# ---- block 1 ----
Figure 1. Clock wiring as the flow saved it (block 1).
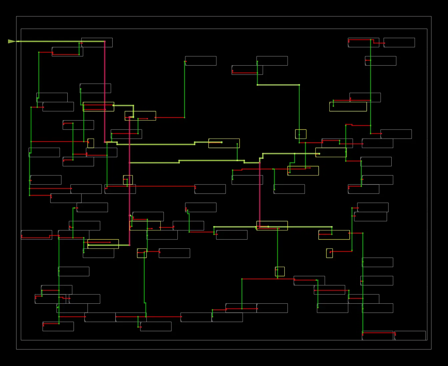
Figure 2. Power grid (block 1).
Pins as bars on the die edge. Tap cells in grey.
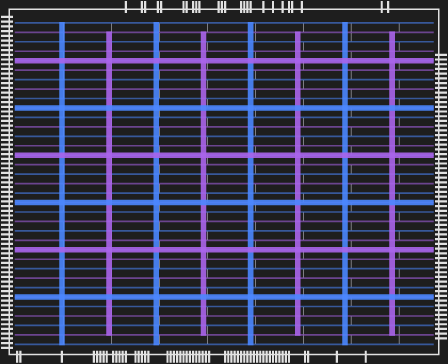
**config.mk**
```make
export PLATFORM = sky130hd
export DESIGN_NAME = fetch_unit
export DESIGN_NICKNAME = d
export VERILOG_FILES = /design/src/rtl/mips_pkg.sv /design/src/rtl/pc_next.sv /design/src/rtl/fetch_unit.sv
export SDC_FILE = /design/constraint.sdc
export NUM_CORES = 1
export LEC_CHECK = 0
export CORE_ASPECT_RATIO = 0.8
export CORE_UTILIZATION = 50
export DETAILED_ROUTE_END_ITERATION = 10
export HOLD_SLACK_MARGIN = 0.1
export PLACE_DENSITY_LB_ADDON = 0.15
export SYNTH_ARGS = -nofsm -noshare
export SYNTH_HDL_FRONTEND = slang
export SYNTH_SLANG_ARGS = --single-unit
```
**constraint.sdc**
```tcl
create_clock -name clk -period 5.6 [get_ports clk]
set_clock_uncertainty 0.05 [all_clocks]
set_input_delay 1.12 -clock clk [delete_from_list [all_inputs] [get_ports clk]]
set_output_delay 1.12 -clock clk [all_outputs]
set_load 0.02 [all_outputs]
```
**src/rtl/mips_pkg.sv**
```systemverilog
// mips_pkg: definitions shared by the instruction-fetch slice.
//   - fetch_state_t : FETCH/HOLD state encoding
//   - DEF_RESET_PC / DEF_EXC_PC : default reset and address-error vectors
//   - OPCODE_*/FUNCT_* : instruction field positions
//   - branch_offset() : sign-extended, word-scaled branch displacement
package mips_pkg;

    typedef enum logic {
        ST_FETCH = 1'b0,
        ST_HOLD  = 1'b1
    } fetch_state_t;

    localparam logic [31:0] DEF_RESET_PC = 32'h0000_3000;
    localparam logic [31:0] DEF_EXC_PC   = 32'h0000_4180;

    localparam int OPCODE_MSB = 31;
    localparam int OPCODE_LSB = 26;
    localparam int FUNCT_MSB  = 5;
    localparam int FUNCT_LSB  = 0;

    function automatic logic [31:0] branch_offset(input logic [15:0] imm);
        return {{14{imm[15]}}, imm, 2'b00};
    endfunction

endpackage

```
**src/rtl/pc_next.sv**
```systemverilog
// pc_next: combinational next-PC selection.
//   i_pc_mux, i_ifj, i_branch : control-unit selects (jump beats branch)
//   i_rs_data                 : register jump target
//   i_instr_idx               : Instr[25:0] (jump index, low 16 = branch imm)
//   i_pc_plus4                : PC+4 of the held instruction
//   o_next_pc                 : raw next PC (alignment handled by the caller)
module pc_next
    import mips_pkg::*;
(
    input  logic        i_pc_mux,
    input  logic        i_ifj,
    input  logic        i_branch,
    input  logic [31:0] i_rs_data,
    input  logic [25:0] i_instr_idx,
    input  logic [31:0] i_pc_plus4,
    output logic [31:0] o_next_pc
);

    always_comb begin
        o_next_pc = i_pc_plus4;
        if (i_pc_mux && i_ifj) begin
            o_next_pc = i_rs_data;
        end else if (i_pc_mux) begin
            o_next_pc = {i_pc_plus4[31:28], i_instr_idx, 2'b00};
        end else if (i_branch) begin
            // 32-bit add wraps naturally for negative offsets
            o_next_pc = i_pc_plus4 + branch_offset(i_instr_idx[15:0]);
        end
    end

endmodule

```
**src/rtl/fetch_unit.sv**
```systemverilog
// fetch_unit: two-state instruction fetch with hold/stall and next-PC update.
// Ports:
//   clk, rstn                 : clock, async active-low reset
//   Imem_Req/Addr/Ready/Data  : instruction-memory request handshake
//   Instr, Instr_Valid        : held instruction and its valid flag
//   opcode, Funct             : decode fields of Instr
//   PC, PC_Plus4              : address of Instr and its successor
//   PC_MUX, IFJ, Branch       : next-PC selects; Rs_Data register target
//   Stall                     : downstream hold (honoured in HOLD only)
//   Addr_Err                  : one-cycle pulse on misaligned next-PC
// Build option: FETCH_ALIGN_CHECK_EN compiles in the misaligned-PC trap to
// EXC_PC; without it the low two next-PC bits are simply cleared.
//
// state | meaning
// FETCH | request outstanding at PC, waiting for Imem_Ready
// HOLD  | Instr valid, retires on the first cycle with Stall=0
module fetch_unit
    import mips_pkg::*;
#(
    parameter logic [31:0] RESET_PC = DEF_RESET_PC,
    parameter logic [31:0] EXC_PC   = DEF_EXC_PC
) (
    input  logic        clk,
    input  logic        rstn,
    output logic        Imem_Req,
    output logic [31:0] Imem_Addr,
    input  logic        Imem_Ready,
    input  logic [31:0] Imem_Data,
    output logic [31:0] Instr,
    output logic        Instr_Valid,
    output logic [5:0]  opcode,
    output logic [5:0]  Funct,
    output logic [31:0] PC,
    output logic [31:0] PC_Plus4,
    input  logic        PC_MUX,
    input  logic        IFJ,
    input  logic        Branch,
    input  logic [31:0] Rs_Data,
    input  logic        Stall,
    output logic        Addr_Err
);

    fetch_state_t r_state;
    logic [31:0]  r_pc;
    logic [31:0]  r_instr;
    logic         r_req;
    logic         r_valid;
    logic         r_addr_err;

    logic [31:0]  w_pc_plus4;
    logic [31:0]  w_next_raw;
    logic [31:0]  w_next_pc;
    logic         w_misaligned;

    assign w_pc_plus4 = r_pc + 32'd4;

    pc_next u_pc_next (
        .i_pc_mux    (PC_MUX),
        .i_ifj       (IFJ),
        .i_branch    (Branch),
        .i_rs_data   (Rs_Data),
        .i_instr_idx (r_instr[25:0]),
        .i_pc_plus4  (w_pc_plus4),
        .o_next_pc   (w_next_raw)
    );

`ifdef FETCH_ALIGN_CHECK_EN
    assign w_misaligned = |w_next_raw[1:0];
    assign w_next_pc    = w_misaligned ? EXC_PC : w_next_raw;
`else
    assign w_misaligned = 1'b0;
    assign w_next_pc    = w_next_raw & 32'hFFFF_FFFC;
`endif

    always_ff @(posedge clk or negedge rstn) begin
        if (!rstn) begin
            r_state    <= ST_FETCH;
            r_pc       <= RESET_PC;
            r_instr    <= '0;
            r_req      <= 1'b0;
            r_valid    <= 1'b0;
            r_addr_err <= 1'b0;
        end else begin
            r_addr_err <= 1'b0;
            case (r_state)
                ST_FETCH: begin
                    // request comes up on the first clock out of reset and
                    // stays up until the memory completes it
                    r_req <= 1'b1;
                    if (r_req && Imem_Ready) begin
                        r_state <= ST_HOLD;
                        r_instr <= Imem_Data;
                        r_req   <= 1'b0;
                        r_valid <= 1'b1;
                    end
                end
                ST_HOLD: begin
                    if (!Stall) begin
                        r_state    <= ST_FETCH;
                        r_pc       <= w_next_pc;
                        r_req      <= 1'b1;
                        r_valid    <= 1'b0;
                        r_addr_err <= w_misaligned;
                    end
                end
                default: r_state <= ST_FETCH;
            endcase
        end
    end

    assign Imem_Req    = r_req;
    assign Imem_Addr   = r_pc;
    assign Instr       = r_instr;
    assign Instr_Valid = r_valid;
    assign opcode      = r_instr[OPCODE_MSB:OPCODE_LSB];
    assign Funct       = r_instr[FUNCT_MSB:FUNCT_LSB];
    assign PC          = r_pc;
    assign PC_Plus4    = w_pc_plus4;
    assign Addr_Err    = r_addr_err;

endmodule

```
==> out/results.ini <==
[synthesis]
synth_area_um2 = 5870
top_cell = nand2_1
edf_count = 0
simple_gate_share_pct = 16.2

[sta]
rsz0062_at_grt = no
hold_viol_final = 0

[worst_setup_path]
max_stage_delay_ns = 0.69
crit-reg2reg-capture = Imem_Addr[30]$_DFFE_PN0P_
path_class = reg2out
crit_required_ns = 4.43

[clock_tree]
tritoncts = yes

[finish]
fill_cells = 865
lay_top_cells = clkdlybuf4s50_1 (202), nand2_1 (64), dfrtp_1 (63)
layout.cells.most_common = clkdlybuf4s50_1

[run_status]
outcome = finished clean

Notes on Figure 1 above:
Clk power: 0.000578 W
registers: 65
TritonCTS Sinks: 65
worst skew pair latency: 0.34 ns

Notes on Figure 2 above:
purple -> VDD
blue -> VSS
rows = 34
tap cells = 144
signal pins = 214
met4 straps = 8
met1 rails = 35
DIE WIDTH: 123 um
Max IR drop VDD: 0.000453 V
Die Y: 98.9 um
core region area: 11100 um2

## routing by layer
metal	wire, um	GRT usage [%]	share of wire [%]
met1	8310	43.2	43
met2	8910	52.1	46
met3	1850	7.75	9.6
met4	322	9.64	1.7
met5	0	0	0
## through the flow
| stage | setup WS [ns] | hold slack, ns | instances | instance area [um2] |
|---|---|---|---|---|
| 6_report | 1.01 | 0.435 | 975 | 7990 |
| 5_1_grt | 0.922 | 0.465 | 975 | 7990 |
| 4_1_cts | 1.06 | 0.442 | 975 | 7990 |
| 3_5_place_dp | 1.42 | 0.422 | 959 | 7700 |
| 3_3_place_gp | 1.47 | 0.415 | 959 | 7700 |
| 2_1_floorplan | 1.80 | 0.442 | 677 | 5890 |
## registers in the layout, summed over array words and instances (netlist names)
name	cells
Instr_Valid	1
Imem_Addr	30
r_state	1
Imem_Req	1
Instr	32
## critical path, delay by kind of cell, from the launching register on
kind / cells / cell delay, ns
and+or+nand+nor: 4 / 1.39
xor gates and xnor gates: 1 / 0.41
DFF: 1 / 0.59
buffers and inverters: 1 / 0.69

# ---- block 2 ----
Figure 3. Placed cells, one colour a class (block 2).
The bar under the picture is 50 um long.
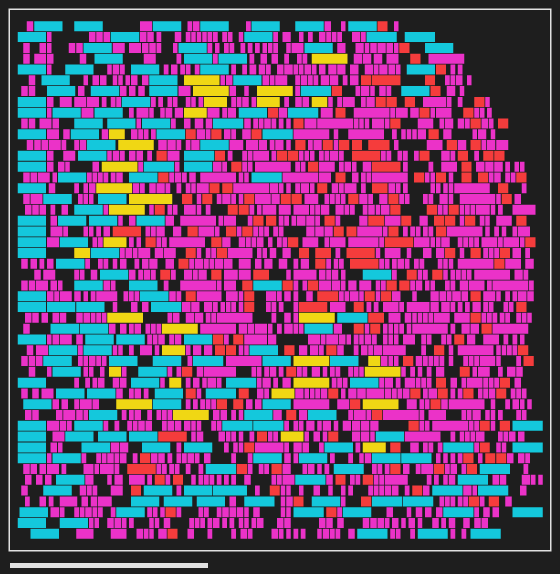
Figure 4. Power grid (block 2).
Pins as bars on the die edge. Tap cells in grey.
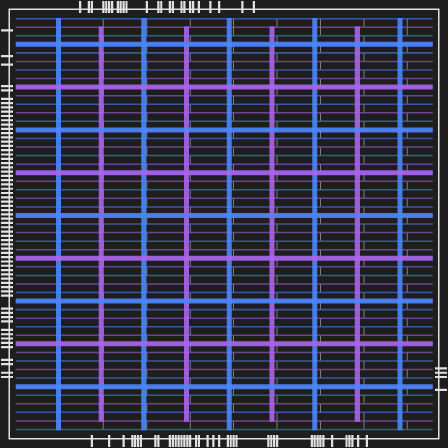
[src/rtl/seq_divider_pkg.sv]
// seq_divider_pkg: shared types and constants for the sequential divider.
// Optional signed mode is selected in the top with SEQ_DIVIDER_SIGNED_EN.
package seq_divider_pkg;

   localparam int DEFAULT_DIV_DATA_LEN = 32;

   typedef enum logic [1:0] {
      IDLE = 2'd0,
      BUSY = 2'd1,
      DONE = 2'd2
   } t_div_state;

   // Width of an iteration counter that can hold the value data_len.
   function automatic int div_cnt_width(input int data_len);
      return $clog2(data_len + 1);
   endfunction

endpackage

[src/rtl/seq_divider_step.sv]
// div_restoring_step: one combinational radix-2 restoring division step,
// shared by every iteration of seq_divider.
module div_restoring_step
   import seq_divider_pkg::*;
#(
   parameter int DATA_LEN = DEFAULT_DIV_DATA_LEN
) (
   input  logic [DATA_LEN:0]   rem_in,
   input  logic                dividend_msb,
   input  logic [DATA_LEN-1:0] divisor,
   output logic [DATA_LEN:0]   rem_out,
   output logic                q_bit
);

   logic [DATA_LEN+1:0] shifted;
   logic [DATA_LEN:0]   diff;

   // NOTE: every output of a combinational block is assigned on every path, so no latch is inferred.
   always_comb begin
      shifted = {rem_in, dividend_msb};
      q_bit   = (shifted >= {2'b00, divisor});
      // When the trial succeeds the true difference is below the divisor, so
      // the truncated subtraction is exact.
      diff    = shifted[DATA_LEN:0] - {1'b0, divisor};
      rem_out = q_bit ? diff : shifted[DATA_LEN:0];
   end

endmodule

[src/rtl/seq_divider.sv]
// seq_divider: iterative radix-2 restoring divider with ready/valid handshakes.
// Define SEQ_DIVIDER_SIGNED_EN for two's-complement operands (default: unsigned).
module seq_divider
   import seq_divider_pkg::*;
#(
   parameter int DATA_LEN = DEFAULT_DIV_DATA_LEN
) (
   input  logic                clk,
   input  logic                reset,
   input  logic                in_valid,
   output logic                in_ready,
   input  logic [DATA_LEN-1:0] a,
   input  logic [DATA_LEN-1:0] b,
   output logic                out_valid,
   input  logic                out_ready,
   output logic [DATA_LEN-1:0] quotient,
   output logic [DATA_LEN-1:0] remainder,
   output logic                div_by_zero
);

   localparam int CNT_W = div_cnt_width(DATA_LEN);

   t_div_state          state_q, state_d;
   logic [CNT_W-1:0]    cnt_q, cnt_d;
   logic [DATA_LEN:0]   rem_q, rem_d;
   // Dividend bits shift out of the top while quotient bits shift in at the bottom.
   logic [DATA_LEN-1:0] dvd_q, dvd_d;
   logic [DATA_LEN-1:0] dvs_q, dvs_d;
   logic [DATA_LEN-1:0] quo_q, quo_d;
   logic [DATA_LEN-1:0] rmd_q, rmd_d;
   logic                dbz_q, dbz_d;

   logic [DATA_LEN:0]   step_rem;
   logic                step_bit;
   logic [DATA_LEN-1:0] op_a, op_b;
   logic [DATA_LEN-1:0] res_quo, res_rmd;
`ifdef SEQ_DIVIDER_SIGNED_EN
   logic                sign_quo_q, sign_quo_d;
   logic                sign_rem_q, sign_rem_d;
`endif

   div_restoring_step #(
      .DATA_LEN (DATA_LEN)
   ) u_step (
      .rem_in       (rem_q),
      .dividend_msb (dvd_q[DATA_LEN-1]),
      .divisor      (dvs_q),
      .rem_out      (step_rem),
      .q_bit        (step_bit)
   );

   always_comb begin
      state_d = state_q;
      cnt_d   = cnt_q;
      rem_d   = rem_q;
      dvd_d   = dvd_q;
      dvs_d   = dvs_q;
      quo_d   = quo_q;
      rmd_d   = rmd_q;
      dbz_d   = dbz_q;
      op_a    = a;
      op_b    = b;
`ifdef SEQ_DIVIDER_SIGNED_EN
      sign_quo_d = sign_quo_q;
      sign_rem_d = sign_rem_q;
      if (a[DATA_LEN-1]) op_a = -a;
      if (b[DATA_LEN-1]) op_b = -b;
`endif

      // Result of the final step; a zero divisor skips iteration and the
      // still-unshifted dividend register holds the original magnitude.
      res_quo = {dvd_q[DATA_LEN-2:0], step_bit};
      res_rmd = step_rem[DATA_LEN-1:0];
      if (dvs_q == '0) begin
         res_quo = '1;
         res_rmd = dvd_q;
      end
`ifdef SEQ_DIVIDER_SIGNED_EN
      if (sign_quo_q && (dvs_q != '0)) res_quo = -res_quo;
      if (sign_rem_q)                  res_rmd = -res_rmd;
`endif

      case (state_q)
         IDLE: begin
            if (in_valid) begin
               dvd_d   = op_a;
               dvs_d   = op_b;
               rem_d   = '0;
               cnt_d   = (b == '0) ? CNT_W'(1) : CNT_W'(DATA_LEN);
               state_d = BUSY;
`ifdef SEQ_DIVIDER_SIGNED_EN
               sign_quo_d = a[DATA_LEN-1] ^ b[DATA_LEN-1];
               sign_rem_d = a[DATA_LEN-1];
`endif
            end
         end
         BUSY: begin
            rem_d = step_rem;
            dvd_d = {dvd_q[DATA_LEN-2:0], step_bit};
            cnt_d = cnt_q - CNT_W'(1);
            if (cnt_q == CNT_W'(1)) begin
               quo_d   = res_quo;
               rmd_d   = res_rmd;
               dbz_d   = (dvs_q == '0);
               state_d = DONE;
            end
         end
         DONE: begin
            if (out_ready) state_d = IDLE;
         end
         default: state_d = IDLE;
      endcase
   end

   // NOTE: sequential state uses non-blocking assignments only; datapath
   // registers are reset too so the result outputs read zero after reset.
   always_ff @(posedge clk) begin
      if (reset) begin
         state_q <= IDLE;
         cnt_q   <= '0;
         rem_q   <= '0;
         dvd_q   <= '0;
         dvs_q   <= '0;
         quo_q   <= '0;
         rmd_q   <= '0;
         dbz_q   <= 1'b0;
`ifdef SEQ_DIVIDER_SIGNED_EN
         sign_quo_q <= 1'b0;
         sign_rem_q <= 1'b0;
`endif
      end else begin
         state_q <= state_d;
         cnt_q   <= cnt_d;
         rem_q   <= rem_d;
         dvd_q   <= dvd_d;
         dvs_q   <= dvs_d;
         quo_q   <= quo_d;
         rmd_q   <= rmd_d;
         dbz_q   <= dbz_d;
`ifdef SEQ_DIVIDER_SIGNED_EN
         sign_quo_q <= sign_quo_d;
         sign_rem_q <= sign_rem_d;
`endif
      end
   end

   assign in_ready    = (state_q == IDLE);
   assign out_valid   = (state_q == DONE);
   assign quotient    = quo_q;
   assign remainder   = rmd_q;
   assign div_by_zero = dbz_q;

endmodule

[config.mk]
export PLATFORM = sky130hd
export DESIGN_NAME = seq_divider
export DESIGN_NICKNAME = d
export VERILOG_FILES = /design/src/rtl/seq_divider_pkg.sv /design/src/rtl/seq_divider_step.sv /design/src/rtl/seq_divider.sv
export SDC_FILE = /design/constraint.sdc
export NUM_CORES = 1
export LEC_CHECK = 0
export ABC_AREA = 1
export CORE_MARGIN = 1.5
export CORE_UTILIZATION = 58
export DETAILED_ROUTE_END_ITERATION = 10
export DONT_BUFFER_PORTS = 1
export PLACE_DENSITY = 0.76
export SYNTH_ARGS = -nofsm -noshare
export SYNTH_HDL_FRONTEND = slang
export SYNTH_HIERARCHICAL = 1
export SYNTH_SLANG_ARGS = --single-unit
[constraint.sdc]
create_clock -name clk -period 2.3 [get_ports clk]
set_input_delay 0.46 -clock clk [delete_from_list [all_inputs] [get_ports clk]]
set_output_delay 0.46 -clock clk [all_outputs]
set_load 0.02 [all_outputs]
==> out/results.ini <==
[run_status]
violations = setup timing
outcome = finished, violations left

[finish]
layout.cells.most_common = nand2_1
syn_to_final_growth_pct = 30.7
largest_reg_flops = 33

[place]
placed_cell_area_um2 = 11500

[sta]
fin_ws_ns = -0.0964
setup_violations = 10
tightest_slew_ns = 0.754

[synthesis]
yosys_warnings = 6
synth_area_per_cell_um2 = 6.27

[route]
viasPerCell = 5.64
wl_met3_um = 2880

[worst_setup_path]
cp.arrival_ns = 2.72
crit_required_ns = 2.63
crit_chain = inv_2 -> ha_4 -> nand2_1 -> nand2_1 -> inv_1 -> nand2_1 -> nand2_1 -> nand3_2 -> nand2_2 -> nand2_2 -> nand2_4 -> nand3_4 -> buf_12 -> nand2_1 -> nand2_1 -> o21ai_1 -> nand3_1 -> nand2_1 -> inv_1

[die]
fp_util_pct = 59.3

[clock_tree]
cts-resized-gates = 87
clockBufferDepth = 2

[global_route]
grt_pass1_vias = 10229
grt_util_met1_pct = 47.1
gr-usage-met2_pct = 56.4

[pwr]
ir_drop_v = 0.000594

About Figure 3:
red -> other buffers and delay cells  # cells 192, share of their area 12%
yellow -> clock drivers and dummy loads  # cells 32, share of their area 4.9%
magenta -> combinational and other logic  # cells 1391, share of their area 57%
cyan -> flops  # cells 170, share of their area 26%
fin util: 77.5%
Row Count: 48
Seq area share: 25.7%
core region area: 17300 um2

About Figure 4:
blue -> VSS
purple -> VDD
tap cells = 225
signal pins = 135
rows = 48
met1 rails = 49
met4 straps = 9

-- cell families after synthesis --
logic type	share of synthesized area [%]
and+or+nand+nor	32.5
buffers and inverters	14.0
AOI/OAI and AO/OA	14.7
DFF	33.2
adders and majority gates	4.34
xor gates and xnor gates	1.28
-- power by group --
part	leakage (nW)	total (W)	switching [W]	internal (W)
clock network	0.311	0.00307	0.00147	0.00160
registers	1.40	0.00350	0.000282	0.00322
logic	4.69	0.00581	0.00340	0.00241
total	6.40	0.0124	0.00515	0.00723
-- cell usage after synthesis (2+ instances only) --
cell,count,area (um2)
nand2_2,6,37.5
nand2_1,479,1800
nand4_1,38,238
ha_1,34,425
nand3_1,70,350
and2_1,6,37.5
inv_2,5,18.8
nand3_2,2,20.0
a21oi_1,134,671
buf_2,26,130
a31oi_1,3,18.8
o21ai_0,103,515
o221ai_1,31,272
or2_2,2,12.5
clkbuf_1,31,116
nor3_1,9,45.0
dfxtp_1,170,3400
inv_1,259,972
buf_4,6,45.0
nor2_2,7,43.8
a21o_1,2,15.0
nor2_4,2,22.5
buf_6,13,146
xor2_1,15,131
nor2_1,174,653

# ---- block 3 ----
[config.mk]
export PLATFORM = sky130hd
export DESIGN_NAME = gpio_cmd_sequencer
export DESIGN_NICKNAME = d
export VERILOG_FILES = /design/src/rtl/gpio_cmd_sequencer.sv
export SDC_FILE = /design/constraint.sdc
export NUM_CORES = 1
export LEC_CHECK = 0
export CAP_MARGIN = 20
export CORE_MARGIN = 1.5
export CORE_UTILIZATION = 52
export CTS_BUF_LIST = sky130_fd_sc_hd__clkbuf_4 sky130_fd_sc_hd__clkbuf_8
export CTS_CLUSTER_DIAMETER = 30
export DETAILED_ROUTE_END_ITERATION = 8
export GPL_ROUTABILITY_DRIVEN = 0
export GPL_TIMING_DRIVEN = 0
export PLACE_DENSITY = 0.88
export SKIP_LAST_GASP = 1
export SYNTH_ARGS = -nofsm -noshare
export SYNTH_HDL_FRONTEND = slang
export SYNTH_SLANG_ARGS = --single-unit
export TNS_END_PERCENT = 30
[constraint.sdc]
create_clock -name i_CLK -period 5.7 [get_ports i_CLK]
set_input_delay 0.855 -clock i_CLK [delete_from_list [all_inputs] [get_ports i_CLK]]
set_output_delay 0.855 -clock i_CLK [all_outputs]
set_load 0.01 [all_outputs]
[src/rtl/gpio_cmd_sequencer.sv]
// gpio_cmd_sequencer: decodes toggle-handshaked GPIO command words, assembles an
// M_LEN x M_LEN kernel, streams image pixels to N conv channels, fetches result
// words for read-back and sequences RUN/EOP.
module gpio_cmd_sequencer #(
    parameter int GPIO_D      = 32,
    parameter int BITS_IMAGEN = 8,
    parameter int BITS_DATA   = 13,
    parameter int N           = 2,
    parameter int M_LEN       = 3,
    parameter int NB_ADDRESS  = 10,
    localparam int CH_W       = (N > 1) ? $clog2(N) : 1
) (
    input  logic                                 i_CLK,
    input  logic                                 i_reset,
    input  logic [GPIO_D-1:0]                    i_gpio_data,
    output logic [GPIO_D-1:0]                    o_gpio_data,
    output logic [M_LEN*M_LEN*BITS_IMAGEN-1:0]   o_kernel,
    output logic                                 o_kernel_valid,
    output logic [NB_ADDRESS-1:0]                o_img_len,
    output logic [BITS_IMAGEN-1:0]               o_pix,
    output logic                                 o_pix_valid,
    output logic [CH_W-1:0]                      o_pix_ch,
    output logic                                 o_load,
    output logic                                 o_run,
    input  logic                                 i_eop,
    output logic                                 o_rd_req,
    input  logic                                 i_rd_valid,
    input  logic [BITS_DATA-1:0]                 i_rd_data
);

    localparam int ROW_W = M_LEN * BITS_IMAGEN;
    localparam int K_W   = M_LEN * ROW_W;
    localparam int KR_W  = (M_LEN > 1) ? $clog2(M_LEN) : 1;

    typedef enum logic [1:0] {
        S_IDLE   = 2'd0,
        S_ILOAD  = 2'd1,
        S_RDWAIT = 2'd2,
        S_RUN    = 2'd3
    } state_e;

    typedef enum logic [2:0] {
        CMD_KROW  = 3'd0,
        CMD_SIZE  = 3'd1,
        CMD_PIXEL = 3'd2,
        CMD_DREQ  = 3'd3,
        CMD_RUN   = 3'd4,
        CMD_CLR   = 3'd7
    } cmd_e;

    // Handshake
    logic                   sync1_q, sync2_q;
    logic                   seen_q, seen_d;
    logic                   ack_q, ack_d;
    logic                   err_q, err_d;
    logic                   accept;

    // Control
    state_e                 state_q, state_d, cur_state;

    // Kernel assembly
    logic [KR_W-1:0]        krow_q, krow_d;
    logic [K_W-1:0]         kernel_q, kernel_d;
    logic                   kvalid_q, kvalid_d;

    // Image streaming
    logic [NB_ADDRESS-1:0]  img_len_q, img_len_d;
    logic [NB_ADDRESS-1:0]  col_q, col_d;
    logic [CH_W-1:0]        ch_q, ch_d;
    logic [BITS_IMAGEN-1:0] pix_q, pix_d;
    logic                   pix_valid_q, pix_valid_d;
    logic [CH_W-1:0]        pix_ch_q, pix_ch_d;

    // Run / read-back
    logic                   run_q, run_d;
    logic                   rd_req_q, rd_req_d;
    logic [BITS_DATA-1:0]   rd_data_q, rd_data_d;

    // Command word fields; host holds them stable until the ack toggles
    cmd_e                   cmd;
    logic [23:0]            payload;
    logic                   unused_gpio_bits;

    assign cmd              = cmd_e'(i_gpio_data[31:29]);
    assign payload          = i_gpio_data[24:1];
    assign unused_gpio_bits = ^{i_gpio_data[27:25], i_gpio_data[0]};

    // All registers; async reset discards any partial kernel or image load.
    always_ff @(posedge i_CLK or negedge i_reset) begin
        if (!i_reset) begin
            sync1_q     <= 1'b0;
            sync2_q     <= 1'b0;
            seen_q      <= 1'b0;
            ack_q       <= 1'b0;
            err_q       <= 1'b0;
            state_q     <= S_IDLE;
            krow_q      <= '0;
            kernel_q    <= '0;
            kvalid_q    <= 1'b0;
            img_len_q   <= '0;
            col_q       <= '0;
            ch_q        <= '0;
            pix_q       <= '0;
            pix_valid_q <= 1'b0;
            pix_ch_q    <= '0;
            run_q       <= 1'b0;
            rd_req_q    <= 1'b0;
            rd_data_q   <= '0;
        end else begin
            sync1_q     <= i_gpio_data[28];
            sync2_q     <= sync1_q;
            seen_q      <= seen_d;
            ack_q       <= ack_d;
            err_q       <= err_d;
            state_q     <= state_d;
            krow_q      <= krow_d;
            kernel_q    <= kernel_d;
            kvalid_q    <= kvalid_d;
            img_len_q   <= img_len_d;
            col_q       <= col_d;
            ch_q        <= ch_d;
            pix_q       <= pix_d;
            pix_valid_q <= pix_valid_d;
            pix_ch_q    <= pix_ch_d;
            run_q       <= run_d;
            rd_req_q    <= rd_req_d;
            rd_data_q   <= rd_data_d;
        end
    end

    // Next-state and command decode; EOP is resolved before a command accepted in the same cycle.
    always_comb begin
        cur_state   = state_q;
        seen_d      = seen_q;
        ack_d       = ack_q;
        err_d       = err_q;
        krow_d      = krow_q;
        kernel_d    = kernel_q;
        kvalid_d    = 1'b0;
        img_len_d   = img_len_q;
        col_d       = col_q;
        ch_d        = ch_q;
        pix_d       = pix_q;
        pix_valid_d = 1'b0;
        pix_ch_d    = pix_ch_q;
        run_d       = 1'b0;
        rd_req_d    = 1'b0;
        rd_data_d   = rd_data_q;

        if (state_q == S_RUN && i_eop) begin
            cur_state = S_IDLE;
        end
        state_d = cur_state;

        // A read in flight owns the ack; new toggles wait until it is issued
        accept = (sync2_q != seen_q) && (state_q != S_RDWAIT);

        if (state_q == S_RDWAIT && i_rd_valid) begin
            rd_data_d = i_rd_data;
            ack_d     = ~ack_q;
            state_d   = S_IDLE;
        end

        if (accept) begin
            seen_d = sync2_q;
            ack_d  = ~ack_q;
            case (cmd)
                CMD_KROW: begin
                    if (cur_state == S_IDLE) begin
                        for (int unsigned r = 0; r < M_LEN; r++) begin
                            if (krow_q == KR_W'(r)) begin
                                kernel_d[r*ROW_W +: ROW_W] = payload[ROW_W-1:0];
                            end
                        end
                        if (krow_q == KR_W'(M_LEN - 1)) begin
                            krow_d   = '0;
                            kvalid_d = 1'b1;
                        end else begin
                            krow_d = krow_q + KR_W'(1);
                        end
                    end else begin
                        err_d = 1'b1;
                    end
                end
                CMD_SIZE: begin
                    if (cur_state == S_IDLE && payload[NB_ADDRESS-1:0] != '0) begin
                        img_len_d = payload[NB_ADDRESS-1:0];
                    end else begin
                        err_d = 1'b1;
                    end
                end
                CMD_PIXEL: begin
                    if (cur_state == S_ILOAD || (cur_state == S_IDLE && img_len_q != '0)) begin
                        pix_d       = payload[BITS_IMAGEN-1:0];
                        pix_valid_d = 1'b1;
                        pix_ch_d    = ch_q;
                        state_d     = S_ILOAD;
                        if (col_q == img_len_q - NB_ADDRESS'(1)) begin
                            col_d = '0;
                            if (ch_q == CH_W'(N - 1)) begin
                                ch_d    = '0;
                                state_d = S_IDLE;
                            end else begin
                                ch_d = ch_q + CH_W'(1);
                            end
                        end else begin
                            col_d = col_q + NB_ADDRESS'(1);
                        end
                    end else begin
                        err_d = 1'b1;
                    end
                end
                CMD_DREQ: begin
                    if (cur_state == S_IDLE) begin
                        rd_req_d = 1'b1;
                        state_d  = S_RDWAIT;
                        ack_d    = ack_q;
                    end else begin
                        err_d = 1'b1;
                    end
                end
                CMD_RUN: begin
                    if (cur_state == S_IDLE) begin
                        run_d   = 1'b1;
                        state_d = S_RUN;
                    end else begin
                        err_d = 1'b1;
                    end
                end
                CMD_CLR: begin
                    err_d = 1'b0;
                end
                default: begin
                    err_d = 1'b1;
                end
            endcase
        end
    end

    // GPIO read-back word: ack toggle, status (error dominates busy), result data.
    always_comb begin
        o_gpio_data     = '0;
        o_gpio_data[31] = ack_q;
        if (err_q) begin
            o_gpio_data[30:29] = 2'b10;
        end else if (state_q != S_IDLE) begin
            o_gpio_data[30:29] = 2'b01;
        end
        o_gpio_data[BITS_DATA-1:0] = rd_data_q;
    end

    assign o_kernel       = kernel_q;
    assign o_kernel_valid = kvalid_q;
    assign o_img_len      = img_len_q;
    assign o_pix          = pix_q;
    assign o_pix_valid    = pix_valid_q;
    assign o_pix_ch       = pix_ch_q;
    assign o_load         = (state_q == S_ILOAD);
    assign o_run          = run_q;
    assign o_rd_req       = rd_req_q;

endmodule

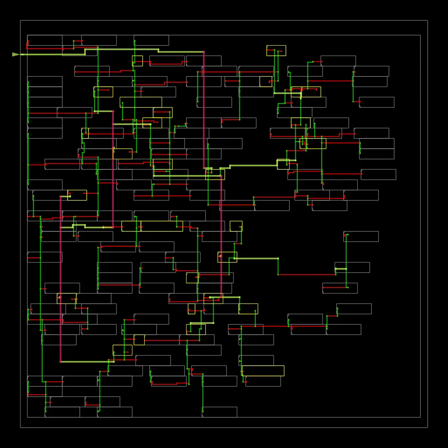
Figure 5: block 3, clock wiring as the flow saved it.
Clk power: 0.000808 W
clk_skew: 0.0115 ns
clkbuf count: 18

==> out/results.ini <==
[sta]
finalMaxSlewViolations = 0
setup_violations = 0

[synthesis]
top_area_cell = dfrtp_1
ys_async_sr_fraction_pct = 100
synth_seq_share_pct = 56.7
numSynthFlops = 128
edf_count = 0

[pwr]
internal_power_w = 0.00240
power_w = 0.00356

[global_route]
busiest_layer = met2
grtUsageTotal_pct = 27.4

[worst_setup_path]
crit_chain = clkdlybuf4s50_1 -> nand2_1 -> o21bai_2 -> nand4b_2 -> nor3_2 -> buf_2 -> mux2_2

[run_status]
outcome = finished clean

[finish]
design.seq.count = 128
dominant_cells = flip-flops and latches
buffer_area_share_pct = 22.8

[clock_tree]
post-cts-setup-buffers = 0

[die]
rows = 37

power by group through the flow:
| stage | clock network (W) | registers (W) | logic, W |
|---|---|---|---|
| detailed placement | 0 | 0.00142 | 0.00132 |
| CTS | 0.000816 | 0.00141 | 0.00134 |
| global route | 0.000859 | 0.00144 | 0.00143 |
| floorplan | 0 | 0.00149 | 0.000505 |
| global placement | 0 | 0.00139 | 0.00128 |
| finish | 0.000808 | 0.00141 | 0.00134 |
cell usage after synthesis (3+ instances only):
cell,number
nor3_1,7
clkbuf_1,5
buf_4,18
nand2_1,49
xnor2_1,8
mux2_2,94
a31oi_1,3
nor2b_1,6
a21oi_1,8
nand3_1,9
o21ai_0,11
inv_1,7
nor4_1,3
dfrtp_1,128
nor2_1,13
or2_2,4
buf_2,8
xor2_1,4
o22ai_1,4
per-stage QoR:
step,utilization [%],instances,hold slack [ns],setup slack (ns),instance area [um2]
4_1_cts,75.4,779,0.308,2.84,7860
3_5_place_dp,71.5,748,0.341,2.40,7450
2_1_floorplan,-,457,0.331,3.20,5710
3_3_place_gp,71.2,747,0.334,-0.987,7420
6_report,75.4,779,0.323,2.80,7860
5_1_grt,75.4,779,0.338,2.71,7860

# ---- block 4 ----
Figure 6. Clock network drawn from the DEF (block 4).
The bar under the picture is 50 um long.
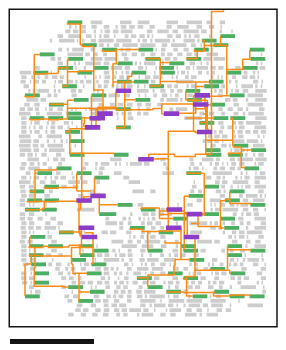
Figure 7. Placed cells, one colour a class (block 4).
The bar under the picture is 50 um long.
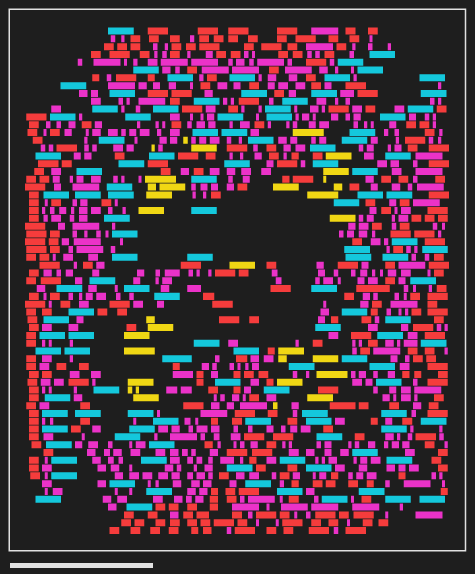
Figure 8. Clock wiring as the flow saved it (block 4).
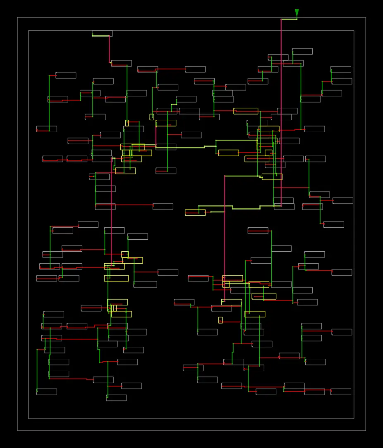
### config.mk
export PLATFORM = sky130hd
export DESIGN_NAME = coco_id_ex
export DESIGN_NICKNAME = d
export VERILOG_FILES = /design/src/rtl/coco_id_ex.sv
export SDC_FILE = /design/constraint.sdc
export NUM_CORES = 1
export LEC_CHECK = 0
export CELL_PAD_IN_SITES_DETAIL_PLACEMENT = 1
export CELL_PAD_IN_SITES_GLOBAL_PLACEMENT = 2
export CORE_ASPECT_RATIO = 1.2
export CORE_MARGIN = 5
export CORE_UTILIZATION = 28
export CTS_CLUSTER_DIAMETER = 150
export DETAILED_ROUTE_END_ITERATION = 12
export PLACE_DENSITY = 0.95
export SYNTH_ARGS = -nofsm -noshare
export SYNTH_HDL_FRONTEND = slang
export SYNTH_SLANG_ARGS = --single-unit
### constraint.sdc
create_clock -name i_clk -period 5.6 [get_ports i_clk]
set_clock_uncertainty 0.05 [all_clocks]
set_input_delay 1.68 -clock i_clk [delete_from_list [all_inputs] [get_ports i_clk]]
set_output_delay 1.68 -clock i_clk [all_outputs]
set_load 0.1 [all_outputs]
### src/rtl/coco_id_ex.sv
// coco_id_ex: ID/EX pipeline stage with operand forwarding and load-use detection.
//
// Captures decode-stage operands and control each cycle, forwards results from
// the EX/MEM and MEM/WB stages onto the ALU operands, and flags load-use hazards
// for the upstream stall logic.
//
// Ports
//   i_clk, i_rst_n        clock, asynchronous active-low reset
//   i_id_*                decode-stage operands, immediate, register numbers, control
//   i_stall, i_flush      hold stage / replace stage with a bubble (flush wins)
//   i_mem_*, i_wb_*       forwarding sources (regwrite, destination, result)
//   o_ex_a, o_ex_b        forwarded ALU operands (B may be the immediate)
//   o_ex_ctrl, o_ex_rd    ALU op code and destination register
//   o_ex_regwrite, o_ex_memread, o_ex_valid  stage control flags
//   o_hazard_stall        load-use hazard request
module coco_id_ex (
  input  logic        i_clk,
  input  logic        i_rst_n,
  input  logic [31:0] i_id_a,
  input  logic [31:0] i_id_b,
  input  logic [31:0] i_id_imm,
  input  logic        i_id_bsel,
  input  logic [4:0]  i_id_rs,
  input  logic [4:0]  i_id_rt,
  input  logic [4:0]  i_id_rd,
  input  logic [4:0]  i_id_ctrl,
  input  logic        i_id_regwrite,
  input  logic        i_id_memread,
  input  logic        i_id_valid,
  input  logic        i_stall,
  input  logic        i_flush,
  input  logic        i_mem_regwrite,
  input  logic [4:0]  i_mem_rd,
  input  logic [31:0] i_mem_result,
  input  logic        i_wb_regwrite,
  input  logic [4:0]  i_wb_rd,
  input  logic [31:0] i_wb_result,
  output logic [31:0] o_ex_a,
  output logic [31:0] o_ex_b,
  output logic [4:0]  o_ex_ctrl,
  output logic [4:0]  o_ex_rd,
  output logic        o_ex_regwrite,
  output logic        o_ex_memread,
  output logic        o_ex_valid,
  output logic        o_hazard_stall
);

  logic [31:0] r_op_a;
  logic [31:0] r_op_b;
  logic [31:0] r_imm;
  logic        r_bsel;
  logic [4:0]  r_rs;
  logic [4:0]  r_rt;
  logic [4:0]  r_rd;
  logic [4:0]  r_ctrl;
  logic        r_regwrite;
  logic        r_memread;
  logic        r_valid;

  logic        w_mem_hit_a;
  logic        w_wb_hit_a;
  logic        w_mem_hit_b;
  logic        w_wb_hit_b;
  logic [31:0] w_fwd_a;
  logic [31:0] w_fwd_b;

  // Register 0 is hard-wired zero, so it never matches a forwarding source.
  always_comb begin
    w_mem_hit_a = i_mem_regwrite && (i_mem_rd == r_rs) && (r_rs != 5'd0);
    w_wb_hit_a  = i_wb_regwrite  && (i_wb_rd  == r_rs) && (r_rs != 5'd0);
    w_mem_hit_b = i_mem_regwrite && (i_mem_rd == r_rt) && (r_rt != 5'd0);
    w_wb_hit_b  = i_wb_regwrite  && (i_wb_rd  == r_rt) && (r_rt != 5'd0);
  end

  // The younger (MEM) result takes priority over WB.
  always_comb begin
    w_fwd_a = r_op_a;
    if (w_mem_hit_a) begin
      w_fwd_a = i_mem_result;
    end else if (w_wb_hit_a) begin
      w_fwd_a = i_wb_result;
    end

    w_fwd_b = r_op_b;
    if (w_mem_hit_b) begin
      w_fwd_b = i_mem_result;
    end else if (w_wb_hit_b) begin
      w_fwd_b = i_wb_result;
    end
  end

  always_ff @(posedge i_clk or negedge i_rst_n) begin
    if (!i_rst_n) begin
      r_op_a     <= 32'd0;
      r_op_b     <= 32'd0;
      r_imm      <= 32'd0;
      r_bsel     <= 1'b0;
      r_rs       <= 5'd0;
      r_rt       <= 5'd0;
      r_rd       <= 5'd0;
      r_ctrl     <= 5'd0;
      r_regwrite <= 1'b0;
      r_memread  <= 1'b0;
      r_valid    <= 1'b0;
    end else if (i_flush) begin
      // Bubble: operands, immediate and B-select are left as they are.
      r_rs       <= 5'd0;
      r_rt       <= 5'd0;
      r_rd       <= 5'd0;
      r_ctrl     <= 5'd0;
      r_regwrite <= 1'b0;
      r_memread  <= 1'b0;
      r_valid    <= 1'b0;
    end else if (i_stall) begin
      // Capture forwarded values so a WB result seen only once survives the stall.
      r_op_a <= w_fwd_a;
      r_op_b <= w_fwd_b;
    end else begin
      r_op_a     <= i_id_a;
      r_op_b     <= i_id_b;
      r_imm      <= i_id_imm;
      r_bsel     <= i_id_bsel;
      r_rs       <= i_id_rs;
      r_rt       <= i_id_rt;
      r_rd       <= i_id_rd;
      r_ctrl     <= i_id_ctrl;
      r_regwrite <= i_id_regwrite;
      r_memread  <= i_id_memread;
      r_valid    <= i_id_valid;
    end
  end

  always_comb begin
    o_ex_a        = w_fwd_a;
    o_ex_b        = r_bsel ? r_imm : w_fwd_b;
    o_ex_ctrl     = r_ctrl;
    o_ex_rd       = r_rd;
    o_ex_regwrite = r_regwrite;
    o_ex_memread  = r_memread;
    o_ex_valid    = r_valid;
  end

  // rt only counts as a consumer when the B operand really comes from the register file.
  always_comb begin
    o_hazard_stall = r_valid && r_memread && (r_rd != 5'd0) && i_id_valid &&
                     ((r_rd == i_id_rs) || ((r_rd == i_id_rt) && !i_id_bsel));
  end

endmodule

==> out/results.ini <==
[pwr]
p_leak_nw = 5.17
p_sw_w = 0.00167

[sta]
setup-tns-final_ns = 0
fin_ws_ns = 0.0722
slew_headroom_pct = 33.4
hold_viol_final = 0

[synthesis]
ys_types = 38
synth_area_per_cell_um2 = 9.53
synth_cells = 778

[finish]
drive_above_1_share_pct = 18.0
syn_to_final_growth_pct = 67.7
clock_area_share_pct = 5.13
buffer_area_share_pct = 31.1

[worst_setup_path]
crit_top_cell = buf_12
crit_required_ns = 3.87
worstSetupStartpointType = primary input
end_kind = output port

[die]
fp_util_pct = 28.3
chip_area_um2 = 29800

[route]
wl_met2_um = 16600
wl_per_cell_um = 22.7

[place]
dpl.hpwl_um = 22700
dp.cells = 1352

[run_status]
outcome = finished clean

[clock_tree]
holdBufCountCts = 0
path_clk_slew_ns = 0.07

[flow_run]
tool_warnings = 27

Notes on Figure 6 above:
green -> flip-flops  # count 120
orange -> clock wires  # length 2210 um
purple -> clock drivers  # count 17
routed clock nets = 18
flops lie = all over the die
Clk power: 0.00123 W
worst skew pair latency: 0.41 ns
clock network power share: 29.4%

Notes on Figure 7 above:
yellow -> clock drivers and dummy loads  # cells 32, share of their area 5.3%
red -> other buffers and delay cells  # cells 314, share of their area 32%
magenta -> combinational and other logic  # cells 587, share of their area 37%
cyan -> flops  # cells 120, share of their area 25%
Seq area share: 24.2%
core region area: 26200 um2
fin util: 47.4%
design area: 12400 um2

Notes on Figure 8 above:
TritonCTS Sinks: 120
clkbuf count: 20
registers: 120
CTS Buf Count: 17

[path summary, 6_finish.rpt]
path,from,to,slack [ns]
max in group asynchronous,i_rst_n,r_bsel$_DFFE_PN0P_,3.29
max,i_mem_rd[3],o_ex_b[22],0.07
min,r_op_b[26]$_DFFE_PN0N_,r_op_b[26]$_DFFE_PN0N_,0.48
max reg2reg,r_rt[0]$_DFFE_PN0P_,r_op_b[28]$_DFFE_PN0N_,2.75
min in group asynchronous,i_rst_n,r_imm[26]$_DFFE_PN0P_,1.30
min reg2reg,r_op_b[26]$_DFFE_PN0N_,r_op_b[26]$_DFFE_PN0N_,0.48
[cell usage after synthesis, drive strengths merged (3+ instances only)]
cell / n
a21oi: 33
a221oi: 32
a22oi: 63
buf: 16
clkbuf: 47
dfrtp: 120
dlygate4sd3: 4
dlymetal6s2s: 3
inv: 32
mux2i: 87
nand2: 69
nor2: 57
nor3: 39
nor4: 3
o2111ai: 3
o21a: 31
o21ai: 65
o221ai: 32
xnor2: 13
xor2: 13

# ---- block 5 ----
**src/rtl/sc_et_pkg.sv**
```systemverilog
// Shared types and helpers for the stochastic-computing early-termination counter.
package sc_et_pkg;

  typedef enum logic [1:0] {
    S_IDLE = 2'd0,
    S_RUN  = 2'd1,
    S_DONE = 2'd2
  } state_t;

  typedef struct packed {
    logic       valid;
    logic [7:0] k;
  } cp_t;

  // Flags a stream length of 2^k with k_min <= k <= w and returns k.
  function automatic cp_t is_checkpoint(input logic [31:0] len, input int w, input int k_min);
    cp_t r;
    r = '0;
    for (int k = 0; k < 32; k++) begin
      if (k >= k_min && k <= w && len == (32'd1 << k)) begin
        r.valid = 1'b1;
        r.k     = 8'(k);
      end
    end
    return r;
  endfunction

  // Ones count after 2^k bits, rescaled so that 2^w means 1.0.
  function automatic logic [31:0] scale_est(input logic [31:0] cnt, input int k, input int w);
    return cnt << (w - k);
  endfunction

endpackage

```
**src/rtl/sc_et_compare.sv**
```systemverilog
// Closeness test between two consecutive checkpoint estimates.
module sc_et_compare #(
  parameter int W         = 8,
  parameter int ET_THRESH = 1
) (
  input  logic [W:0] i_a,
  input  logic [W:0] i_b,
  output logic       o_close
);

  logic [W+1:0] w_a, w_b, w_diff;

  // One guard bit so the unsigned difference can never wrap.
  always_comb begin
    w_a     = {1'b0, i_a};
    w_b     = {1'b0, i_b};
    w_diff  = (w_a >= w_b) ? (w_a - w_b) : (w_b - w_a);
    o_close = (w_diff <= (W+2)'(ET_THRESH));
  end

endmodule

```
**src/rtl/sc_et_counter.sv**
```systemverilog
// Unipolar bitstream accumulator with power-of-two checkpoints and early stop.
module sc_et_counter
  import sc_et_pkg::*;
#(
  parameter int W         = 8,
  parameter int K_MIN     = 4,
  parameter int ET_THRESH = 1
) (
  input  logic         clk,
  input  logic         rst,
  input  logic         start,
  input  logic         et_en,
  input  logic         bit_in,
  input  logic         bit_valid,
  output logic         busy,
  output logic         done,
  output logic [W:0]   result,
  output logic [W:0]   len_out,
  output logic         et_flag
);

  state_t     r_state, w_state_nxt;
  logic [W:0] r_cnt, r_len, r_prev, r_result, r_len_out;
  logic       r_have_prev, r_et_en, r_et_flag;

  logic [W:0] w_cnt_nxt, w_len_nxt, w_est;
  cp_t        w_cp;
  logic       w_accept, w_close, w_full, w_early, w_term;

  sc_et_compare #(.W(W), .ET_THRESH(ET_THRESH)) u_cmp (
    .i_a     (w_est),
    .i_b     (r_prev),
    .o_close (w_close)
  );

  // Speculative next counts and checkpoint decision for the bit on the input.
  always_comb begin
    w_accept  = (r_state == S_RUN) && bit_valid && !start;
    w_cnt_nxt = r_cnt + (W+1)'(bit_in);
    w_len_nxt = r_len + (W+1)'(1);
    w_cp      = is_checkpoint(32'(w_len_nxt), W, K_MIN);
    w_est     = (W+1)'(scale_est(32'(w_cnt_nxt), int'(w_cp.k), W));
    w_full    = w_cp.valid && (int'(w_cp.k) == W);
    w_early   = w_cp.valid && r_have_prev && r_et_en && w_close;
    w_term    = w_accept && (w_full || w_early);
  end

  // State register.
  always_ff @(posedge clk) begin
    if (rst) r_state <= S_IDLE;
    else     r_state <= w_state_nxt;
  end

  // Next state: start wins over everything, a terminating bit ends RUN.
  always_comb begin
    w_state_nxt = r_state;
    if (start)
      w_state_nxt = S_RUN;
    else if (r_state == S_RUN && w_term)
      w_state_nxt = S_DONE;
  end

  // Accumulators, previous estimate and captured results.
  always_ff @(posedge clk) begin
    if (rst || start) begin
      r_cnt       <= '0;
      r_len       <= '0;
      r_prev      <= '0;
      r_have_prev <= 1'b0;
      r_result    <= '0;
      r_len_out   <= '0;
      r_et_flag   <= 1'b0;
      r_et_en     <= rst ? 1'b0 : et_en;
    end else if (w_accept) begin
      r_cnt <= w_cnt_nxt;
      r_len <= w_len_nxt;
      if (w_term) begin
        r_result  <= w_est;
        r_len_out <= w_len_nxt;
        // Reaching full length is never reported as an early stop.
        r_et_flag <= w_early && !w_full;
      end else if (w_cp.valid) begin
        r_prev      <= w_est;
        r_have_prev <= 1'b1;
      end
    end
  end

  assign busy    = (r_state == S_RUN);
  assign done    = (r_state == S_DONE);
  assign result  = r_result;
  assign len_out = r_len_out;
  assign et_flag = r_et_flag;

endmodule

```
**config.mk**
```make
export PLATFORM = sky130hd
export DESIGN_NAME = sc_et_counter
export DESIGN_NICKNAME = d
export VERILOG_FILES = /design/src/rtl/sc_et_pkg.sv /design/src/rtl/sc_et_compare.sv /design/src/rtl/sc_et_counter.sv
export SDC_FILE = /design/constraint.sdc
export NUM_CORES = 1
export LEC_CHECK = 0
export ABC_AREA = 1
export CAP_MARGIN = 20
export CORE_ASPECT_RATIO = 1.25
export CORE_UTILIZATION = 30
export DETAILED_ROUTE_END_ITERATION = 16
export GPL_ROUTABILITY_DRIVEN = 0
export MAX_ROUTING_LAYER = met4
export PLACE_DENSITY = 0.56
export SETUP_SLACK_MARGIN = 0.1
export SKIP_CTS_REPAIR_TIMING = 1
export SYNTH_ARGS = -nofsm -noshare
export SYNTH_HDL_FRONTEND = slang
export SYNTH_SLANG_ARGS = --single-unit
```
**constraint.sdc**
```tcl
create_clock -name clk -period 11 [get_ports clk]
set_clock_uncertainty 0.2 [all_clocks]
set_input_delay 2.2 -clock clk [delete_from_list [all_inputs] [get_ports clk]]
set_output_delay 2.2 -clock clk [all_outputs]
set_load 0.05 [all_outputs]
```
==> out/results.ini <==
[finish]
final_util_pct = 35.1
drive_above_1_share_pct = 5.94

[route]
routed.top_layer = met4
wl_per_cell_um = 11.6
drc = 0

[synthesis]
flop_cell = dfxtp_1
ys_types = 36
top_area_share_pct = 25.1
ys_chip_area_um2 = 3910

[worst_setup_path]
crit_chain = clkdlybuf4s50_1 -> ha_1 -> ha_1 -> nand3_1 -> nor2_1 -> nand2_1 -> xor2_1 -> nand3_1 -> nand3_1 -> nand4_1 -> nand2_1 -> ha_1 -> nand2_1 -> inv_1 -> a21oi_1 -> nand3_1 -> a21oi_1 -> nand4_1 -> nand2_1 -> nand3_4 -> nand2_4 -> inv_4 -> nor2_1 -> nor2_1
crit_fanout = 20
r2r_cells = 32

[pwr]
pg_comb_w = 0.0000281
p_leak_nw = 2.26
internal_power_w = 0.000280
power_top_consumer = registers

[place]
dp.cells = 833
pre_cts_ws_ns = 4.64

[clock_tree]
cts_max_level = 2
path_clk_slew_ns = 0.07
cts-root-buf = clkbuf_16

[die]
coreArea_um2 = 12700

[sta]
whs_ns = 0.259
fin_crit_sh_pct = 55.2
period_needed_ns = 6.08

[global_route]
grt_util_met3_pct = 2.01
grt_pass1_vias = 3808
grt_max_degree = 37

[run_status]
outcome = finished clean

[worst min-delay path by stage]
stage	start	to	slack [ns]	depth (start not counted)
global route	et_flag$_SDFFE_PP0P_	et_flag$_SDFFE_PP0P_	0.28	2
CTS	et_flag$_SDFFE_PP0P_	et_flag$_SDFFE_PP0P_	0.27	2
finish	et_flag$_SDFFE_PP0P_	et_flag$_SDFFE_PP0P_	0.26	2
detailed placement	et_flag$_SDFFE_PP0P_	et_flag$_SDFFE_PP0P_	0.26	2
global placement	r_have_prev$_SDFFE_PP0P_	r_have_prev$_SDFFE_PP0P_	0.25	2
floorplan	r_have_prev$_SDFFE_PP0P_	r_have_prev$_SDFFE_PP0P_	0.24	2
[layout make-up]
cell class | instances | area (um2)
flip-flops and latches | 50 | 1010
inverters | 116 | 438
clock inverters | 3 | 26.3
clock buffers | 5 | 125
repair buffers | 28 | 275
fillers | 1418 | 8250
well taps | 168 | 210
multi-input cells | 471 | 2380
[worst reg2reg max path: cells and delay by family (launching register included)]
kind	cells	cell delay, ns
AND/OR/NAND/NOR	20	2.75
flip-flops	1	0.44
AND-OR/OR-AND	1	0.11
adder cells (fa/ha/maj)	4	1.29
buffers and inverters	7	0.81
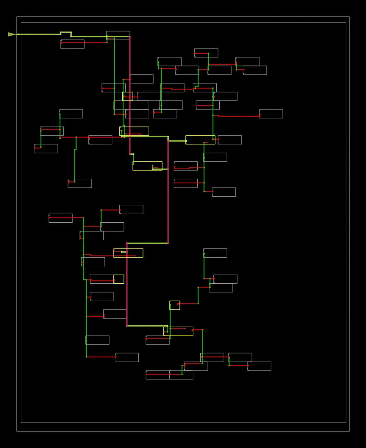
Figure 9: block 5, clock wiring as the flow saved it.
CTS Buf Count: 5
Clk power: 0.000162 W
worst skew pair latency: 0.30 ns
TritonCTS Sinks: 50
registers: 50


# ---- block 6 ----
Figure 10. Clock network drawn from the DEF (block 6).
The bar under the picture is 200 um long.
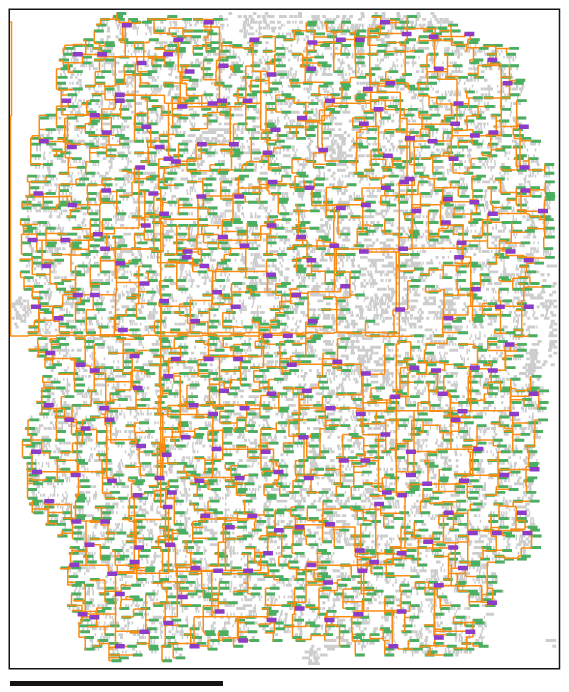
Figure 11. Placed cells, one colour a class (block 6).
The bar under the picture is 200 um long.
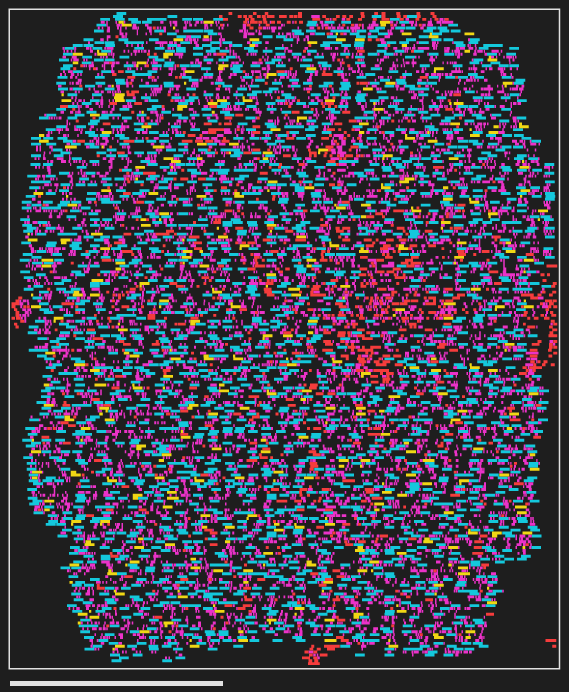
Figure 12. Power grid (block 6).
Pins as bars on the die edge. Tap cells in grey.
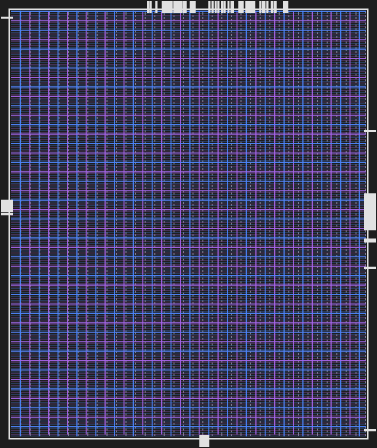
==> config.mk <==
export PLATFORM = sky130hd
export DESIGN_NAME = d_mem
export DESIGN_NICKNAME = d
export VERILOG_FILES = /design/src/rtl/d_mem.sv
export SDC_FILE = /design/constraint.sdc
export NUM_CORES = 2
export LEC_CHECK = 0
export ABC_AREA = 1
export CAP_MARGIN = 20
export CELL_PAD_IN_SITES_DETAIL_PLACEMENT = 0
export CELL_PAD_IN_SITES_GLOBAL_PLACEMENT = 1
export CORE_ASPECT_RATIO = 1.2
export CORE_MARGIN = 1
export CORE_UTILIZATION = 31
export CTS_CLUSTER_DIAMETER = 200
export DETAILED_ROUTE_END_ITERATION = 16
export PLACE_DENSITY_LB_ADDON = 0.1
export SYNTH_ARGS = -nofsm -noshare
export SYNTH_HDL_FRONTEND = slang
export SYNTH_SLANG_ARGS = --single-unit
==> constraint.sdc <==
create_clock -name clock -period 4.4 [get_ports clock]
set_input_delay 0.66 -clock clock [delete_from_list [all_inputs] [get_ports clock]]
set_output_delay 0.66 -clock clock [all_outputs]
set_load 0.01 [all_outputs]
==> src/rtl/d_mem.sv <==
// Data memory stage for the single-cycle MIPS datapath: combinational loads,
// edge-committed byte-lane stores, alignment/range fault detection and access counters.
module d_mem #(
    parameter int DEPTH = 64,
    parameter int CNT_W = 16
) (
    input  logic             clock,
    input  logic             reset,
    input  logic [31:0]      addr,
    input  logic [31:0]      write_data,
    input  logic             mem_read,
    input  logic             mem_write,
    input  logic [1:0]       size,
    input  logic             load_unsigned,
    output logic [31:0]      read_data,
    output logic             fault,
    output logic             fault_sticky,
    output logic [CNT_W-1:0] load_count,
    output logic [CNT_W-1:0] store_count
);
    localparam int AW = $clog2(DEPTH);

    logic [31:0]      mem_q [DEPTH];
    logic [31:0]      mem_d [DEPTH];
    logic [CNT_W-1:0] load_count_q, load_count_d;
    logic [CNT_W-1:0] store_count_q, store_count_d;
    logic             fault_sticky_q, fault_sticky_d;

    logic [AW-1:0]    idx_s;
    logic [1:0]       lane_s;
    logic             range_fault_s;
    logic             misalign_s;
    logic             fault_s;
    logic             load_ok_s;
    logic             store_ok_s;
    logic [31:0]      rd_word_s;
    logic [31:0]      shifted_s;
    logic [15:0]      half_s;
    logic [31:0]      read_data_s;
    logic [31:0]      wr_mask_s;
    logic [31:0]      wr_data_s;

    assign idx_s         = addr[AW+1:2];
    assign lane_s        = addr[1:0];
    assign range_fault_s = |addr[31:AW+2];
    assign fault_s       = (mem_read | mem_write) & (range_fault_s | misalign_s);
    assign load_ok_s     = mem_read & ~fault_s;
    assign store_ok_s    = mem_write & ~fault_s;
    assign rd_word_s     = mem_q[idx_s];
    assign shifted_s     = rd_word_s >> {lane_s, 3'b000};
    assign half_s        = addr[1] ? rd_word_s[31:16] : rd_word_s[15:0];

    // Alignment rules per access size; the reserved size always faults
    always_comb begin
        misalign_s = 1'b0;
        case (size)
            2'b00:   misalign_s = 1'b0;
            2'b01:   misalign_s = addr[0];
            2'b10:   misalign_s = |addr[1:0];
            default: misalign_s = 1'b1;
        endcase
    end

    // Load path: lane select and sign/zero extension from pre-write contents
    always_comb begin
        read_data_s = 32'd0;
        if (load_ok_s) begin
            case (size)
                2'b00:   read_data_s = {{24{~load_unsigned & shifted_s[7]}}, shifted_s[7:0]};
                2'b01:   read_data_s = {{16{~load_unsigned & half_s[15]}}, half_s};
                2'b10:   read_data_s = rd_word_s;
                default: read_data_s = 32'd0;
            endcase
        end else begin
            read_data_s = 32'd0;
        end
    end

    // Store lane mask and lane-replicated data
    always_comb begin
        wr_mask_s = 32'd0;
        wr_data_s = write_data;
        case (size)
            2'b00: begin
                wr_mask_s = 32'h0000_00FF << {lane_s, 3'b000};
                wr_data_s = {4{write_data[7:0]}};
            end
            2'b01: begin
                wr_mask_s = addr[1] ? 32'hFFFF_0000 : 32'h0000_FFFF;
                wr_data_s = {2{write_data[15:0]}};
            end
            2'b10: begin
                wr_mask_s = 32'hFFFF_FFFF;
                wr_data_s = write_data;
            end
            default: begin
                wr_mask_s = 32'd0;
                wr_data_s = write_data;
            end
        endcase
    end

    // Next state: array merge, counters and sticky fault
    always_comb begin
        for (int i = 0; i < DEPTH; i++) begin
            mem_d[i] = mem_q[i];
        end
        load_count_d   = load_count_q + {{(CNT_W-1){1'b0}}, load_ok_s};
        store_count_d  = store_count_q + {{(CNT_W-1){1'b0}}, store_ok_s};
        fault_sticky_d = fault_sticky_q | fault_s;
        if (store_ok_s) begin
            mem_d[idx_s] = (rd_word_s & ~wr_mask_s) | (wr_data_s & wr_mask_s);
        end else begin
            mem_d[idx_s] = rd_word_s;
        end
    end

    // State registers; reset clears the array so loads return zero immediately
    always_ff @(posedge clock or negedge reset) begin
        if (!reset) begin
            for (int i = 0; i < DEPTH; i++) begin
                mem_q[i] <= 32'd0;
            end
            load_count_q   <= {CNT_W{1'b0}};
            store_count_q  <= {CNT_W{1'b0}};
            fault_sticky_q <= 1'b0;
        end else begin
            for (int i = 0; i < DEPTH; i++) begin
                mem_q[i] <= mem_d[i];
            end
            load_count_q   <= load_count_d;
            store_count_q  <= store_count_d;
            fault_sticky_q <= fault_sticky_d;
        end
    end

    assign read_data    = read_data_s;
    assign fault        = fault_s;
    assign fault_sticky = fault_sticky_q;
    assign load_count   = load_count_q;
    assign store_count  = store_count_q;
endmodule

==> out/results.ini <==
[synthesis]
top_cell = nand2_1
yosys_warnings = 0
synth_area_um2 = 97600
flop_cell = dfrtp_1
synth_seq_share_pct = 53.3

[global_route]
grt_pass1_wl_um = 620000
grt_util_met1_pct = 35.4
busiest_layer = met2
gr-usage-met2_pct = 45.0
antenna_found_initial = 7

[sta]
finalMaxSlewViolations = 0

[worst_setup_path]
startpoint = addr[7]
r2r_start = mem_q[1352]$_DFFE_PN0P_
crit_required_ns = 3.74
critical_path.slowest_cell = clkdlybuf4s50_1
worstSetupStartpointType = primary input
path_class = in2out
critPathCapture = read_data[2]

[pwr]
p_sw_share_pct = 31.2
power_clock_w = 0.0205
pg_comb_w = 0.0119

[clock_tree]
path_clk_slew_ns = 0.06

[run_status]
outcome = finished clean

[route]
dr_total_vias = 87101
drt_first_pass_iters = 6

[finish]
drive_above_1_share_pct = 12.5
nets = 13214

[die]
chip_area_um2 = 317000

Notes on Figure 10 above:
orange -> clock wires  # length 32.5 mm
purple -> clock drivers  # count 243
green -> flip-flops  # count 2081
flops lie = all over the die
routed clock nets = 244

Notes on Figure 11 above:
cyan -> flops  # cells 2081, share of their area 45%
red -> other buffers and delay cells  # cells 1130, share of their area 11%
magenta -> combinational and other logic  # cells 9682, share of their area 37%
yellow -> clock drivers and dummy loads  # cells 439, share of their area 6.8%
core region area: 313000 um2
Seq area share: 43.2%
Row Count: 225
design area: 121000 um2

Notes on Figure 12 above:
blue -> VSS
purple -> VDD
signal pins = 137
met4 straps = 37
tap cells = 4199
Die Y: 617 um
DIE WIDTH: 514 um
Max IR drop VDD: 0.000344 V

logic make-up after synthesis:
group / synth area share, %
simple gates: 25.2
fa+ha+maj: 0.0641
compound gates: 15.1
flops: 53.3
xor+xnor: 0.242
buf+inv: 6.10
registers in the layout, indices dropped and copies added (netlist names):
register	cells
load_count	16
store_count	16
mem_q	2048
fault_sticky	1
stage by stage:
step	utilization [%]	cells	cell area [um2]	TNS [ns]
6_report	38.5	17533	121000	0
5_1_grt	38.5	17533	121000	-0.00806
4_1_cts	38.4	17512	120000	-0.0592
3_5_place_dp	35.6	17039	111000	-11.03
3_3_place_gp	35.6	17039	111000	-11.26
2_1_floorplan	-	12761	97600	0
critical path, delay by kind of cell:
family | cells | cell delay [ns]
buf+inv | 9 | 2.07
simple gates | 9 | 0.85
cell type report:
| class | count | area (um2) | share of cell area [%] |
|---|---|---|---|
| repair buffers | 1130 | 12900 | 10.7 |
| multi-input cells | 9231 | 40800 | 33.8 |
| well taps | 4199 | 5250 | 4.35 |
| clock inverters | 72 | 653 | 0.541 |
| diodes | 2 | 5.00 | 0.00415 |
| inverters | 451 | 1730 | 1.43 |
| flip-flops and latches | 2081 | 52100 | 43.2 |
| clock buffers | 367 | 7220 | 5.98 |

# ---- block 7 ----
File: src/rtl/uart_rx_oversample.sv
// 8N1-style UART receiver driven by a 16x (OVERSAMPLE) tick, mid-bit sampling, valid/ready output.
// Optional parity bit compiled in with `define UART_RX_PARITY_EN.
module uart_rx_oversample #(
    parameter int DATA_BITS  = 8,
    parameter int OVERSAMPLE = 16,
    parameter int PARITY_ODD = 0
) (
    input  logic                 clk,
    input  logic                 rst,
    input  logic                 tick,
    input  logic                 rx,
    output logic [DATA_BITS-1:0] rx_data,
    output logic                 rx_valid,
    input  logic                 rx_ready,
    output logic                 frame_err,
    output logic                 parity_err,
    output logic                 overrun,
    output logic                 busy
);
    localparam int CW = $clog2(OVERSAMPLE);
    localparam int IW = $clog2(DATA_BITS);
    localparam logic [CW-1:0] CNT_HALF = CW'(OVERSAMPLE / 2 - 1);
    localparam logic [CW-1:0] CNT_LAST = CW'(OVERSAMPLE - 1);
    localparam logic [IW-1:0] IDX_LAST = IW'(DATA_BITS - 1);

    typedef enum logic [2:0] {
        S_IDLE   = 3'd0,
        S_START  = 3'd1,
        S_DATA   = 3'd2,
`ifdef UART_RX_PARITY_EN
        S_PARITY = 3'd3,
`endif
        S_STOP   = 3'd4,
        S_BREAK  = 3'd5
    } state_t;

    state_t               state_q, state_d;
    logic                 rx_meta_q, rx_meta_d;
    logic                 rx_s_q, rx_s_d;
    logic [CW-1:0]        cnt_q, cnt_d;
    logic [IW-1:0]        idx_q, idx_d;
    logic [DATA_BITS-1:0] shreg_q, shreg_d;
    logic [DATA_BITS-1:0] rx_data_q, rx_data_d;
    logic                 rx_valid_q, rx_valid_d;
    logic                 frame_err_q, frame_err_d;
    logic                 overrun_q, overrun_d;
    logic                 busy_q, busy_d;
    logic                 commit;
    logic                 handshake;
`ifdef UART_RX_PARITY_EN
    logic                 par_q, par_d;
    logic                 parity_err_q, parity_err_d;
`else
    logic                 unused_parity_sense;
    assign unused_parity_sense = (PARITY_ODD != 0);
`endif

    always_comb begin
        rx_meta_d   = rx;
        rx_s_d      = rx_meta_q;
        state_d     = state_q;
        cnt_d       = cnt_q;
        idx_d       = idx_q;
        shreg_d     = shreg_q;
        rx_data_d   = rx_data_q;
        rx_valid_d  = rx_valid_q;
        frame_err_d = frame_err_q;
        overrun_d   = overrun_q;
        commit      = 1'b0;
        handshake   = rx_valid_q & rx_ready;
`ifdef UART_RX_PARITY_EN
        par_d        = par_q;
        parity_err_d = parity_err_q;
`endif

        if (handshake) begin
            rx_valid_d = 1'b0;
            overrun_d  = 1'b0;
        end

        if (tick) begin
            case (state_q)
                S_IDLE: begin
                    if (!rx_s_q) begin
                        state_d = S_START;
                        cnt_d   = '0;
                    end
                end
                S_START: begin
                    // Mid start bit: a high line here means the edge was a glitch.
                    if (cnt_q == CNT_HALF) begin
                        cnt_d = '0;
                        idx_d = '0;
                        state_d = rx_s_q ? S_IDLE : S_DATA;
                    end else begin
                        cnt_d = cnt_q + 1'b1;
                    end
                end
                S_DATA: begin
                    if (cnt_q == CNT_LAST) begin
                        cnt_d   = '0;
                        shreg_d = {rx_s_q, shreg_q[DATA_BITS-1:1]};
                        idx_d   = idx_q + 1'b1;
                        if (idx_q == IDX_LAST) begin
`ifdef UART_RX_PARITY_EN
                            state_d = S_PARITY;
`else
                            state_d = S_STOP;
`endif
                        end
                    end else begin
                        cnt_d = cnt_q + 1'b1;
                    end
                end
`ifdef UART_RX_PARITY_EN
                S_PARITY: begin
                    if (cnt_q == CNT_LAST) begin
                        cnt_d   = '0;
                        par_d   = rx_s_q;
                        state_d = S_STOP;
                    end else begin
                        cnt_d = cnt_q + 1'b1;
                    end
                end
`endif
                S_STOP: begin
                    if (cnt_q == CNT_LAST) begin
                        cnt_d   = '0;
                        commit  = 1'b1;
                        state_d = rx_s_q ? S_IDLE : S_BREAK;
                    end else begin
                        cnt_d = cnt_q + 1'b1;
                    end
                end
                S_BREAK: begin
                    // A held-low line yields one framing-error word, then waits for idle.
                    if (rx_s_q) state_d = S_IDLE;
                end
                default: state_d = S_IDLE;
            endcase
        end

        if (commit) begin
            if (!rx_valid_q || rx_ready) begin
                rx_data_d   = shreg_q;
                frame_err_d = ~rx_s_q;
                rx_valid_d  = 1'b1;
`ifdef UART_RX_PARITY_EN
                parity_err_d = ((^shreg_q) ^ par_q) != 1'(PARITY_ODD);
`endif
            end else begin
                overrun_d = 1'b1;
            end
        end

        busy_d = (state_d != S_IDLE);
    end

    always_ff @(posedge clk or negedge rst) begin
        if (!rst) begin
            state_q     <= S_IDLE;
            rx_meta_q   <= 1'b1;
            rx_s_q      <= 1'b1;
            cnt_q       <= '0;
            idx_q       <= '0;
            shreg_q     <= '0;
            rx_data_q   <= '0;
            rx_valid_q  <= 1'b0;
            frame_err_q <= 1'b0;
            overrun_q   <= 1'b0;
            busy_q      <= 1'b0;
`ifdef UART_RX_PARITY_EN
            par_q        <= 1'b0;
            parity_err_q <= 1'b0;
`endif
        end else begin
            state_q     <= state_d;
            rx_meta_q   <= rx_meta_d;
            rx_s_q      <= rx_s_d;
            cnt_q       <= cnt_d;
            idx_q       <= idx_d;
            shreg_q     <= shreg_d;
            rx_data_q   <= rx_data_d;
            rx_valid_q  <= rx_valid_d;
            frame_err_q <= frame_err_d;
            overrun_q   <= overrun_d;
            busy_q      <= busy_d;
`ifdef UART_RX_PARITY_EN
            par_q        <= par_d;
            parity_err_q <= parity_err_d;
`endif
        end
    end

    assign rx_data   = rx_data_q;
    assign rx_valid  = rx_valid_q;
    assign frame_err = frame_err_q;
    assign overrun   = overrun_q;
    assign busy      = busy_q;
`ifdef UART_RX_PARITY_EN
    assign parity_err = parity_err_q;
`else
    assign parity_err = 1'b0;
`endif

endmodule
File: config.mk
export PLATFORM = sky130hd
export DESIGN_NAME = uart_rx_oversample
export DESIGN_NICKNAME = d
export VERILOG_FILES = /design/src/rtl/uart_rx_oversample.sv
export SDC_FILE = /design/constraint.sdc
export NUM_CORES = 1
export LEC_CHECK = 0
export CORE_ASPECT_RATIO = 1.4
export CORE_MARGIN = 4
export CORE_UTILIZATION = 61
export DETAILED_ROUTE_END_ITERATION = 7
export DONT_BUFFER_PORTS = 1
export MAX_ROUTING_LAYER = met4
export PLACE_DENSITY = 0.83
export SYNTH_ARGS = -nofsm -noshare
export SYNTH_HDL_FRONTEND = slang
export SYNTH_SLANG_ARGS = --single-unit
File: constraint.sdc
create_clock -name clk -period 2.1 [get_ports clk]
set_input_delay 0.42 -clock clk [delete_from_list [all_inputs] [get_ports clk]]
set_output_delay 0.42 -clock clk [all_outputs]
set_load 0.01 [all_outputs]
==> out/results.ini <==
[run_status]
outcome = finished clean

[place]
portBuffers = 0

[worst_setup_path]
worstSetupStartpointType = register
critPathCapture = rx_data[2]$_DFFE_PN0P_

[die]
die_w_um = 50.2
io-pin-count = 18
fp_util_pct = 63.6

[synthesis]
ys_top_cells_by_count = dfrtp_1 (30), mux2_2 (17), inv_1 (7), nand2_1 (6)
xor_area_share_pct = 0
synthAdderAreaFrac_pct = 2.47
synth_area_um2 = 1520
synth.cellmix.compoundShare_pct = 11.7
ys_types = 44

[pwr]
pg_comb_w = 0.000200
combPwrFrac_pct = 15.1

[finish]
diodes = 0
drive_above_1_share_pct = 29.5

[clock_tree]
holdBufCountCts = 2

[sta]
fin_crit_sh_pct = 90.6
period_needed_ns = 1.90
hold_viol_final = 0
rsz0062_at_grt = no

[global_route]
grtUsageTotal_pct = 21.7
grt_pass1_vias = 1054
grt_max_degree = 33

[route]
routed_wl_um = 2880

[min_path]
min-delay-start = rx
holdPathEnd = rx_meta_q$_DFF_PN1_

[per-layer routing]
layer,wire (um),global-route usage [%],vias up
met4,78,11.4,0
met5,0,-,-
met1,1120,23.6,480
met2,1480,34.6,35
li1,-,-,456
met3,193,7.83,7
[area by class of cell]
cell class	instances	area (um2)
clock buffers	8	58.8
multi-input cells	79	649
flip-flops and latches	32	803
well taps	34	42.5
repair buffers	3	37.5
inverters	7	26.3
fillers	152	773
[through the flow]
stage | setup slack (ns) | total power, W | utilization [%] | hold slack (ns)
2_1_floorplan | 0.414 | 0.000898 | - | 0.124
3_3_place_gp | 0.302 | 0.000932 | 63.9 | 0.125
3_5_place_dp | 0.211 | 0.000951 | 63.9 | 0.125
4_1_cts | 0.206 | 0.00133 | 67.7 | 0.0712
5_1_grt | 0.0756 | 0.00140 | 67.7 | 0.0521
6_report | 0.197 | 0.00132 | 67.7 | 0.0889
[critical path, delay by kind of cell, from the launching register on]
kind | cells | cell delay, ns
multiplexers | 1 | 0.39
AND/OR/NAND/NOR | 2 | 0.51
flip-flops | 1 | 0.56
AND-OR/OR-AND | 1 | 0.32
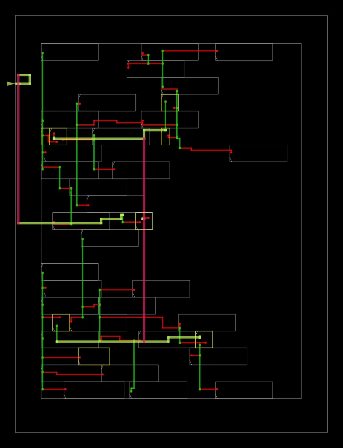
Figure 13: block 7, clock wiring as the flow saved it.
worst skew pair latency: 0.34 ns
registers: 32
clk_skew: 0.0190 ns

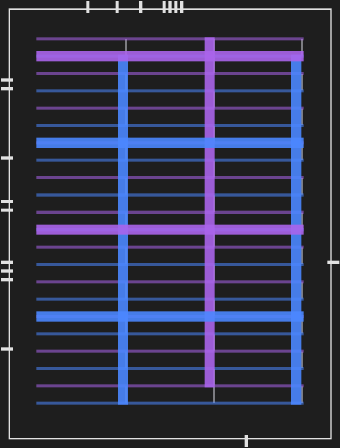
Figure 14: block 7, power grid.
Pins as bars on the die edge. Tap cells in grey.
purple -> VDD
blue -> VSS
rows = 21
tap cells = 34
met1 rails = 22
met5 straps = 4
signal pins = 18


# ---- block 8 ----
==> config.mk <==
export PLATFORM = sky130hd
export DESIGN_NAME = trig_frame_writer
export DESIGN_NICKNAME = d
export VERILOG_FILES = /design/src/rtl/daq_pkg.sv /design/src/rtl/trig_edge_qual.sv /design/src/rtl/trig_frame_writer.sv
export SDC_FILE = /design/constraint.sdc
export NUM_CORES = 1
export LEC_CHECK = 0
export CAP_MARGIN = 0
export CORE_MARGIN = 3
export CORE_UTILIZATION = 56
export DETAILED_ROUTE_END_ITERATION = 12
export PLACE_DENSITY = 0.8
export SLEW_MARGIN = 40
export SYNTH_ARGS = -nofsm -noshare
export SYNTH_HDL_FRONTEND = slang
export SYNTH_SLANG_ARGS = --single-unit
==> constraint.sdc <==
create_clock -name clk_adc -period 2.45 [get_ports clk_adc]
set_input_delay 0.3675 -clock clk_adc [delete_from_list [all_inputs] [get_ports clk_adc]]
set_output_delay 0.3675 -clock clk_adc [all_outputs]
set_load 0.02 [all_outputs]
==> src/rtl/daq_pkg.sv <==
// Shared types and constants for the ADC trigger/frame write path.
// Frame word layout: {sof, eof, payload[13:0]}.
package daq_pkg;
   typedef enum logic [1:0] {IDLE, HDR, CAP, HOLD} state_e;

   localparam int SOF_BIT   = 15;
   localparam int EOF_BIT   = 14;
   localparam int HDR_WORDS = 3;
   localparam int TS_W      = 28;
   localparam int PAY_W     = 14;
   localparam int CNT_W     = 16;

   typedef struct packed {
      logic             sof;
      logic             eof;
      logic [PAY_W-1:0] payload;
   } fifo_word_t;
endpackage

==> src/rtl/trig_edge_qual.sv <==
// Rising-edge detect on the trigger level and accept/drop qualification.
// Only an IDLE writer can accept or drop; everything else is ignored.
module trig_edge_qual (
   input  logic clk_adc,
   input  logic RESET,
   input  logic trig_i,
   input  logic run_en_i,
   input  logic afull_i,
   input  logic idle_i,
   output logic accept_o,
   output logic drop_o
);
   logic trig_prev_q;
   logic rise;

   always_ff @(posedge clk_adc or negedge RESET) begin
      if (!RESET) trig_prev_q <= 1'b0;
      else        trig_prev_q <= trig_i;
   end

   assign rise     = trig_i & ~trig_prev_q;
   assign accept_o = idle_i & rise & run_en_i & ~afull_i;
   assign drop_o   = idle_i & rise & run_en_i &  afull_i;
endmodule

==> src/rtl/trig_frame_writer.sv <==
// Triggered frame writer: 3 header words then WIN_LEN samples into the data FIFO,
// followed by a hold-off; counts accepted and dropped triggers, flags overflow.
module trig_frame_writer
   import daq_pkg::*;
#(
   parameter int WIN_LEN = 64,
   parameter int HOLDOFF = 16
) (
   input  logic        clk_adc,
   input  logic        RESET,
   input  logic        run_en,
   input  logic        trig_in,
   input  logic        clr_cnt,
   input  logic [13:0] din,
   input  logic        fifo_full,
   input  logic        fifo_afull,
   output logic [15:0] fifo_wdata,
   output logic        fifo_wrreq,
   output logic        busy,
   output logic [13:0] evt_cnt,
   output logic [15:0] drop_cnt,
   output logic        overflow
);
   state_e           state_q;
   logic [CNT_W-1:0] cnt_q;
   logic [TS_W-1:0]  ts_q, ts_d, ts_lat_q;
   logic             wrreq_q;
   fifo_word_t       wdata_q;
   logic [13:0]      evt_cnt_q;
   logic [15:0]      drop_cnt_q;
   logic             ovf_q;
   logic             accept, drop;

   trig_edge_qual u_qual (
      .clk_adc  (clk_adc),
      .RESET    (RESET),
      .trig_i   (trig_in),
      .run_en_i (run_en),
      .afull_i  (fifo_afull),
      .idle_i   (state_q == IDLE),
      .accept_o (accept),
      .drop_o   (drop)
   );

   assign ts_d = ts_q + TS_W'(1);

   always_ff @(posedge clk_adc or negedge RESET) begin
      if (!RESET) ts_q <= '0;
      else        ts_q <= ts_d;
   end

   // Outputs are registered one cycle ahead of the state they belong to, so
   // each state computes the word that appears on the bus next cycle.
   always_ff @(posedge clk_adc or negedge RESET) begin
      if (!RESET) begin
         state_q  <= IDLE;
         cnt_q    <= '0;
         ts_lat_q <= '0;
         wrreq_q  <= 1'b0;
         wdata_q  <= '0;
      end else begin
         wrreq_q <= 1'b0;
         wdata_q <= '0;
         unique case (state_q)
            IDLE: begin
               if (accept) begin
                  // The header register itself holds the latched event number.
                  state_q  <= HDR;
                  cnt_q    <= '0;
                  ts_lat_q <= ts_q;
                  wrreq_q  <= 1'b1;
                  wdata_q  <= '{sof: 1'b1, eof: 1'b0, payload: evt_cnt_q};
               end
            end
            HDR: begin
               wrreq_q <= 1'b1;
               if (cnt_q == CNT_W'(HDR_WORDS - 1)) begin
                  state_q <= CAP;
                  cnt_q   <= '0;
                  wdata_q <= '{sof: 1'b0, eof: 1'b0, payload: din};
               end else begin
                  cnt_q <= cnt_q + CNT_W'(1);
                  if (cnt_q == '0) wdata_q.payload <= ts_lat_q[TS_W-1 -: PAY_W];
                  else             wdata_q.payload <= ts_lat_q[PAY_W-1:0];
               end
            end
            CAP: begin
               if (cnt_q == CNT_W'(WIN_LEN - 1)) begin
                  state_q <= (HOLDOFF > 0) ? HOLD : IDLE;
                  cnt_q   <= '0;
               end else begin
                  cnt_q   <= cnt_q + CNT_W'(1);
                  wrreq_q <= 1'b1;
                  wdata_q <= '{sof: 1'b0, eof: (cnt_q == CNT_W'(WIN_LEN - 2)), payload: din};
               end
            end
            HOLD: begin
               if (cnt_q == CNT_W'(HOLDOFF - 1)) begin
                  state_q <= IDLE;
                  cnt_q   <= '0;
               end else begin
                  cnt_q <= cnt_q + CNT_W'(1);
               end
            end
            default: state_q <= IDLE;
         endcase
      end
   end

   // Clear wins over a same-cycle accept, drop or overflow.
   always_ff @(posedge clk_adc or negedge RESET) begin
      if (!RESET) begin
         evt_cnt_q  <= '0;
         drop_cnt_q <= '0;
         ovf_q      <= 1'b0;
      end else if (clr_cnt) begin
         evt_cnt_q  <= '0;
         drop_cnt_q <= '0;
         ovf_q      <= 1'b0;
      end else begin
         if (accept) evt_cnt_q <= evt_cnt_q + 14'd1;
         if (drop && drop_cnt_q != 16'hFFFF) drop_cnt_q <= drop_cnt_q + 16'd1;
         if (wrreq_q && fifo_full) ovf_q <= 1'b1;
      end
   end

   assign fifo_wdata = wdata_q;
   assign fifo_wrreq = wrreq_q;
   assign busy       = (state_q != IDLE);
   assign evt_cnt    = evt_cnt_q;
   assign drop_cnt   = drop_cnt_q;
   assign overflow   = ovf_q;
endmodule

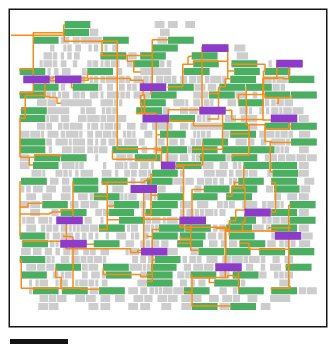
Figure 15: block 8, clock network drawn from the DEF.
The bar under the picture is 20 um long.
green -> flip-flops  # count 123
purple -> clock drivers  # count 17
orange -> clock wires  # length 1510 um
routed clock nets = 18
clock network power share: 53.5%
clk_skew: 0.00820 ns

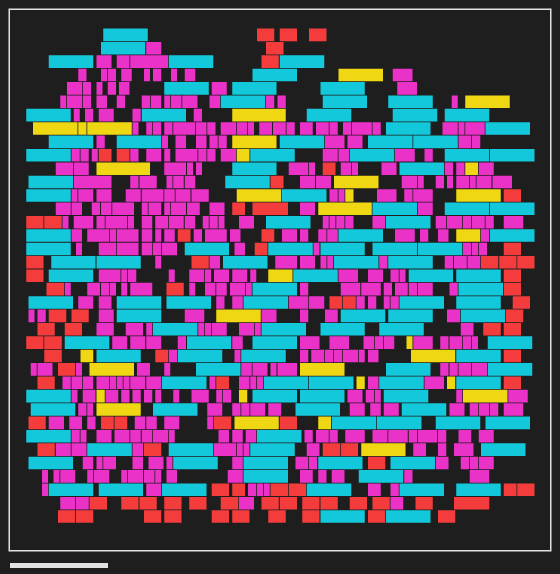
Figure 16: block 8, placed cells, one colour a class.
The bar under the picture is 20 um long.
magenta -> combinational and other logic  # cells 424, share of their area 39%
cyan -> flops  # cells 123, share of their area 42%
red -> other buffers and delay cells  # cells 87, share of their area 12%
yellow -> clock drivers and dummy loads  # cells 32, share of their area 7.9%

==> out/results.ini <==
[worst_setup_path]
crit_top_cell = inv_1
critPathBufInv = 3
crit_chain = inv_1 -> ha_1 -> inv_1 -> clkdlybuf4s50_1

[clock_tree]
clockBufferDepth = 2
cts-root-buf = clkbuf_8
insertion_delay_ns = 0.53

[run_status]
outcome = finished clean

[finish]
diodes = 0
syn_to_final_growth_pct = 24.7
logic_gates = 408
nets = 686
sh_comb_area_pct = 37.0
fill_cells = 725

[synthesis]
flop_cell = dfrtp_1
edf_count = 0
yosys_warnings = 0
ys_top_cells_by_count = dfrtp_1 (123), nand3_1 (46), nor2_1 (44), nand2_1 (33), xnor2_1 (30)
synth_nets = 610
ys_cells = 577
ys_chip_area_um2 = 6030

[die]
io-pin-count = 70

[pwr]
power_clock_w = 0.00245
pg_comb_w = 0.0000979
p_leak_nw = 3.29
p_sw_w = 0.000951
internal_power_w = 0.00364
power_w = 0.00459

[sta]
whs_ns = 0.378

[route]
drc = 0

## placed cells by master, fill, tap and decap left out, types with 9 or more instances in the layout
cell,n
a21o_1,14
xnor2_1,30
buf_4,16
inv_1,16
clkdlybuf4s50_1,68
and3_1,18
nand4_1,23
mux2_2,28
dfrtp_1,123
a21oi_1,22
nand3_1,46
ha_1,12
clkbuf_16,16
nor3_1,9
a22oi_1,14
nand2_1,33
o21ai_0,18
nor2_1,43
xor2_1,23
## kinds of logic (layout without fill, tap and decap cells)
group | Yosys count | after routing | share of synthesized area [%]
AND-OR/OR-AND | 108 | 108 | 12.0
adder cells (fa/ha/maj) | 12 | 12 | 2.49
flip-flops | 123 | 123 | 51.0
AND/OR/NAND/NOR | 204 | 204 | 18.0
multiplexers | 31 | 31 | 5.75
buffers and inverters | 46 | 135 | 2.99
XOR/XNOR | 53 | 53 | 7.70
## layer usage
layer,global-route usage [%],wire [um]
met5,0,0
met4,9.97,180
met3,6.81,1000
met2,47.1,8020
met1,34.4,6240
## flip-flops by register name (all words and copies together), names as in the netlist
signal and flops:
ts_lat_q 28, ts_q 28, cnt_q 16, drop_cnt 16, fifo_wdata 16, evt_cnt 14, state_q 2, fifo_wrreq 1
overflow 1, u_qual.trig_prev_q 1

# ---- block 9 ----
Figure 17. Gate-type map (block 9).
The bar under the picture is 20 um long.
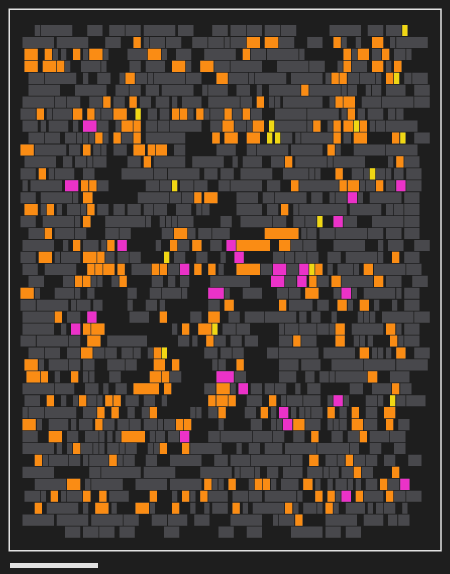
Figure 18. Clock wiring as the flow saved it (block 9).
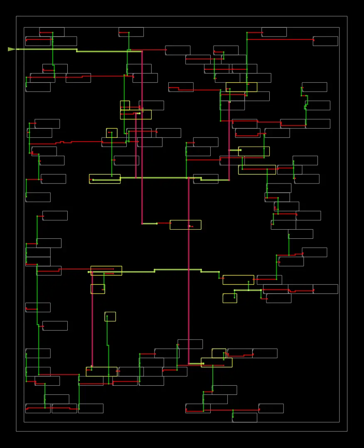
<file path="src/rtl/alm_dot_acc.sv">
// Streaming saturating dot-product accumulator fed by the approximate log multiplier.
// Products arrive over valid/ready; one signed result per programmed vector length is returned.
module alm_dot_acc #(
  parameter int PW     = 32,
  parameter int AW     = 40,
  parameter int LEN_W  = 8,
  parameter int OC_FIX = 1
) (
  input  logic                 clk_i,
  input  logic                 rst_ni,
  input  logic                 start_i,
  input  logic [LEN_W-1:0]     len_i,
  input  logic                 prod_valid_i,
  output logic                 prod_ready_o,
  input  logic [PW-1:0]        prod_i,
  output logic                 res_valid_o,
  input  logic                 res_ready_i,
  output logic signed [AW-1:0] res_o,
  output logic                 sat_o,
  output logic                 busy_o
);

  typedef enum logic [1:0] {S_IDLE, S_ACC, S_HOLD} state_e;

  state_e           state_q, state_d;
  logic [AW-1:0]    acc_q, acc_d;
  logic [AW-1:0]    res_q, res_d;
  logic             sat_q, sat_d;
  logic             res_sat_q, res_sat_d;
  logic [LEN_W-1:0] cnt_q, cnt_d;

  logic             beat;
  logic             oc_bit;
  logic [AW:0]      opnd;
  logic [AW:0]      sum;
  logic             ovf;
  logic [AW-1:0]    sum_sat;

  assign beat   = prod_valid_i && (state_q == S_ACC);
  // Ones'-complement negatives are off by one; the +1 rides in as a carry on the sign-extended operand.
  assign oc_bit = (OC_FIX != 0) && prod_i[PW-1];
  assign opnd   = {{(AW+1-PW){prod_i[PW-1]}}, prod_i} + {{AW{1'b0}}, oc_bit};
  assign sum    = {acc_q[AW-1], acc_q} + opnd;
  assign ovf    = sum[AW] ^ sum[AW-1];
  assign sum_sat = !ovf    ? sum[AW-1:0] :
                   sum[AW] ? {1'b1, {(AW-1){1'b0}}} :
                             {1'b0, {(AW-1){1'b1}}};

  always_comb begin
    state_d   = state_q;
    acc_d     = acc_q;
    sat_d     = sat_q;
    cnt_d     = cnt_q;
    res_d     = res_q;
    res_sat_d = res_sat_q;
    case (state_q)
      S_IDLE: begin
        if (start_i) begin
          if (len_i != '0) begin
            cnt_d   = len_i;
            acc_d   = '0;
            sat_d   = 1'b0;
            state_d = S_ACC;
          end else begin
            res_d     = '0;
            res_sat_d = 1'b0;
            state_d   = S_HOLD;
          end
        end
      end
      S_ACC: begin
        if (beat) begin
          acc_d = sum_sat;
          sat_d = sat_q | ovf;
          cnt_d = cnt_q - 1'b1;
          if (cnt_q == {{(LEN_W-1){1'b0}}, 1'b1}) begin
            res_d     = sum_sat;
            res_sat_d = sat_q | ovf;
            state_d   = S_HOLD;
          end
        end
      end
      S_HOLD: begin
        if (res_ready_i) state_d = S_IDLE;
      end
      default: state_d = S_IDLE;
    endcase
  end

  always_ff @(posedge clk_i) begin
    if (!rst_ni) begin
      state_q   <= S_IDLE;
      acc_q     <= '0;
      sat_q     <= 1'b0;
      cnt_q     <= '0;
      res_q     <= '0;
      res_sat_q <= 1'b0;
    end else begin
      state_q   <= state_d;
      acc_q     <= acc_d;
      sat_q     <= sat_d;
      cnt_q     <= cnt_d;
      res_q     <= res_d;
      res_sat_q <= res_sat_d;
    end
  end

  assign prod_ready_o = (state_q == S_ACC);
  assign res_valid_o  = (state_q == S_HOLD);
  assign busy_o       = (state_q != S_IDLE);
  assign res_o        = res_q;
  assign sat_o        = res_sat_q;

endmodule

</file>
<file path="config.mk">
export PLATFORM = sky130hd
export DESIGN_NAME = alm_dot_acc
export DESIGN_NICKNAME = d
export VERILOG_FILES = /design/src/rtl/alm_dot_acc.sv
export SDC_FILE = /design/constraint.sdc
export NUM_CORES = 1
export LEC_CHECK = 0
export CORE_AREA = 2 2 96 121
export DETAILED_ROUTE_END_ITERATION = 16
export DIE_AREA = 0 0 98 123
export MAX_ROUTING_LAYER = met4
export PLACE_DENSITY_LB_ADDON = 0.1
export SYNTH_ARGS = -nofsm -noshare
export SYNTH_HDL_FRONTEND = slang
export SYNTH_SLANG_ARGS = --single-unit
</file>
<file path="constraint.sdc">
create_clock -name clk_i -period 3.65 [get_ports clk_i]
set_input_delay 0.5475 -clock clk_i [delete_from_list [all_inputs] [get_ports clk_i]]
set_output_delay 0.5475 -clock clk_i [all_outputs]
set_load 0.01 [all_outputs]
</file>
==> out/results.ini <==
[sta]
hold_viol_final = 0
finalMaxSlewViolations = 0
fin_crit_sh_pct = 97.0
setup-tns-final_ns = 0

[synthesis]
synthAdderAreaFrac_pct = 9.36
synth_seq_share_pct = 31.2
synth_area_um2 = 5910
top_logic_kind = AND-OR/OR-AND gates
xor_area_share_pct = 4.72

[flow_run]
maxCapViolCount = 0
tool_warnings = 27

[finish]
syn_to_final_growth_pct = 35.7
logic_gates = 620
layout.cells.most_common = nand2_1
sh_comb_area_pct = 48.5

[worst_setup_path]
r2r_start = acc_q[0]$_SDFFE_PN0P_
cp.arrival_ns = 3.84
r2r_cells = 14

[min_path]
hold_class = reg2reg

[clock_tree]
post-cts-setup-buffers = 0

[pwr]
power_top_consumer = registers

[route]
drt_first_pass_iters = 7

[die]
n_tap_cell = 135

[run_status]
outcome = finished clean

Notes on Figure 17 above:
magenta -> AND and OR gates  # cells 25, most used or3_1
yellow -> inverters  # cells 16, most used inv_1
orange -> inverting AOI/OAI gates  # cells 214, most used a21oi_1, where all over the die

Notes on Figure 18 above:
worst skew pair latency: 0.36 ns
clkbuf count: 9
Clk power: 0.000997 W
CTS Buf Count: 9
clk_skew: 0.0124 ns

## worst max-delay path: stages
cell,delay (ns)
clkdlybuf4s50_1,0.51
fa_1,0.20
inv_1,0.06
fa_1,0.39
nand2b_4,0.18
a21oi_2,0.21
o21ai_2,0.10
a2111o_1,0.48
a31oi_4,0.19
a31oi_4,0.15
and2_4,0.19
buf_4,0.15
nor3_4,0.19
buf_4,0.17
a22o_1,0.14
## layer usage
layer | track usage (%) | vias to the layer above | share of wire [%]
li1 | - | 3105 | -
met1 | 36.5 | 3023 | 40
met4 | 13.9 | 0 | 4.0
met5 | - | - | 0
met3 | 4.75 | 59 | 5.1
met2 | 58.0 | 240 | 51
## how the worst max path moves through the flow
stage / startpoint / endpoint / cells after the start
2_1_floorplan: prod_i[0] / res_o[2]$_SDFFE_PN0P_ / 14
6_report: prod_i[0] / acc_q[21]$_SDFFE_PN0P_ / 15
3_3_place_gp: prod_i[31] / res_o[0]$_SDFFE_PN0P_ / 14
5_1_grt: prod_i[0] / acc_q[31]$_SDFFE_PN0P_ / 15
4_1_cts: prod_i[0] / res_o[35]$_SDFFE_PN0P_ / 14
3_5_place_dp: prod_i[31] / res_o[35]$_SDFFE_PN0P_ / 14

# ---- block 10 ----
## src/rtl/gf8_pkg.sv

```systemverilog
// Shared GF(2^8) types and the polynomial-basis reduction used by the
// multiply/accumulate datapath.
package gf8_pkg;

    localparam logic [8:0] GF8_POLY_AES = 9'h11B;

    typedef logic [7:0]  gf8_t;
    typedef logic [14:0] gf8_prod_t;

    // Fold coefficients 14..8 back into the low byte, highest first, so that
    // each fold can only disturb bits below the one being cleared.
    function automatic gf8_t gf8_reduce(gf8_prod_t p, logic [8:0] poly);
        gf8_prod_t t;
        t = p;
        for (int i = 14; i >= 8; i--) begin
            if (t[i]) begin
                t = t ^ (gf8_prod_t'(poly) << (i - 8));
            end
        end
        return t[7:0];
    endfunction

endpackage

```

## src/rtl/gf8_reduce_comb.sv

```systemverilog
// Combinational reduction of a 15-coefficient GF(2)[x] product modulo poly.
module gf8_reduce_comb
    import gf8_pkg::*;
(
    input  gf8_prod_t  p,
    input  logic [8:0] poly,
    output gf8_t       r
);

    assign r = gf8_reduce(p, poly);

endmodule

```

## src/rtl/gf8_mac_reduce.sv

```systemverilog
// Reduces split partial products modulo POLY and XOR-accumulates each group
// into one GF(2^8) dot-product result.
module gf8_mac_reduce
    import gf8_pkg::*;
#(
    parameter logic [8:0] POLY  = GF8_POLY_AES,
    parameter int         CNT_W = 8
) (
    input  logic             clk,
    input  logic             rst,
    input  logic             in_valid,
    output logic             in_ready,
    input  logic [6:0]       in_lo,
    input  logic [7:0]       in_hi,
    input  logic             in_last,
    output logic             out_valid,
    input  logic             out_ready,
    output logic [7:0]       out_data,
    output logic [CNT_W-1:0] out_count,
    output logic             out_ovf
);

    // Handshake: a beat moves when valid && ready on a rising edge; a producer
    // holding valid keeps its payload stable until that edge, and ready never
    // depends combinationally on the same interface's valid.

    gf8_prod_t        prod;
    gf8_t             prod_red;
    logic             r1_valid;
    logic             r1_last;
    gf8_t             r1_data;
    gf8_t             acc;
    logic [CNT_W-1:0] cnt;
    logic             ovf;
    logic             s2_take;
    logic             in_fire;
    logic             out_fire;
    gf8_t             acc_n;
    logic [CNT_W-1:0] cnt_n;
    logic             ovf_n;

    assign prod = {in_hi, in_lo};

    gf8_reduce_comb u_reduce (
        .p    (prod),
        .poly (POLY),
        .r    (prod_red)
    );

    // A last beat may only leave S1 when the output register is free or
    // draining this cycle; non-last beats never touch the output register.
    assign s2_take  = r1_valid && (!r1_last || !out_valid || out_ready);
    assign in_ready = !rst && (!r1_valid || s2_take);
    assign in_fire  = in_valid && in_ready;
    assign out_fire = out_valid && out_ready;

    assign acc_n = acc ^ r1_data;
    assign cnt_n = cnt + CNT_W'(1);
    assign ovf_n = ovf | (&cnt);

    always_ff @(posedge clk or posedge rst) begin
        if (rst) begin
            r1_valid <= 1'b0;
            r1_last  <= 1'b0;
            r1_data  <= '0;
        end else if (in_fire) begin
            r1_valid <= 1'b1;
            r1_last  <= in_last;
            r1_data  <= prod_red;
        end else if (s2_take) begin
            r1_valid <= 1'b0;
        end
    end

    always_ff @(posedge clk or posedge rst) begin
        if (rst) begin
            acc       <= '0;
            cnt       <= '0;
            ovf       <= 1'b0;
            out_valid <= 1'b0;
            out_data  <= '0;
            out_count <= '0;
            out_ovf   <= 1'b0;
        end else begin
            if (out_fire) begin
                out_valid <= 1'b0;
            end
            if (s2_take) begin
                if (r1_last) begin
                    out_data  <= acc_n;
                    out_count <= cnt_n;
                    out_ovf   <= ovf_n;
                    out_valid <= 1'b1;
                    acc       <= '0;
                    cnt       <= '0;
                    ovf       <= 1'b0;
                end else begin
                    acc <= acc_n;
                    cnt <= cnt_n;
                    ovf <= ovf_n;
                end
            end
        end
    end

endmodule

```

## config.mk

```make
export PLATFORM = sky130hd
export DESIGN_NAME = gf8_mac_reduce
export DESIGN_NICKNAME = d
export VERILOG_FILES = /design/src/rtl/gf8_pkg.sv /design/src/rtl/gf8_reduce_comb.sv /design/src/rtl/gf8_mac_reduce.sv
export SDC_FILE = /design/constraint.sdc
export NUM_CORES = 1
export LEC_CHECK = 0
export CORE_ASPECT_RATIO = 1.2
export CORE_MARGIN = 4
export CORE_UTILIZATION = 45
export DETAILED_ROUTE_END_ITERATION = 7
export GPL_ROUTABILITY_DRIVEN = 0
export MAX_ROUTING_LAYER = met4
export PLACE_DENSITY = 0.71
export SYNTH_ARGS = -nofsm -noshare
export SYNTH_HDL_FRONTEND = slang
export SYNTH_SLANG_ARGS = --single-unit
```

## constraint.sdc

```tcl
create_clock -name clk -period 1.73 [get_ports clk]
set_input_delay 0.4325 -clock clk [delete_from_list [all_inputs] [get_ports clk]]
set_output_delay 0.4325 -clock clk [all_outputs]
set_load 0.03 [all_outputs]
```

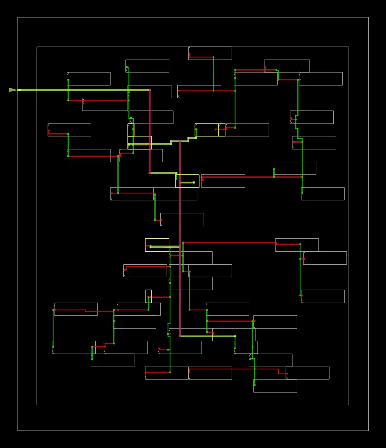
Figure 19: block 10, clock wiring as the flow saved it.
clkbuf count: 8
CTS Buf Count: 5
worst skew pair latency: 0.30 ns

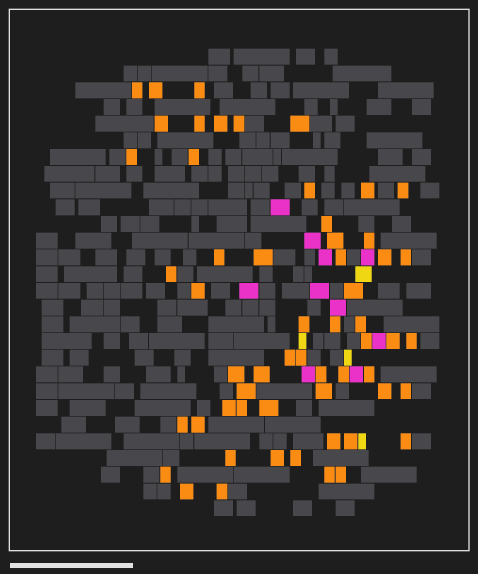
Figure 20: block 10, gate-type map.
The bar under the picture is 20 um long.
yellow -> inverters  # cells 4, most used inv_1
orange -> inverting AOI/OAI gates  # cells 57, most used a21oi_1
magenta -> AND and OR gates  # cells 10, most used or3_1
Layout Cells excl Fill: 344
most instantiated logic cell after routing: dfrtp_1
combinational share of cell area: 39.7%

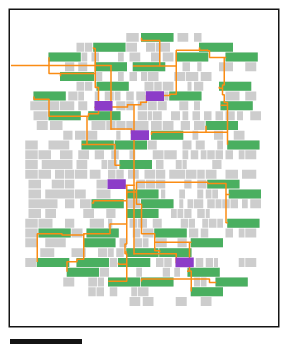
Figure 21: block 10, clock network drawn from the DEF.
The bar under the picture is 20 um long.
orange -> clock wires  # length 547 um
green -> flip-flops  # count 45
purple -> clock drivers  # count 5
routed clock nets = 6
flops lie = all over the die
clk_skew: 0.00849 ns
clock network power share: 15.0%

-- cell usage after synthesis (2+ instances only) --
library cell	count	share of area, %
a21o_1	7	2.2
or2_2	2	0.52
inv_1	4	0.63
nand3b_1	9	2.8
nand2b_1	20	5.2
mux2_2	12	5.7
or4_1	2	0.63
nor2b_1	6	1.6
mux2i_1	2	0.84
xor2_1	4	1.5
buf_2	6	1.3
o211ai_1	4	1.3
o2bb2ai_1	4	1.5
or3_1	3	0.79
a31oi_1	13	3.4
nand4_1	3	0.79
clkbuf_1	2	0.31
o21ai_0	12	2.5
a21oi_1	23	4.8
nand3_1	5	1.0
dfrtp_1	45	47
nand2_1	6	0.94
xnor2_1	12	4.4
xnor3_1	3	2.8
-- worst max-delay path, delay by kind of cell, from the launching register on --
family / cells / cell delay, ns
buffers and inverters: 1 / 0.14
and+or+nand+nor: 1 / 0.19
DFF: 1 / 0.45
AOI/OAI and AO/OA: 1 / 0.14
-- repair_timing --
action / in CTS / in global routing
setup buffers: 1 / 3
setup endpoints to repair: 19 / 1
resized: 22 / 2
pin swaps: 1 / 1
-- flip-flops by register name, summed over array words and instances, names as in the netlist, 8 cells and up --
register,cells
cnt,8
out_data,8
acc,8
out_count,8
r1_data,8
==> out/results.ini <==
[global_route]
gr-usage-met2_pct = 31.3
grt_max_degree = 46

[worst_setup_path]
r2r_cells = 4
end_kind = output port

[finish]
inv_count = 4
nets = 304
diodes = 0
buffer_area_share_pct = 18.0

[sta]
rsz0062_at_grt = no
slew_headroom_pct = 60.8

[die]
chip_area_um2 = 6550

[route]
final_antenna_net_count = 0
wl_met3_um = 250

[synthesis]
numSynthFlops = 45
xor_area_share_pct = 11.0
synth_seq_share_pct = 47.1

[run_status]
outcome = finished clean

[place]
placed_cell_area_um2 = 2990
portBuffers = 38


# ---- block 11 ----
Figure 22. Power grid (block 11).
Pins as bars on the die edge. Tap cells in grey.
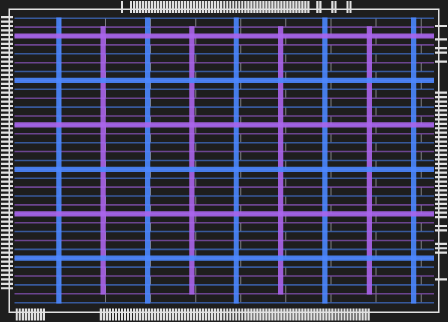
## config.mk

```make
export PLATFORM = sky130hd
export DESIGN_NAME = pc_unit_flat
export DESIGN_NICKNAME = d
export VERILOG_FILES = /design/src/rtl/pc_unit_pkg.sv /design/src/rtl/pc_unit_if.sv /design/src/rtl/pc_ras.sv /design/src/rtl/pc_unit.sv /design/src/flat_wrapper.sv
export SDC_FILE = /design/constraint.sdc
export NUM_CORES = 1
export LEC_CHECK = 0
export ABC_AREA = 1
export CAP_MARGIN = 40
export CORE_ASPECT_RATIO = 0.7
export CORE_UTILIZATION = 43
export DETAILED_ROUTE_END_ITERATION = 10
export HOLD_SLACK_MARGIN = 0.03
export PLACE_DENSITY = 0.95
export SYNTH_ARGS = -nofsm -noshare
export SYNTH_HDL_FRONTEND = slang
export SYNTH_SLANG_ARGS = --single-unit
```

## constraint.sdc

```tcl
create_clock -name clk -period 3.7 [get_ports clk]
set_clock_uncertainty 0.15 [all_clocks]
set_input_delay 0.74 -clock clk [delete_from_list [all_inputs] [get_ports clk]]
set_output_delay 0.74 -clock clk [all_outputs]
set_load 0.03 [all_outputs]
```

## src/rtl/pc_unit_pkg.sv

```systemverilog
// Shared types and constants for the program-counter unit.
package pc_unit_pkg;

    // Fetch qualification states.
    typedef enum logic [1:0] {
        StBoot,
        StRun,
        StHalted
    } pc_state_e;

    localparam logic [31:0] DEFAULT_RESET_VEC = 32'h0000_0000;
    localparam logic [31:0] DEFAULT_EXC_VEC   = 32'h8000_0180;

    // Every instruction is one word; addresses are word aligned.
    localparam int unsigned INSTR_BYTES = 4;
    localparam logic [31:0] ALIGN_MASK  = ~(INSTR_BYTES - 1);

endpackage

```

## src/rtl/pc_unit_if.sv

```systemverilog
// Core-side signal bundle of the PC unit. master = pipeline/control, slave = pc_unit.
interface pc_unit_if #(
    parameter int unsigned N = 32
);
    logic         stall_i;
    logic         halt_i;
    logic         branch_i;
    logic [N-1:0] branch_tgt_i;
    logic         jump_i;
    logic [N-1:0] jump_tgt_i;
    logic         jr_i;
    logic [N-1:0] jr_tgt_i;
    logic         exc_i;
    logic [N-1:0] exc_pc_i;
    logic         eret_i;
    logic         call_i;
    logic         ret_i;

    logic [N-1:0] pc_o;
    logic [N-1:0] pc_plus4_o;
    logic         pc_valid_o;
    logic [N-1:0] epc_o;
    logic [N-1:0] ras_top_o;
    logic         ras_empty_o;

    modport master (
        output stall_i, halt_i, branch_i, branch_tgt_i, jump_i, jump_tgt_i,
               jr_i, jr_tgt_i, exc_i, exc_pc_i, eret_i, call_i, ret_i,
        input  pc_o, pc_plus4_o, pc_valid_o, epc_o, ras_top_o, ras_empty_o
    );

    modport slave (
        input  stall_i, halt_i, branch_i, branch_tgt_i, jump_i, jump_tgt_i,
               jr_i, jr_tgt_i, exc_i, exc_pc_i, eret_i, call_i, ret_i,
        output pc_o, pc_plus4_o, pc_valid_o, epc_o, ras_top_o, ras_empty_o
    );

endinterface

```

## src/rtl/pc_ras.sv

```systemverilog
// Return-address stack: circular buffer, push overwrites oldest when full,
// pop on empty is a no-op, push+pop replaces the top in place.
module pc_ras #(
    parameter int unsigned N     = 32,
    parameter int unsigned DEPTH = 4
) (
    input  logic         clk,
    input  logic         reset_n,
    input  logic         push_i,
    input  logic         pop_i,
    input  logic [N-1:0] push_data_i,
    output logic [N-1:0] top_o,
    output logic         empty_o
);

    localparam int unsigned PtrW = $clog2(DEPTH);
    localparam int unsigned CntW = PtrW + 1;
    localparam logic [CntW-1:0] Full = CntW'(DEPTH);

    logic [N-1:0]    entries_q [DEPTH];
    logic [PtrW-1:0] ptr_q, ptr_d;
    logic [CntW-1:0] count_q, count_d;
    logic            wr_en;
    logic [PtrW-1:0] wr_idx;

    // Pointer/count next state and the single write port.
    always_comb begin
        ptr_d   = ptr_q;
        count_d = count_q;
        wr_en   = 1'b0;
        wr_idx  = ptr_q;
        if (push_i && pop_i) begin
            wr_en = 1'b1;
        end else if (push_i) begin
            ptr_d  = ptr_q + PtrW'(1);
            wr_en  = 1'b1;
            wr_idx = ptr_d;
            if (count_q != Full) begin
                count_d = count_q + CntW'(1);
            end
        end else if (pop_i && count_q != '0) begin
            ptr_d   = ptr_q - PtrW'(1);
            count_d = count_q - CntW'(1);
        end
    end

    // Stack state; reset drops all contents.
    always_ff @(posedge clk or negedge reset_n) begin
        if (!reset_n) begin
            ptr_q   <= '0;
            count_q <= '0;
            for (int i = 0; i < int'(DEPTH); i++) begin
                entries_q[i] <= '0;
            end
        end else begin
            ptr_q   <= ptr_d;
            count_q <= count_d;
            if (wr_en) begin
                entries_q[wr_idx] <= push_data_i;
            end
        end
    end

    assign empty_o = (count_q == '0);
    assign top_o   = empty_o ? '0 : entries_q[ptr_q];

endmodule

```

## src/rtl/pc_unit.sv

```systemverilog
// Program-counter unit: boot/run/halt sequencing, prioritised next-PC select,
// EPC capture and an optional return-address stack (build with PC_RAS_EN).
module pc_unit
    import pc_unit_pkg::*;
#(
    parameter int unsigned  N         = 32,
    parameter logic [N-1:0] RESET_VEC = N'(DEFAULT_RESET_VEC),
    parameter logic [N-1:0] EXC_VEC   = N'(DEFAULT_EXC_VEC),
    parameter int unsigned  RAS_DEPTH = 4
) (
    input logic      clk,
    input logic      reset_n,
    pc_unit_if.slave bus
);

    localparam logic [N-1:0] AlignMask = ~N'(INSTR_BYTES - 1);

    pc_state_e    state_q;
    logic [N-1:0] pc_q;
    logic [N-1:0] epc_q;
    logic [N-1:0] pc_plus4;
    logic [N-1:0] next_pc;

    assign pc_plus4 = pc_q + N'(INSTR_BYTES);

    // Redirect priority among non-exception sources (exc/stall/halt handled in the FSM).
    always_comb begin
        next_pc = pc_plus4;
        if (bus.eret_i) begin
            next_pc = epc_q;
        end else if (bus.jr_i) begin
            next_pc = bus.jr_tgt_i & AlignMask;
        end else if (bus.jump_i) begin
            next_pc = bus.jump_tgt_i & AlignMask;
        end else if (bus.branch_i) begin
            next_pc = bus.branch_tgt_i & AlignMask;
        end
    end

    // State machine owning PC and EPC; exceptions beat halt and stall.
    always_ff @(posedge clk or negedge reset_n) begin
        if (!reset_n) begin
            state_q <= StBoot;
            pc_q    <= RESET_VEC;
            epc_q   <= '0;
        end else begin
            unique case (state_q)
                StBoot: begin
                    state_q <= StRun;
                end
                StRun: begin
                    if (bus.exc_i) begin
                        pc_q  <= EXC_VEC;
                        epc_q <= bus.exc_pc_i & AlignMask;
                    end else if (bus.halt_i) begin
                        state_q <= StHalted;
                    end else if (!bus.stall_i) begin
                        pc_q <= next_pc;
                    end
                end
                StHalted: begin
                    if (bus.exc_i) begin
                        state_q <= StRun;
                        pc_q    <= EXC_VEC;
                        epc_q   <= bus.exc_pc_i & AlignMask;
                    end
                end
                default: begin
                    state_q <= StBoot;
                end
            endcase
        end
    end

    assign bus.pc_o       = pc_q;
    assign bus.pc_plus4_o = pc_plus4;
    assign bus.pc_valid_o = (state_q == StRun);
    assign bus.epc_o      = epc_q;

`ifdef PC_RAS_EN
    logic advance;

    // The stack only moves together with the PC.
    assign advance = (state_q == StRun) && !bus.exc_i && !bus.halt_i && !bus.stall_i;

    pc_ras #(
        .N     (N),
        .DEPTH (RAS_DEPTH)
    ) u_ras (
        .clk         (clk),
        .reset_n     (reset_n),
        .push_i      (advance && bus.call_i),
        .pop_i       (advance && bus.ret_i),
        .push_data_i (pc_plus4),
        .top_o       (bus.ras_top_o),
        .empty_o     (bus.ras_empty_o)
    );
`else
    logic unused_ras_req;

    assign unused_ras_req  = bus.call_i ^ bus.ret_i;
    assign bus.ras_top_o   = '0;
    assign bus.ras_empty_o = 1'b1;
`endif

endmodule

```

## src/flat_wrapper.sv

```systemverilog
// flat-port wrapper written by rule: the top's interface ports become plain ports
module pc_unit_flat import pc_unit_pkg::*;
#(
    parameter int unsigned  N         = 32,
    parameter logic [N-1:0] RESET_VEC = N'(DEFAULT_RESET_VEC),
    parameter logic [N-1:0] EXC_VEC   = N'(DEFAULT_EXC_VEC),
    parameter int unsigned  RAS_DEPTH = 4
)
  (clk, reset_n, bus_stall_i, bus_halt_i, bus_branch_i, bus_branch_tgt_i, bus_jump_i, bus_jump_tgt_i, bus_jr_i, bus_jr_tgt_i, bus_exc_i, bus_exc_pc_i, bus_eret_i, bus_call_i, bus_ret_i, bus_pc_o, bus_pc_plus4_o, bus_pc_valid_o, bus_epc_o, bus_ras_top_o, bus_ras_empty_o);
  pc_unit_if #(.N(N)) bus_i ();
  input logic clk;
  input logic reset_n;
  input wire logic [$bits(bus_i.stall_i)-1:0] bus_stall_i;
  input wire logic [$bits(bus_i.halt_i)-1:0] bus_halt_i;
  input wire logic [$bits(bus_i.branch_i)-1:0] bus_branch_i;
  input wire logic [$bits(bus_i.branch_tgt_i)-1:0] bus_branch_tgt_i;
  input wire logic [$bits(bus_i.jump_i)-1:0] bus_jump_i;
  input wire logic [$bits(bus_i.jump_tgt_i)-1:0] bus_jump_tgt_i;
  input wire logic [$bits(bus_i.jr_i)-1:0] bus_jr_i;
  input wire logic [$bits(bus_i.jr_tgt_i)-1:0] bus_jr_tgt_i;
  input wire logic [$bits(bus_i.exc_i)-1:0] bus_exc_i;
  input wire logic [$bits(bus_i.exc_pc_i)-1:0] bus_exc_pc_i;
  input wire logic [$bits(bus_i.eret_i)-1:0] bus_eret_i;
  input wire logic [$bits(bus_i.call_i)-1:0] bus_call_i;
  input wire logic [$bits(bus_i.ret_i)-1:0] bus_ret_i;
  output wire logic [$bits(bus_i.pc_o)-1:0] bus_pc_o;
  output wire logic [$bits(bus_i.pc_plus4_o)-1:0] bus_pc_plus4_o;
  output wire logic [$bits(bus_i.pc_valid_o)-1:0] bus_pc_valid_o;
  output wire logic [$bits(bus_i.epc_o)-1:0] bus_epc_o;
  output wire logic [$bits(bus_i.ras_top_o)-1:0] bus_ras_top_o;
  output wire logic [$bits(bus_i.ras_empty_o)-1:0] bus_ras_empty_o;
  assign bus_i.stall_i = bus_stall_i;
  assign bus_i.halt_i = bus_halt_i;
  assign bus_i.branch_i = bus_branch_i;
  assign bus_i.branch_tgt_i = bus_branch_tgt_i;
  assign bus_i.jump_i = bus_jump_i;
  assign bus_i.jump_tgt_i = bus_jump_tgt_i;
  assign bus_i.jr_i = bus_jr_i;
  assign bus_i.jr_tgt_i = bus_jr_tgt_i;
  assign bus_i.exc_i = bus_exc_i;
  assign bus_i.exc_pc_i = bus_exc_pc_i;
  assign bus_i.eret_i = bus_eret_i;
  assign bus_i.call_i = bus_call_i;
  assign bus_i.ret_i = bus_ret_i;
  assign bus_pc_o = bus_i.pc_o;
  assign bus_pc_plus4_o = bus_i.pc_plus4_o;
  assign bus_pc_valid_o = bus_i.pc_valid_o;
  assign bus_epc_o = bus_i.epc_o;
  assign bus_ras_top_o = bus_i.ras_top_o;
  assign bus_ras_empty_o = bus_i.ras_empty_o;
  pc_unit #(.N(N), .RESET_VEC(RESET_VEC), .EXC_VEC(EXC_VEC), .RAS_DEPTH(RAS_DEPTH)) u_core (.clk(clk), .reset_n(reset_n), .bus(bus_i));
endmodule
```

==> out/results.ini <==
[run_status]
outcome = finished clean

[clock_tree]
numCtsBuffers = 9
cts_num_sinks = 62
clockBufferDepth = 2

[finish]
inv_count = 50
fill_cells = 937
design.seq.count = 62
clock_area_share_pct = 4.18
sh_seq_area_pct = 21.0
sh_comb_area_pct = 39.2
design_area_um2 = 7400
regArea_um2 = 1550

[sta]
fin_ws_ns = 0.188
finalMaxSlewViolations = 0

[pwr]
pg_comb_w = 0.00308
p_clk_share_pct = 16.1
combPwrFrac_pct = 57.6

[worst_setup_path]
critPathCapture = bus_pc_plus4_o[26]
r2r_start = u_core.state_q[0]$_DFFE_PN0P_

[die]
io-pin-count = 269
rows = 32

[synthesis]
top_cell = nand2_1
synth_seq_share_pct = 31.0
top_area_share_pct = 31.0

[global_route]
antenna_found_initial = 0
grt_pass1_vias = 5368

[place]
dp.cells = 1113

Notes on Figure 22 above:
purple -> VDD
blue -> VSS
rows = 32
met4 straps = 9
tap cells = 153
met5 straps = 6
met1 rails = 33
DIE WIDTH: 131 um
Max IR drop VDD: 0.000745 V
core region area: 11200 um2
Die Y: 92.3 um

==> cell families after synthesis <==
family,share of synthesized area [%]
AND/OR/NAND/NOR,35.3
XOR/XNOR,1.55
adder cells (fa/ha/maj),1.00
AND-OR/OR-AND,11.5
multiplexers,5.60
other,0.150
buffers and inverters,13.9
flip-flops,31.0
==> per-layer routing <==
metal / routed length (um) / GRT usage, % / vias to the layer above / part of all wire [%]
met5: 0 / 0 / - / 0
met4: 352 / 8.62 / 0 / 1.9
met3: 2110 / 7.99 / 32 / 11
met2: 8300 / 47.7 / 355 / 44
met1: 7970 / 44.7 / 2665 / 43
li1: - / - / 2757 / -
==> sequential cells by signal, summed over array words and instances, names as in the netlist <==
signal            flops
u_core.bus.epc_o     30
u_core.bus.pc_o      30
u_core.state_q        2
==> critical path, stage by stage (launching register included) <==
cell,delay [ns]
dfrtp_2,0.47
ha_1,0.26
nand2_2,0.12
nor2_4,0.22
nand2_4,0.09
nor2_4,0.19
nand2_1,0.09
nand2_1,0.08
nand2_1,0.06
inv_1,0.06
clkdlybuf4s50_1,0.66
==> timing repair <==
action | CTS | global route
setup endpoints to repair | 0 | 2
resized | 0 | 1
endpoints found under the hold margin | 0 | 0

# ---- block 12 ----
Figure 23. Gate-type map (block 12).
The bar under the picture is 20 um long.
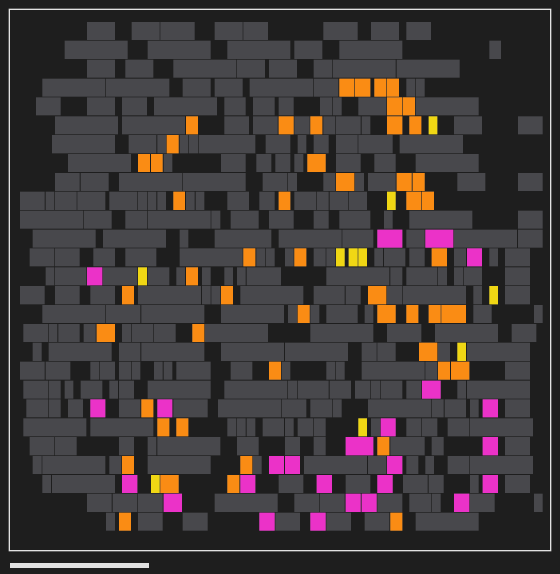
Figure 24. Clock wiring as the flow saved it (block 12).
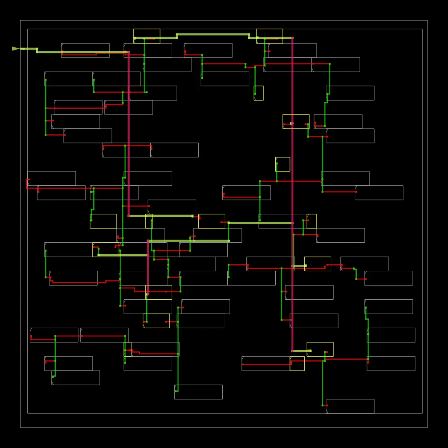
$ cat src/rtl/dither_stream_tx.sv
// Readout engine: streams the dithered pixel SRAM to the MCU as 1-bit pixels packed MSB-first.
// Define DITHER_TX_RAW_EN to bypass packing and stream each raw SRAM byte instead.
module dither_stream_tx #(
  parameter int IMAGEX           = 64,
  parameter int IMAGEY           = 64,
  parameter int IMAGE_SIZE       = IMAGEX * IMAGEY,
  parameter int IMAGE_ADDR_WIDTH = $clog2(IMAGE_SIZE),
  parameter int RGB_SIZE         = 8,
  parameter int PACK_BITS        = 8
) (
  input  logic                        clk,
  input  logic                        rst,
  input  logic                        start,
  output logic                        sram_rden,
  output logic [15:0]                 sram_address,
  input  logic [RGB_SIZE-1:0]         sram_q,
  output logic [7:0]                  tx_data,
  output logic                        tx_valid,
  input  logic                        tx_ready,
  output logic                        busy,
  output logic                        done,
  output logic [IMAGE_ADDR_WIDTH-1:0] byte_count,
  output logic [2:0]                  state_dbg
);

  // Handshake: a byte moves when tx_valid && tx_ready at posedge clk; while tx_valid is
  // high and tx_ready low, tx_valid and tx_data hold.

  // idx must be able to hold IMAGE_SIZE itself, hence one extra bit.
  localparam int IW = IMAGE_ADDR_WIDTH + 1;
  localparam logic [IW-1:0] SIZE_W = IW'(IMAGE_SIZE);
  localparam logic [3:0]    PACK_W = 4'(PACK_BITS);

  typedef enum logic [2:0] {IDLE, FETCH, CAPTURE, STALL, FLUSH, DRAIN} state_t;

  state_t        state, state_nxt;
  logic [IW-1:0] idx;
  logic [IW-1:0] idx_inc;
  logic [2:0]    bit_cnt;
  logic [7:0]    shift;
  logic [7:0]    shift_nxt;
  logic [7:0]    flush_byte;
  logic          byte_done;
  logic          flush_pending;
  logic          can_issue;

  logic [7:0]    fifo_mem [2];
  logic          rd_ptr, wr_ptr;
  logic [1:0]    fifo_cnt;
  logic          push, pop;
  logic [7:0]    push_data;
  logic          sram_q_unused;

  assign sram_q_unused = ^sram_q;
  assign idx_inc       = idx + 1'b1;
  assign shift_nxt     = {shift[6:0], sram_q[RGB_SIZE-1]};
  assign flush_byte    = shift << (PACK_W - {1'b0, bit_cnt});

`ifdef DITHER_TX_RAW_EN
  assign byte_done     = 1'b1;
  assign flush_pending = 1'b0;
`else
  assign byte_done     = (bit_cnt == 3'd7);
  assign flush_pending = (bit_cnt != 3'd0);
`endif

  // A pixel that completes a byte may only be fetched if the FIFO has room for it.
  assign can_issue = (fifo_cnt != 2'd2) || !byte_done;

  assign tx_valid  = (fifo_cnt != 2'd0);
  assign tx_data   = fifo_mem[rd_ptr];
  assign pop       = tx_valid && tx_ready;
  assign busy      = (state != IDLE);
  assign state_dbg = state;

  always_comb begin
    state_nxt    = state;
    push         = 1'b0;
    push_data    = shift_nxt;
    sram_rden    = 1'b0;
    sram_address = '0;
    case (state)
      IDLE: if (start) state_nxt = FETCH;
      FETCH: begin
        if (can_issue) begin
          sram_rden    = 1'b1;
          sram_address = 16'(idx);
          state_nxt    = CAPTURE;
        end else begin
          state_nxt = STALL;
        end
      end
      CAPTURE: begin
        push = byte_done;
`ifdef DITHER_TX_RAW_EN
        push_data = 8'(sram_q);
`endif
        state_nxt = (idx_inc < SIZE_W) ? FETCH : FLUSH;
      end
      STALL: if (fifo_cnt != 2'd2) state_nxt = FETCH;
      FLUSH: begin
        if (!flush_pending) begin
          state_nxt = DRAIN;
        end else if (fifo_cnt != 2'd2) begin
          push      = 1'b1;
          push_data = flush_byte;
          state_nxt = DRAIN;
        end
      end
      DRAIN: if (fifo_cnt == 2'd0) state_nxt = IDLE;
      default: state_nxt = IDLE;
    endcase
  end

  always_ff @(posedge clk or negedge rst) begin
    if (!rst) state <= IDLE;
    else      state <= state_nxt;
  end

  always_ff @(posedge clk or negedge rst) begin
    if (!rst) begin
      idx        <= '0;
      bit_cnt    <= '0;
      shift      <= '0;
      byte_count <= '0;
      done       <= 1'b0;
    end else begin
      // done rises on the same edge that returns the FSM to IDLE, so busy falls with it.
      done <= (state == DRAIN) && (fifo_cnt == 2'd0);
      if (state == IDLE && start) begin
        idx        <= '0;
        bit_cnt    <= '0;
        shift      <= '0;
        byte_count <= '0;
      end else begin
        if (pop) byte_count <= byte_count + 1'b1;
        if (state == CAPTURE) begin
          idx     <= idx_inc;
          shift   <= shift_nxt;
          bit_cnt <= bit_cnt + 3'd1;
        end
      end
    end
  end

  always_ff @(posedge clk or negedge rst) begin
    if (!rst) begin
      for (int i = 0; i < 2; i++) fifo_mem[i] <= '0;
      rd_ptr   <= 1'b0;
      wr_ptr   <= 1'b0;
      fifo_cnt <= '0;
    end else begin
      if (push) begin
        fifo_mem[wr_ptr] <= push_data;
        wr_ptr           <= ~wr_ptr;
      end
      if (pop) rd_ptr <= ~rd_ptr;
      case ({push, pop})
        2'b10:   fifo_cnt <= fifo_cnt + 2'd1;
        2'b01:   fifo_cnt <= fifo_cnt - 2'd1;
        default: fifo_cnt <= fifo_cnt;
      endcase
    end
  end

endmodule

$ cat config.mk
export PLATFORM = sky130hd
export DESIGN_NAME = dither_stream_tx
export DESIGN_NICKNAME = d
export VERILOG_FILES = /design/src/rtl/dither_stream_tx.sv
export SDC_FILE = /design/constraint.sdc
export NUM_CORES = 1
export LEC_CHECK = 0
export ABC_AREA = 0
export CAP_MARGIN = 15
export CORE_MARGIN = 1
export CORE_UTILIZATION = 58
export DETAILED_ROUTE_END_ITERATION = 8
export PLACE_DENSITY_LB_ADDON = 0.3
export SLEW_MARGIN = 20
export SYNTH_ARGS = -nofsm -noshare
export SYNTH_HDL_FRONTEND = slang
export SYNTH_SLANG_ARGS = --single-unit
export TNS_END_PERCENT = 10
$ cat constraint.sdc
create_clock -name clk -period 4.43 [get_ports clk]
set_clock_uncertainty 0.15 [all_clocks]
set_input_delay 0.886 -clock clk [delete_from_list [all_inputs] [get_ports clk]]
set_output_delay 0.886 -clock clk [all_outputs]
set_load 0.01 [all_outputs]
==> out/results.ini <==
[route]
wl_met2_um = 3210
wl_per_cell_um = 14.4
viasPerCell = 5.77

[worst_setup_path]
critPathTopFamily = buffers and inverters
path_depth = 6

[synthesis]
synthMuxAreaShare_pct = 10.5
ys_cells = 345

[place]
pre_cts_ws_ns = 1.14

[finish]
largest_reg_flops = 16
reg.largest.list = fifo_mem: 16 flops, idx: 13 flops, byte_count: 12 flops
non_clock_buffer_count = 48

[global_route]
grt_util_met3_pct = 5.53
grt_overflow = 0
grt_pass1_wl_um = 11700

[run_status]
outcome = finished clean

[pwr]
ir_drop_v = 0.000372
p_sw_w = 0.000865
internal_power_w = 0.00136
pg_comb_w = 0.000921

[sta]
fmax_mhz = 272
rsz0062_at_grt = no

[flow_run]
maxCapViolCount = 0

[die]
fp_util_pct = 60.2

[clock_tree]
holdBufCountCts = 0

About Figure 23:
orange -> inverting AOI/OAI gates  # cells 50, most used a21oi_1
yellow -> inverters  # cells 10, most used inv_1
magenta -> AND and OR gates  # cells 25, most used and2_1

About Figure 24:
clkbuf count: 12
Clk power: 0.000425 W
CTS Buf Count: 9

[cells in the mapped netlist, types with 3 or more instances]
| cell type | n | share of area (%) |
|---|---|---|
| o21ai_0 | 6 | 0.90 |
| xnor2_1 | 12 | 3.2 |
| a22o_1 | 4 | 1.1 |
| o31ai_1 | 4 | 0.90 |
| mux2i_1 | 8 | 2.4 |
| nand4_1 | 7 | 1.3 |
| dfrtp_1 | 60 | 45 |
| xor2_1 | 10 | 2.6 |
| a31oi_1 | 6 | 1.1 |
| nor3_1 | 10 | 1.5 |
| ha_1 | 7 | 2.6 |
| clkbuf_1 | 11 | 1.2 |
| nand3_1 | 7 | 1.1 |
| nor4_1 | 5 | 0.94 |
| and2_1 | 14 | 2.6 |
| nand2b_1 | 7 | 1.3 |
| nand2_1 | 39 | 4.4 |
| mux2_2 | 20 | 6.8 |
| buf_2 | 3 | 0.45 |
| or3_1 | 4 | 0.75 |
| nor2_1 | 28 | 3.2 |
| a21oi_1 | 26 | 3.9 |
| inv_1 | 9 | 1.0 |
| nor2b_1 | 3 | 0.56 |
| buf_4 | 3 | 0.68 |


==> notes/layouts.md <==
Pictures saved along the way, in no particular order.

Clock wiring as the flow saved it.
panel A
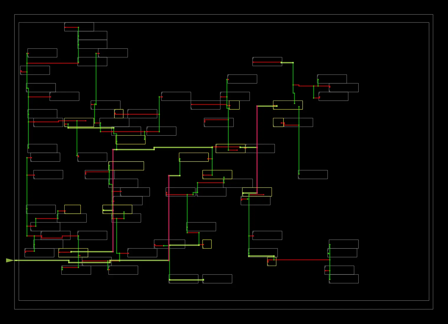
panel B
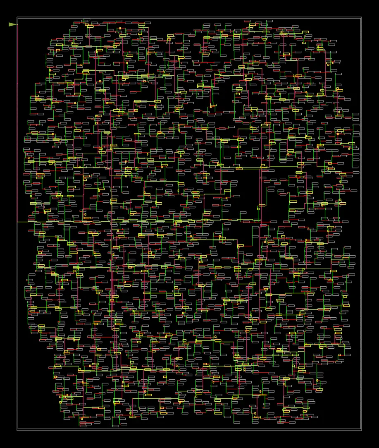
panel C
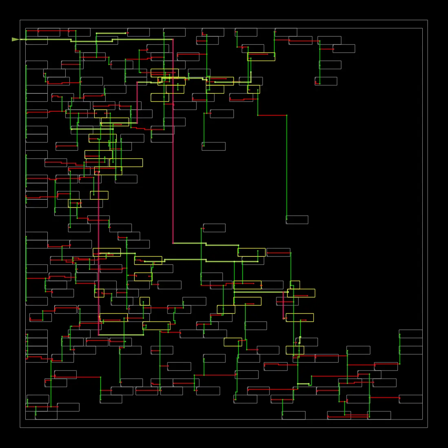
panel D
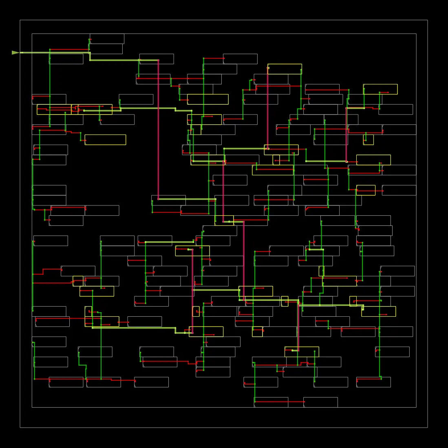
- most clock buffers: panel B
- most sequential cells: panel B
- block 8 = panel D
- block 6 = panel B
- block 2 = panel C
- block 11 = panel A


==> notes/layouts.md <==
Pictures saved along the way, in no particular order.

Gate-type map.
shot_01.png
The bar under the picture is 20 um long.
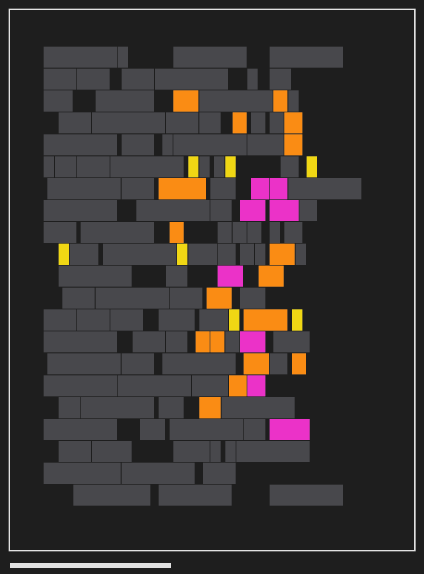
shot_02.png
The bar under the picture is 20 um long.
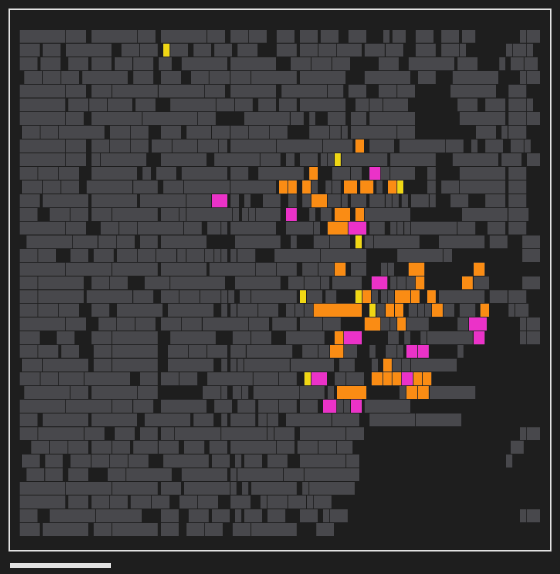
shot_03.png
The bar under the picture is 50 um long.
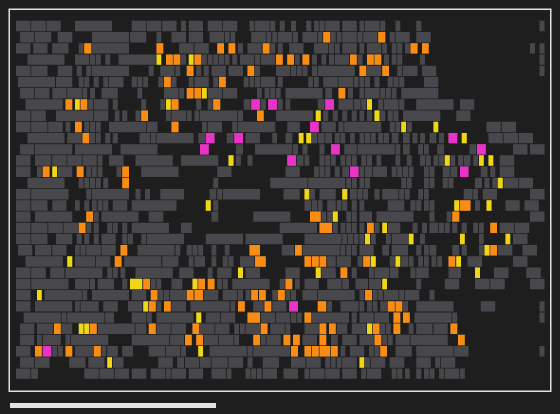
shot_04.png
The bar under the picture is 50 um long.
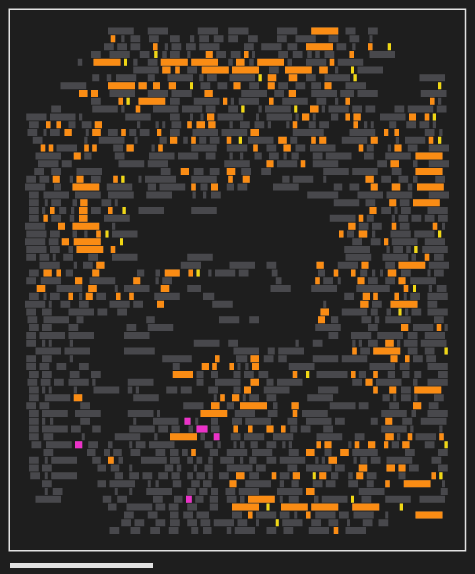
shot_05.png
The bar under the picture is 20 um long.
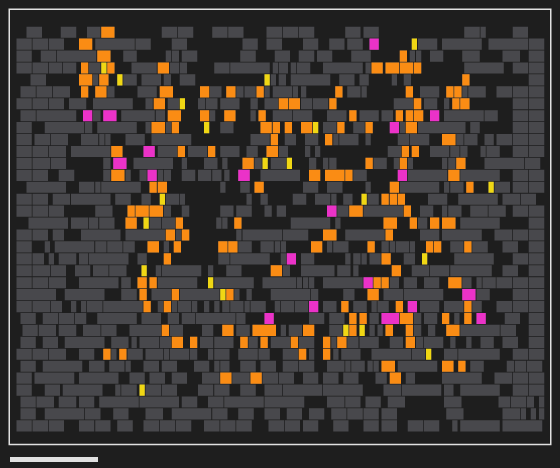
shot_06.png
The bar under the picture is 20 um long.
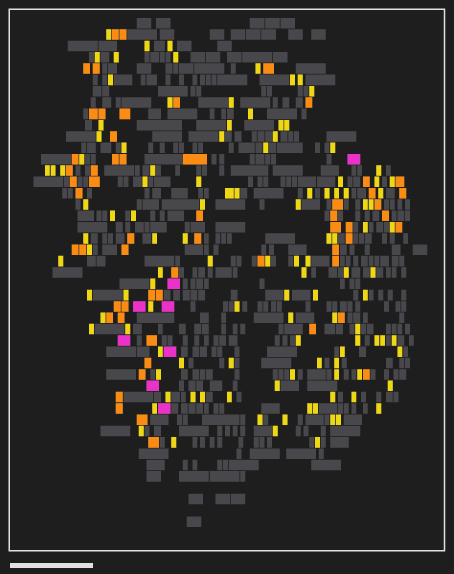
For block 7, see shot_01.png.
For block 5, see shot_06.png.
For block 11, see shot_03.png.
For block 3, see shot_02.png.
For block 1, see shot_05.png.
For block 4, see shot_04.png.

Key to shot_01.png:
orange -> inverting AOI/OAI gates  # cells 17, most used o21ai_0
magenta -> AND and OR gates  # cells 8, most used or3b_2
yellow -> inverters  # cells 7, most used inv_1

Power is estimated from default activity; no workload was simulated.
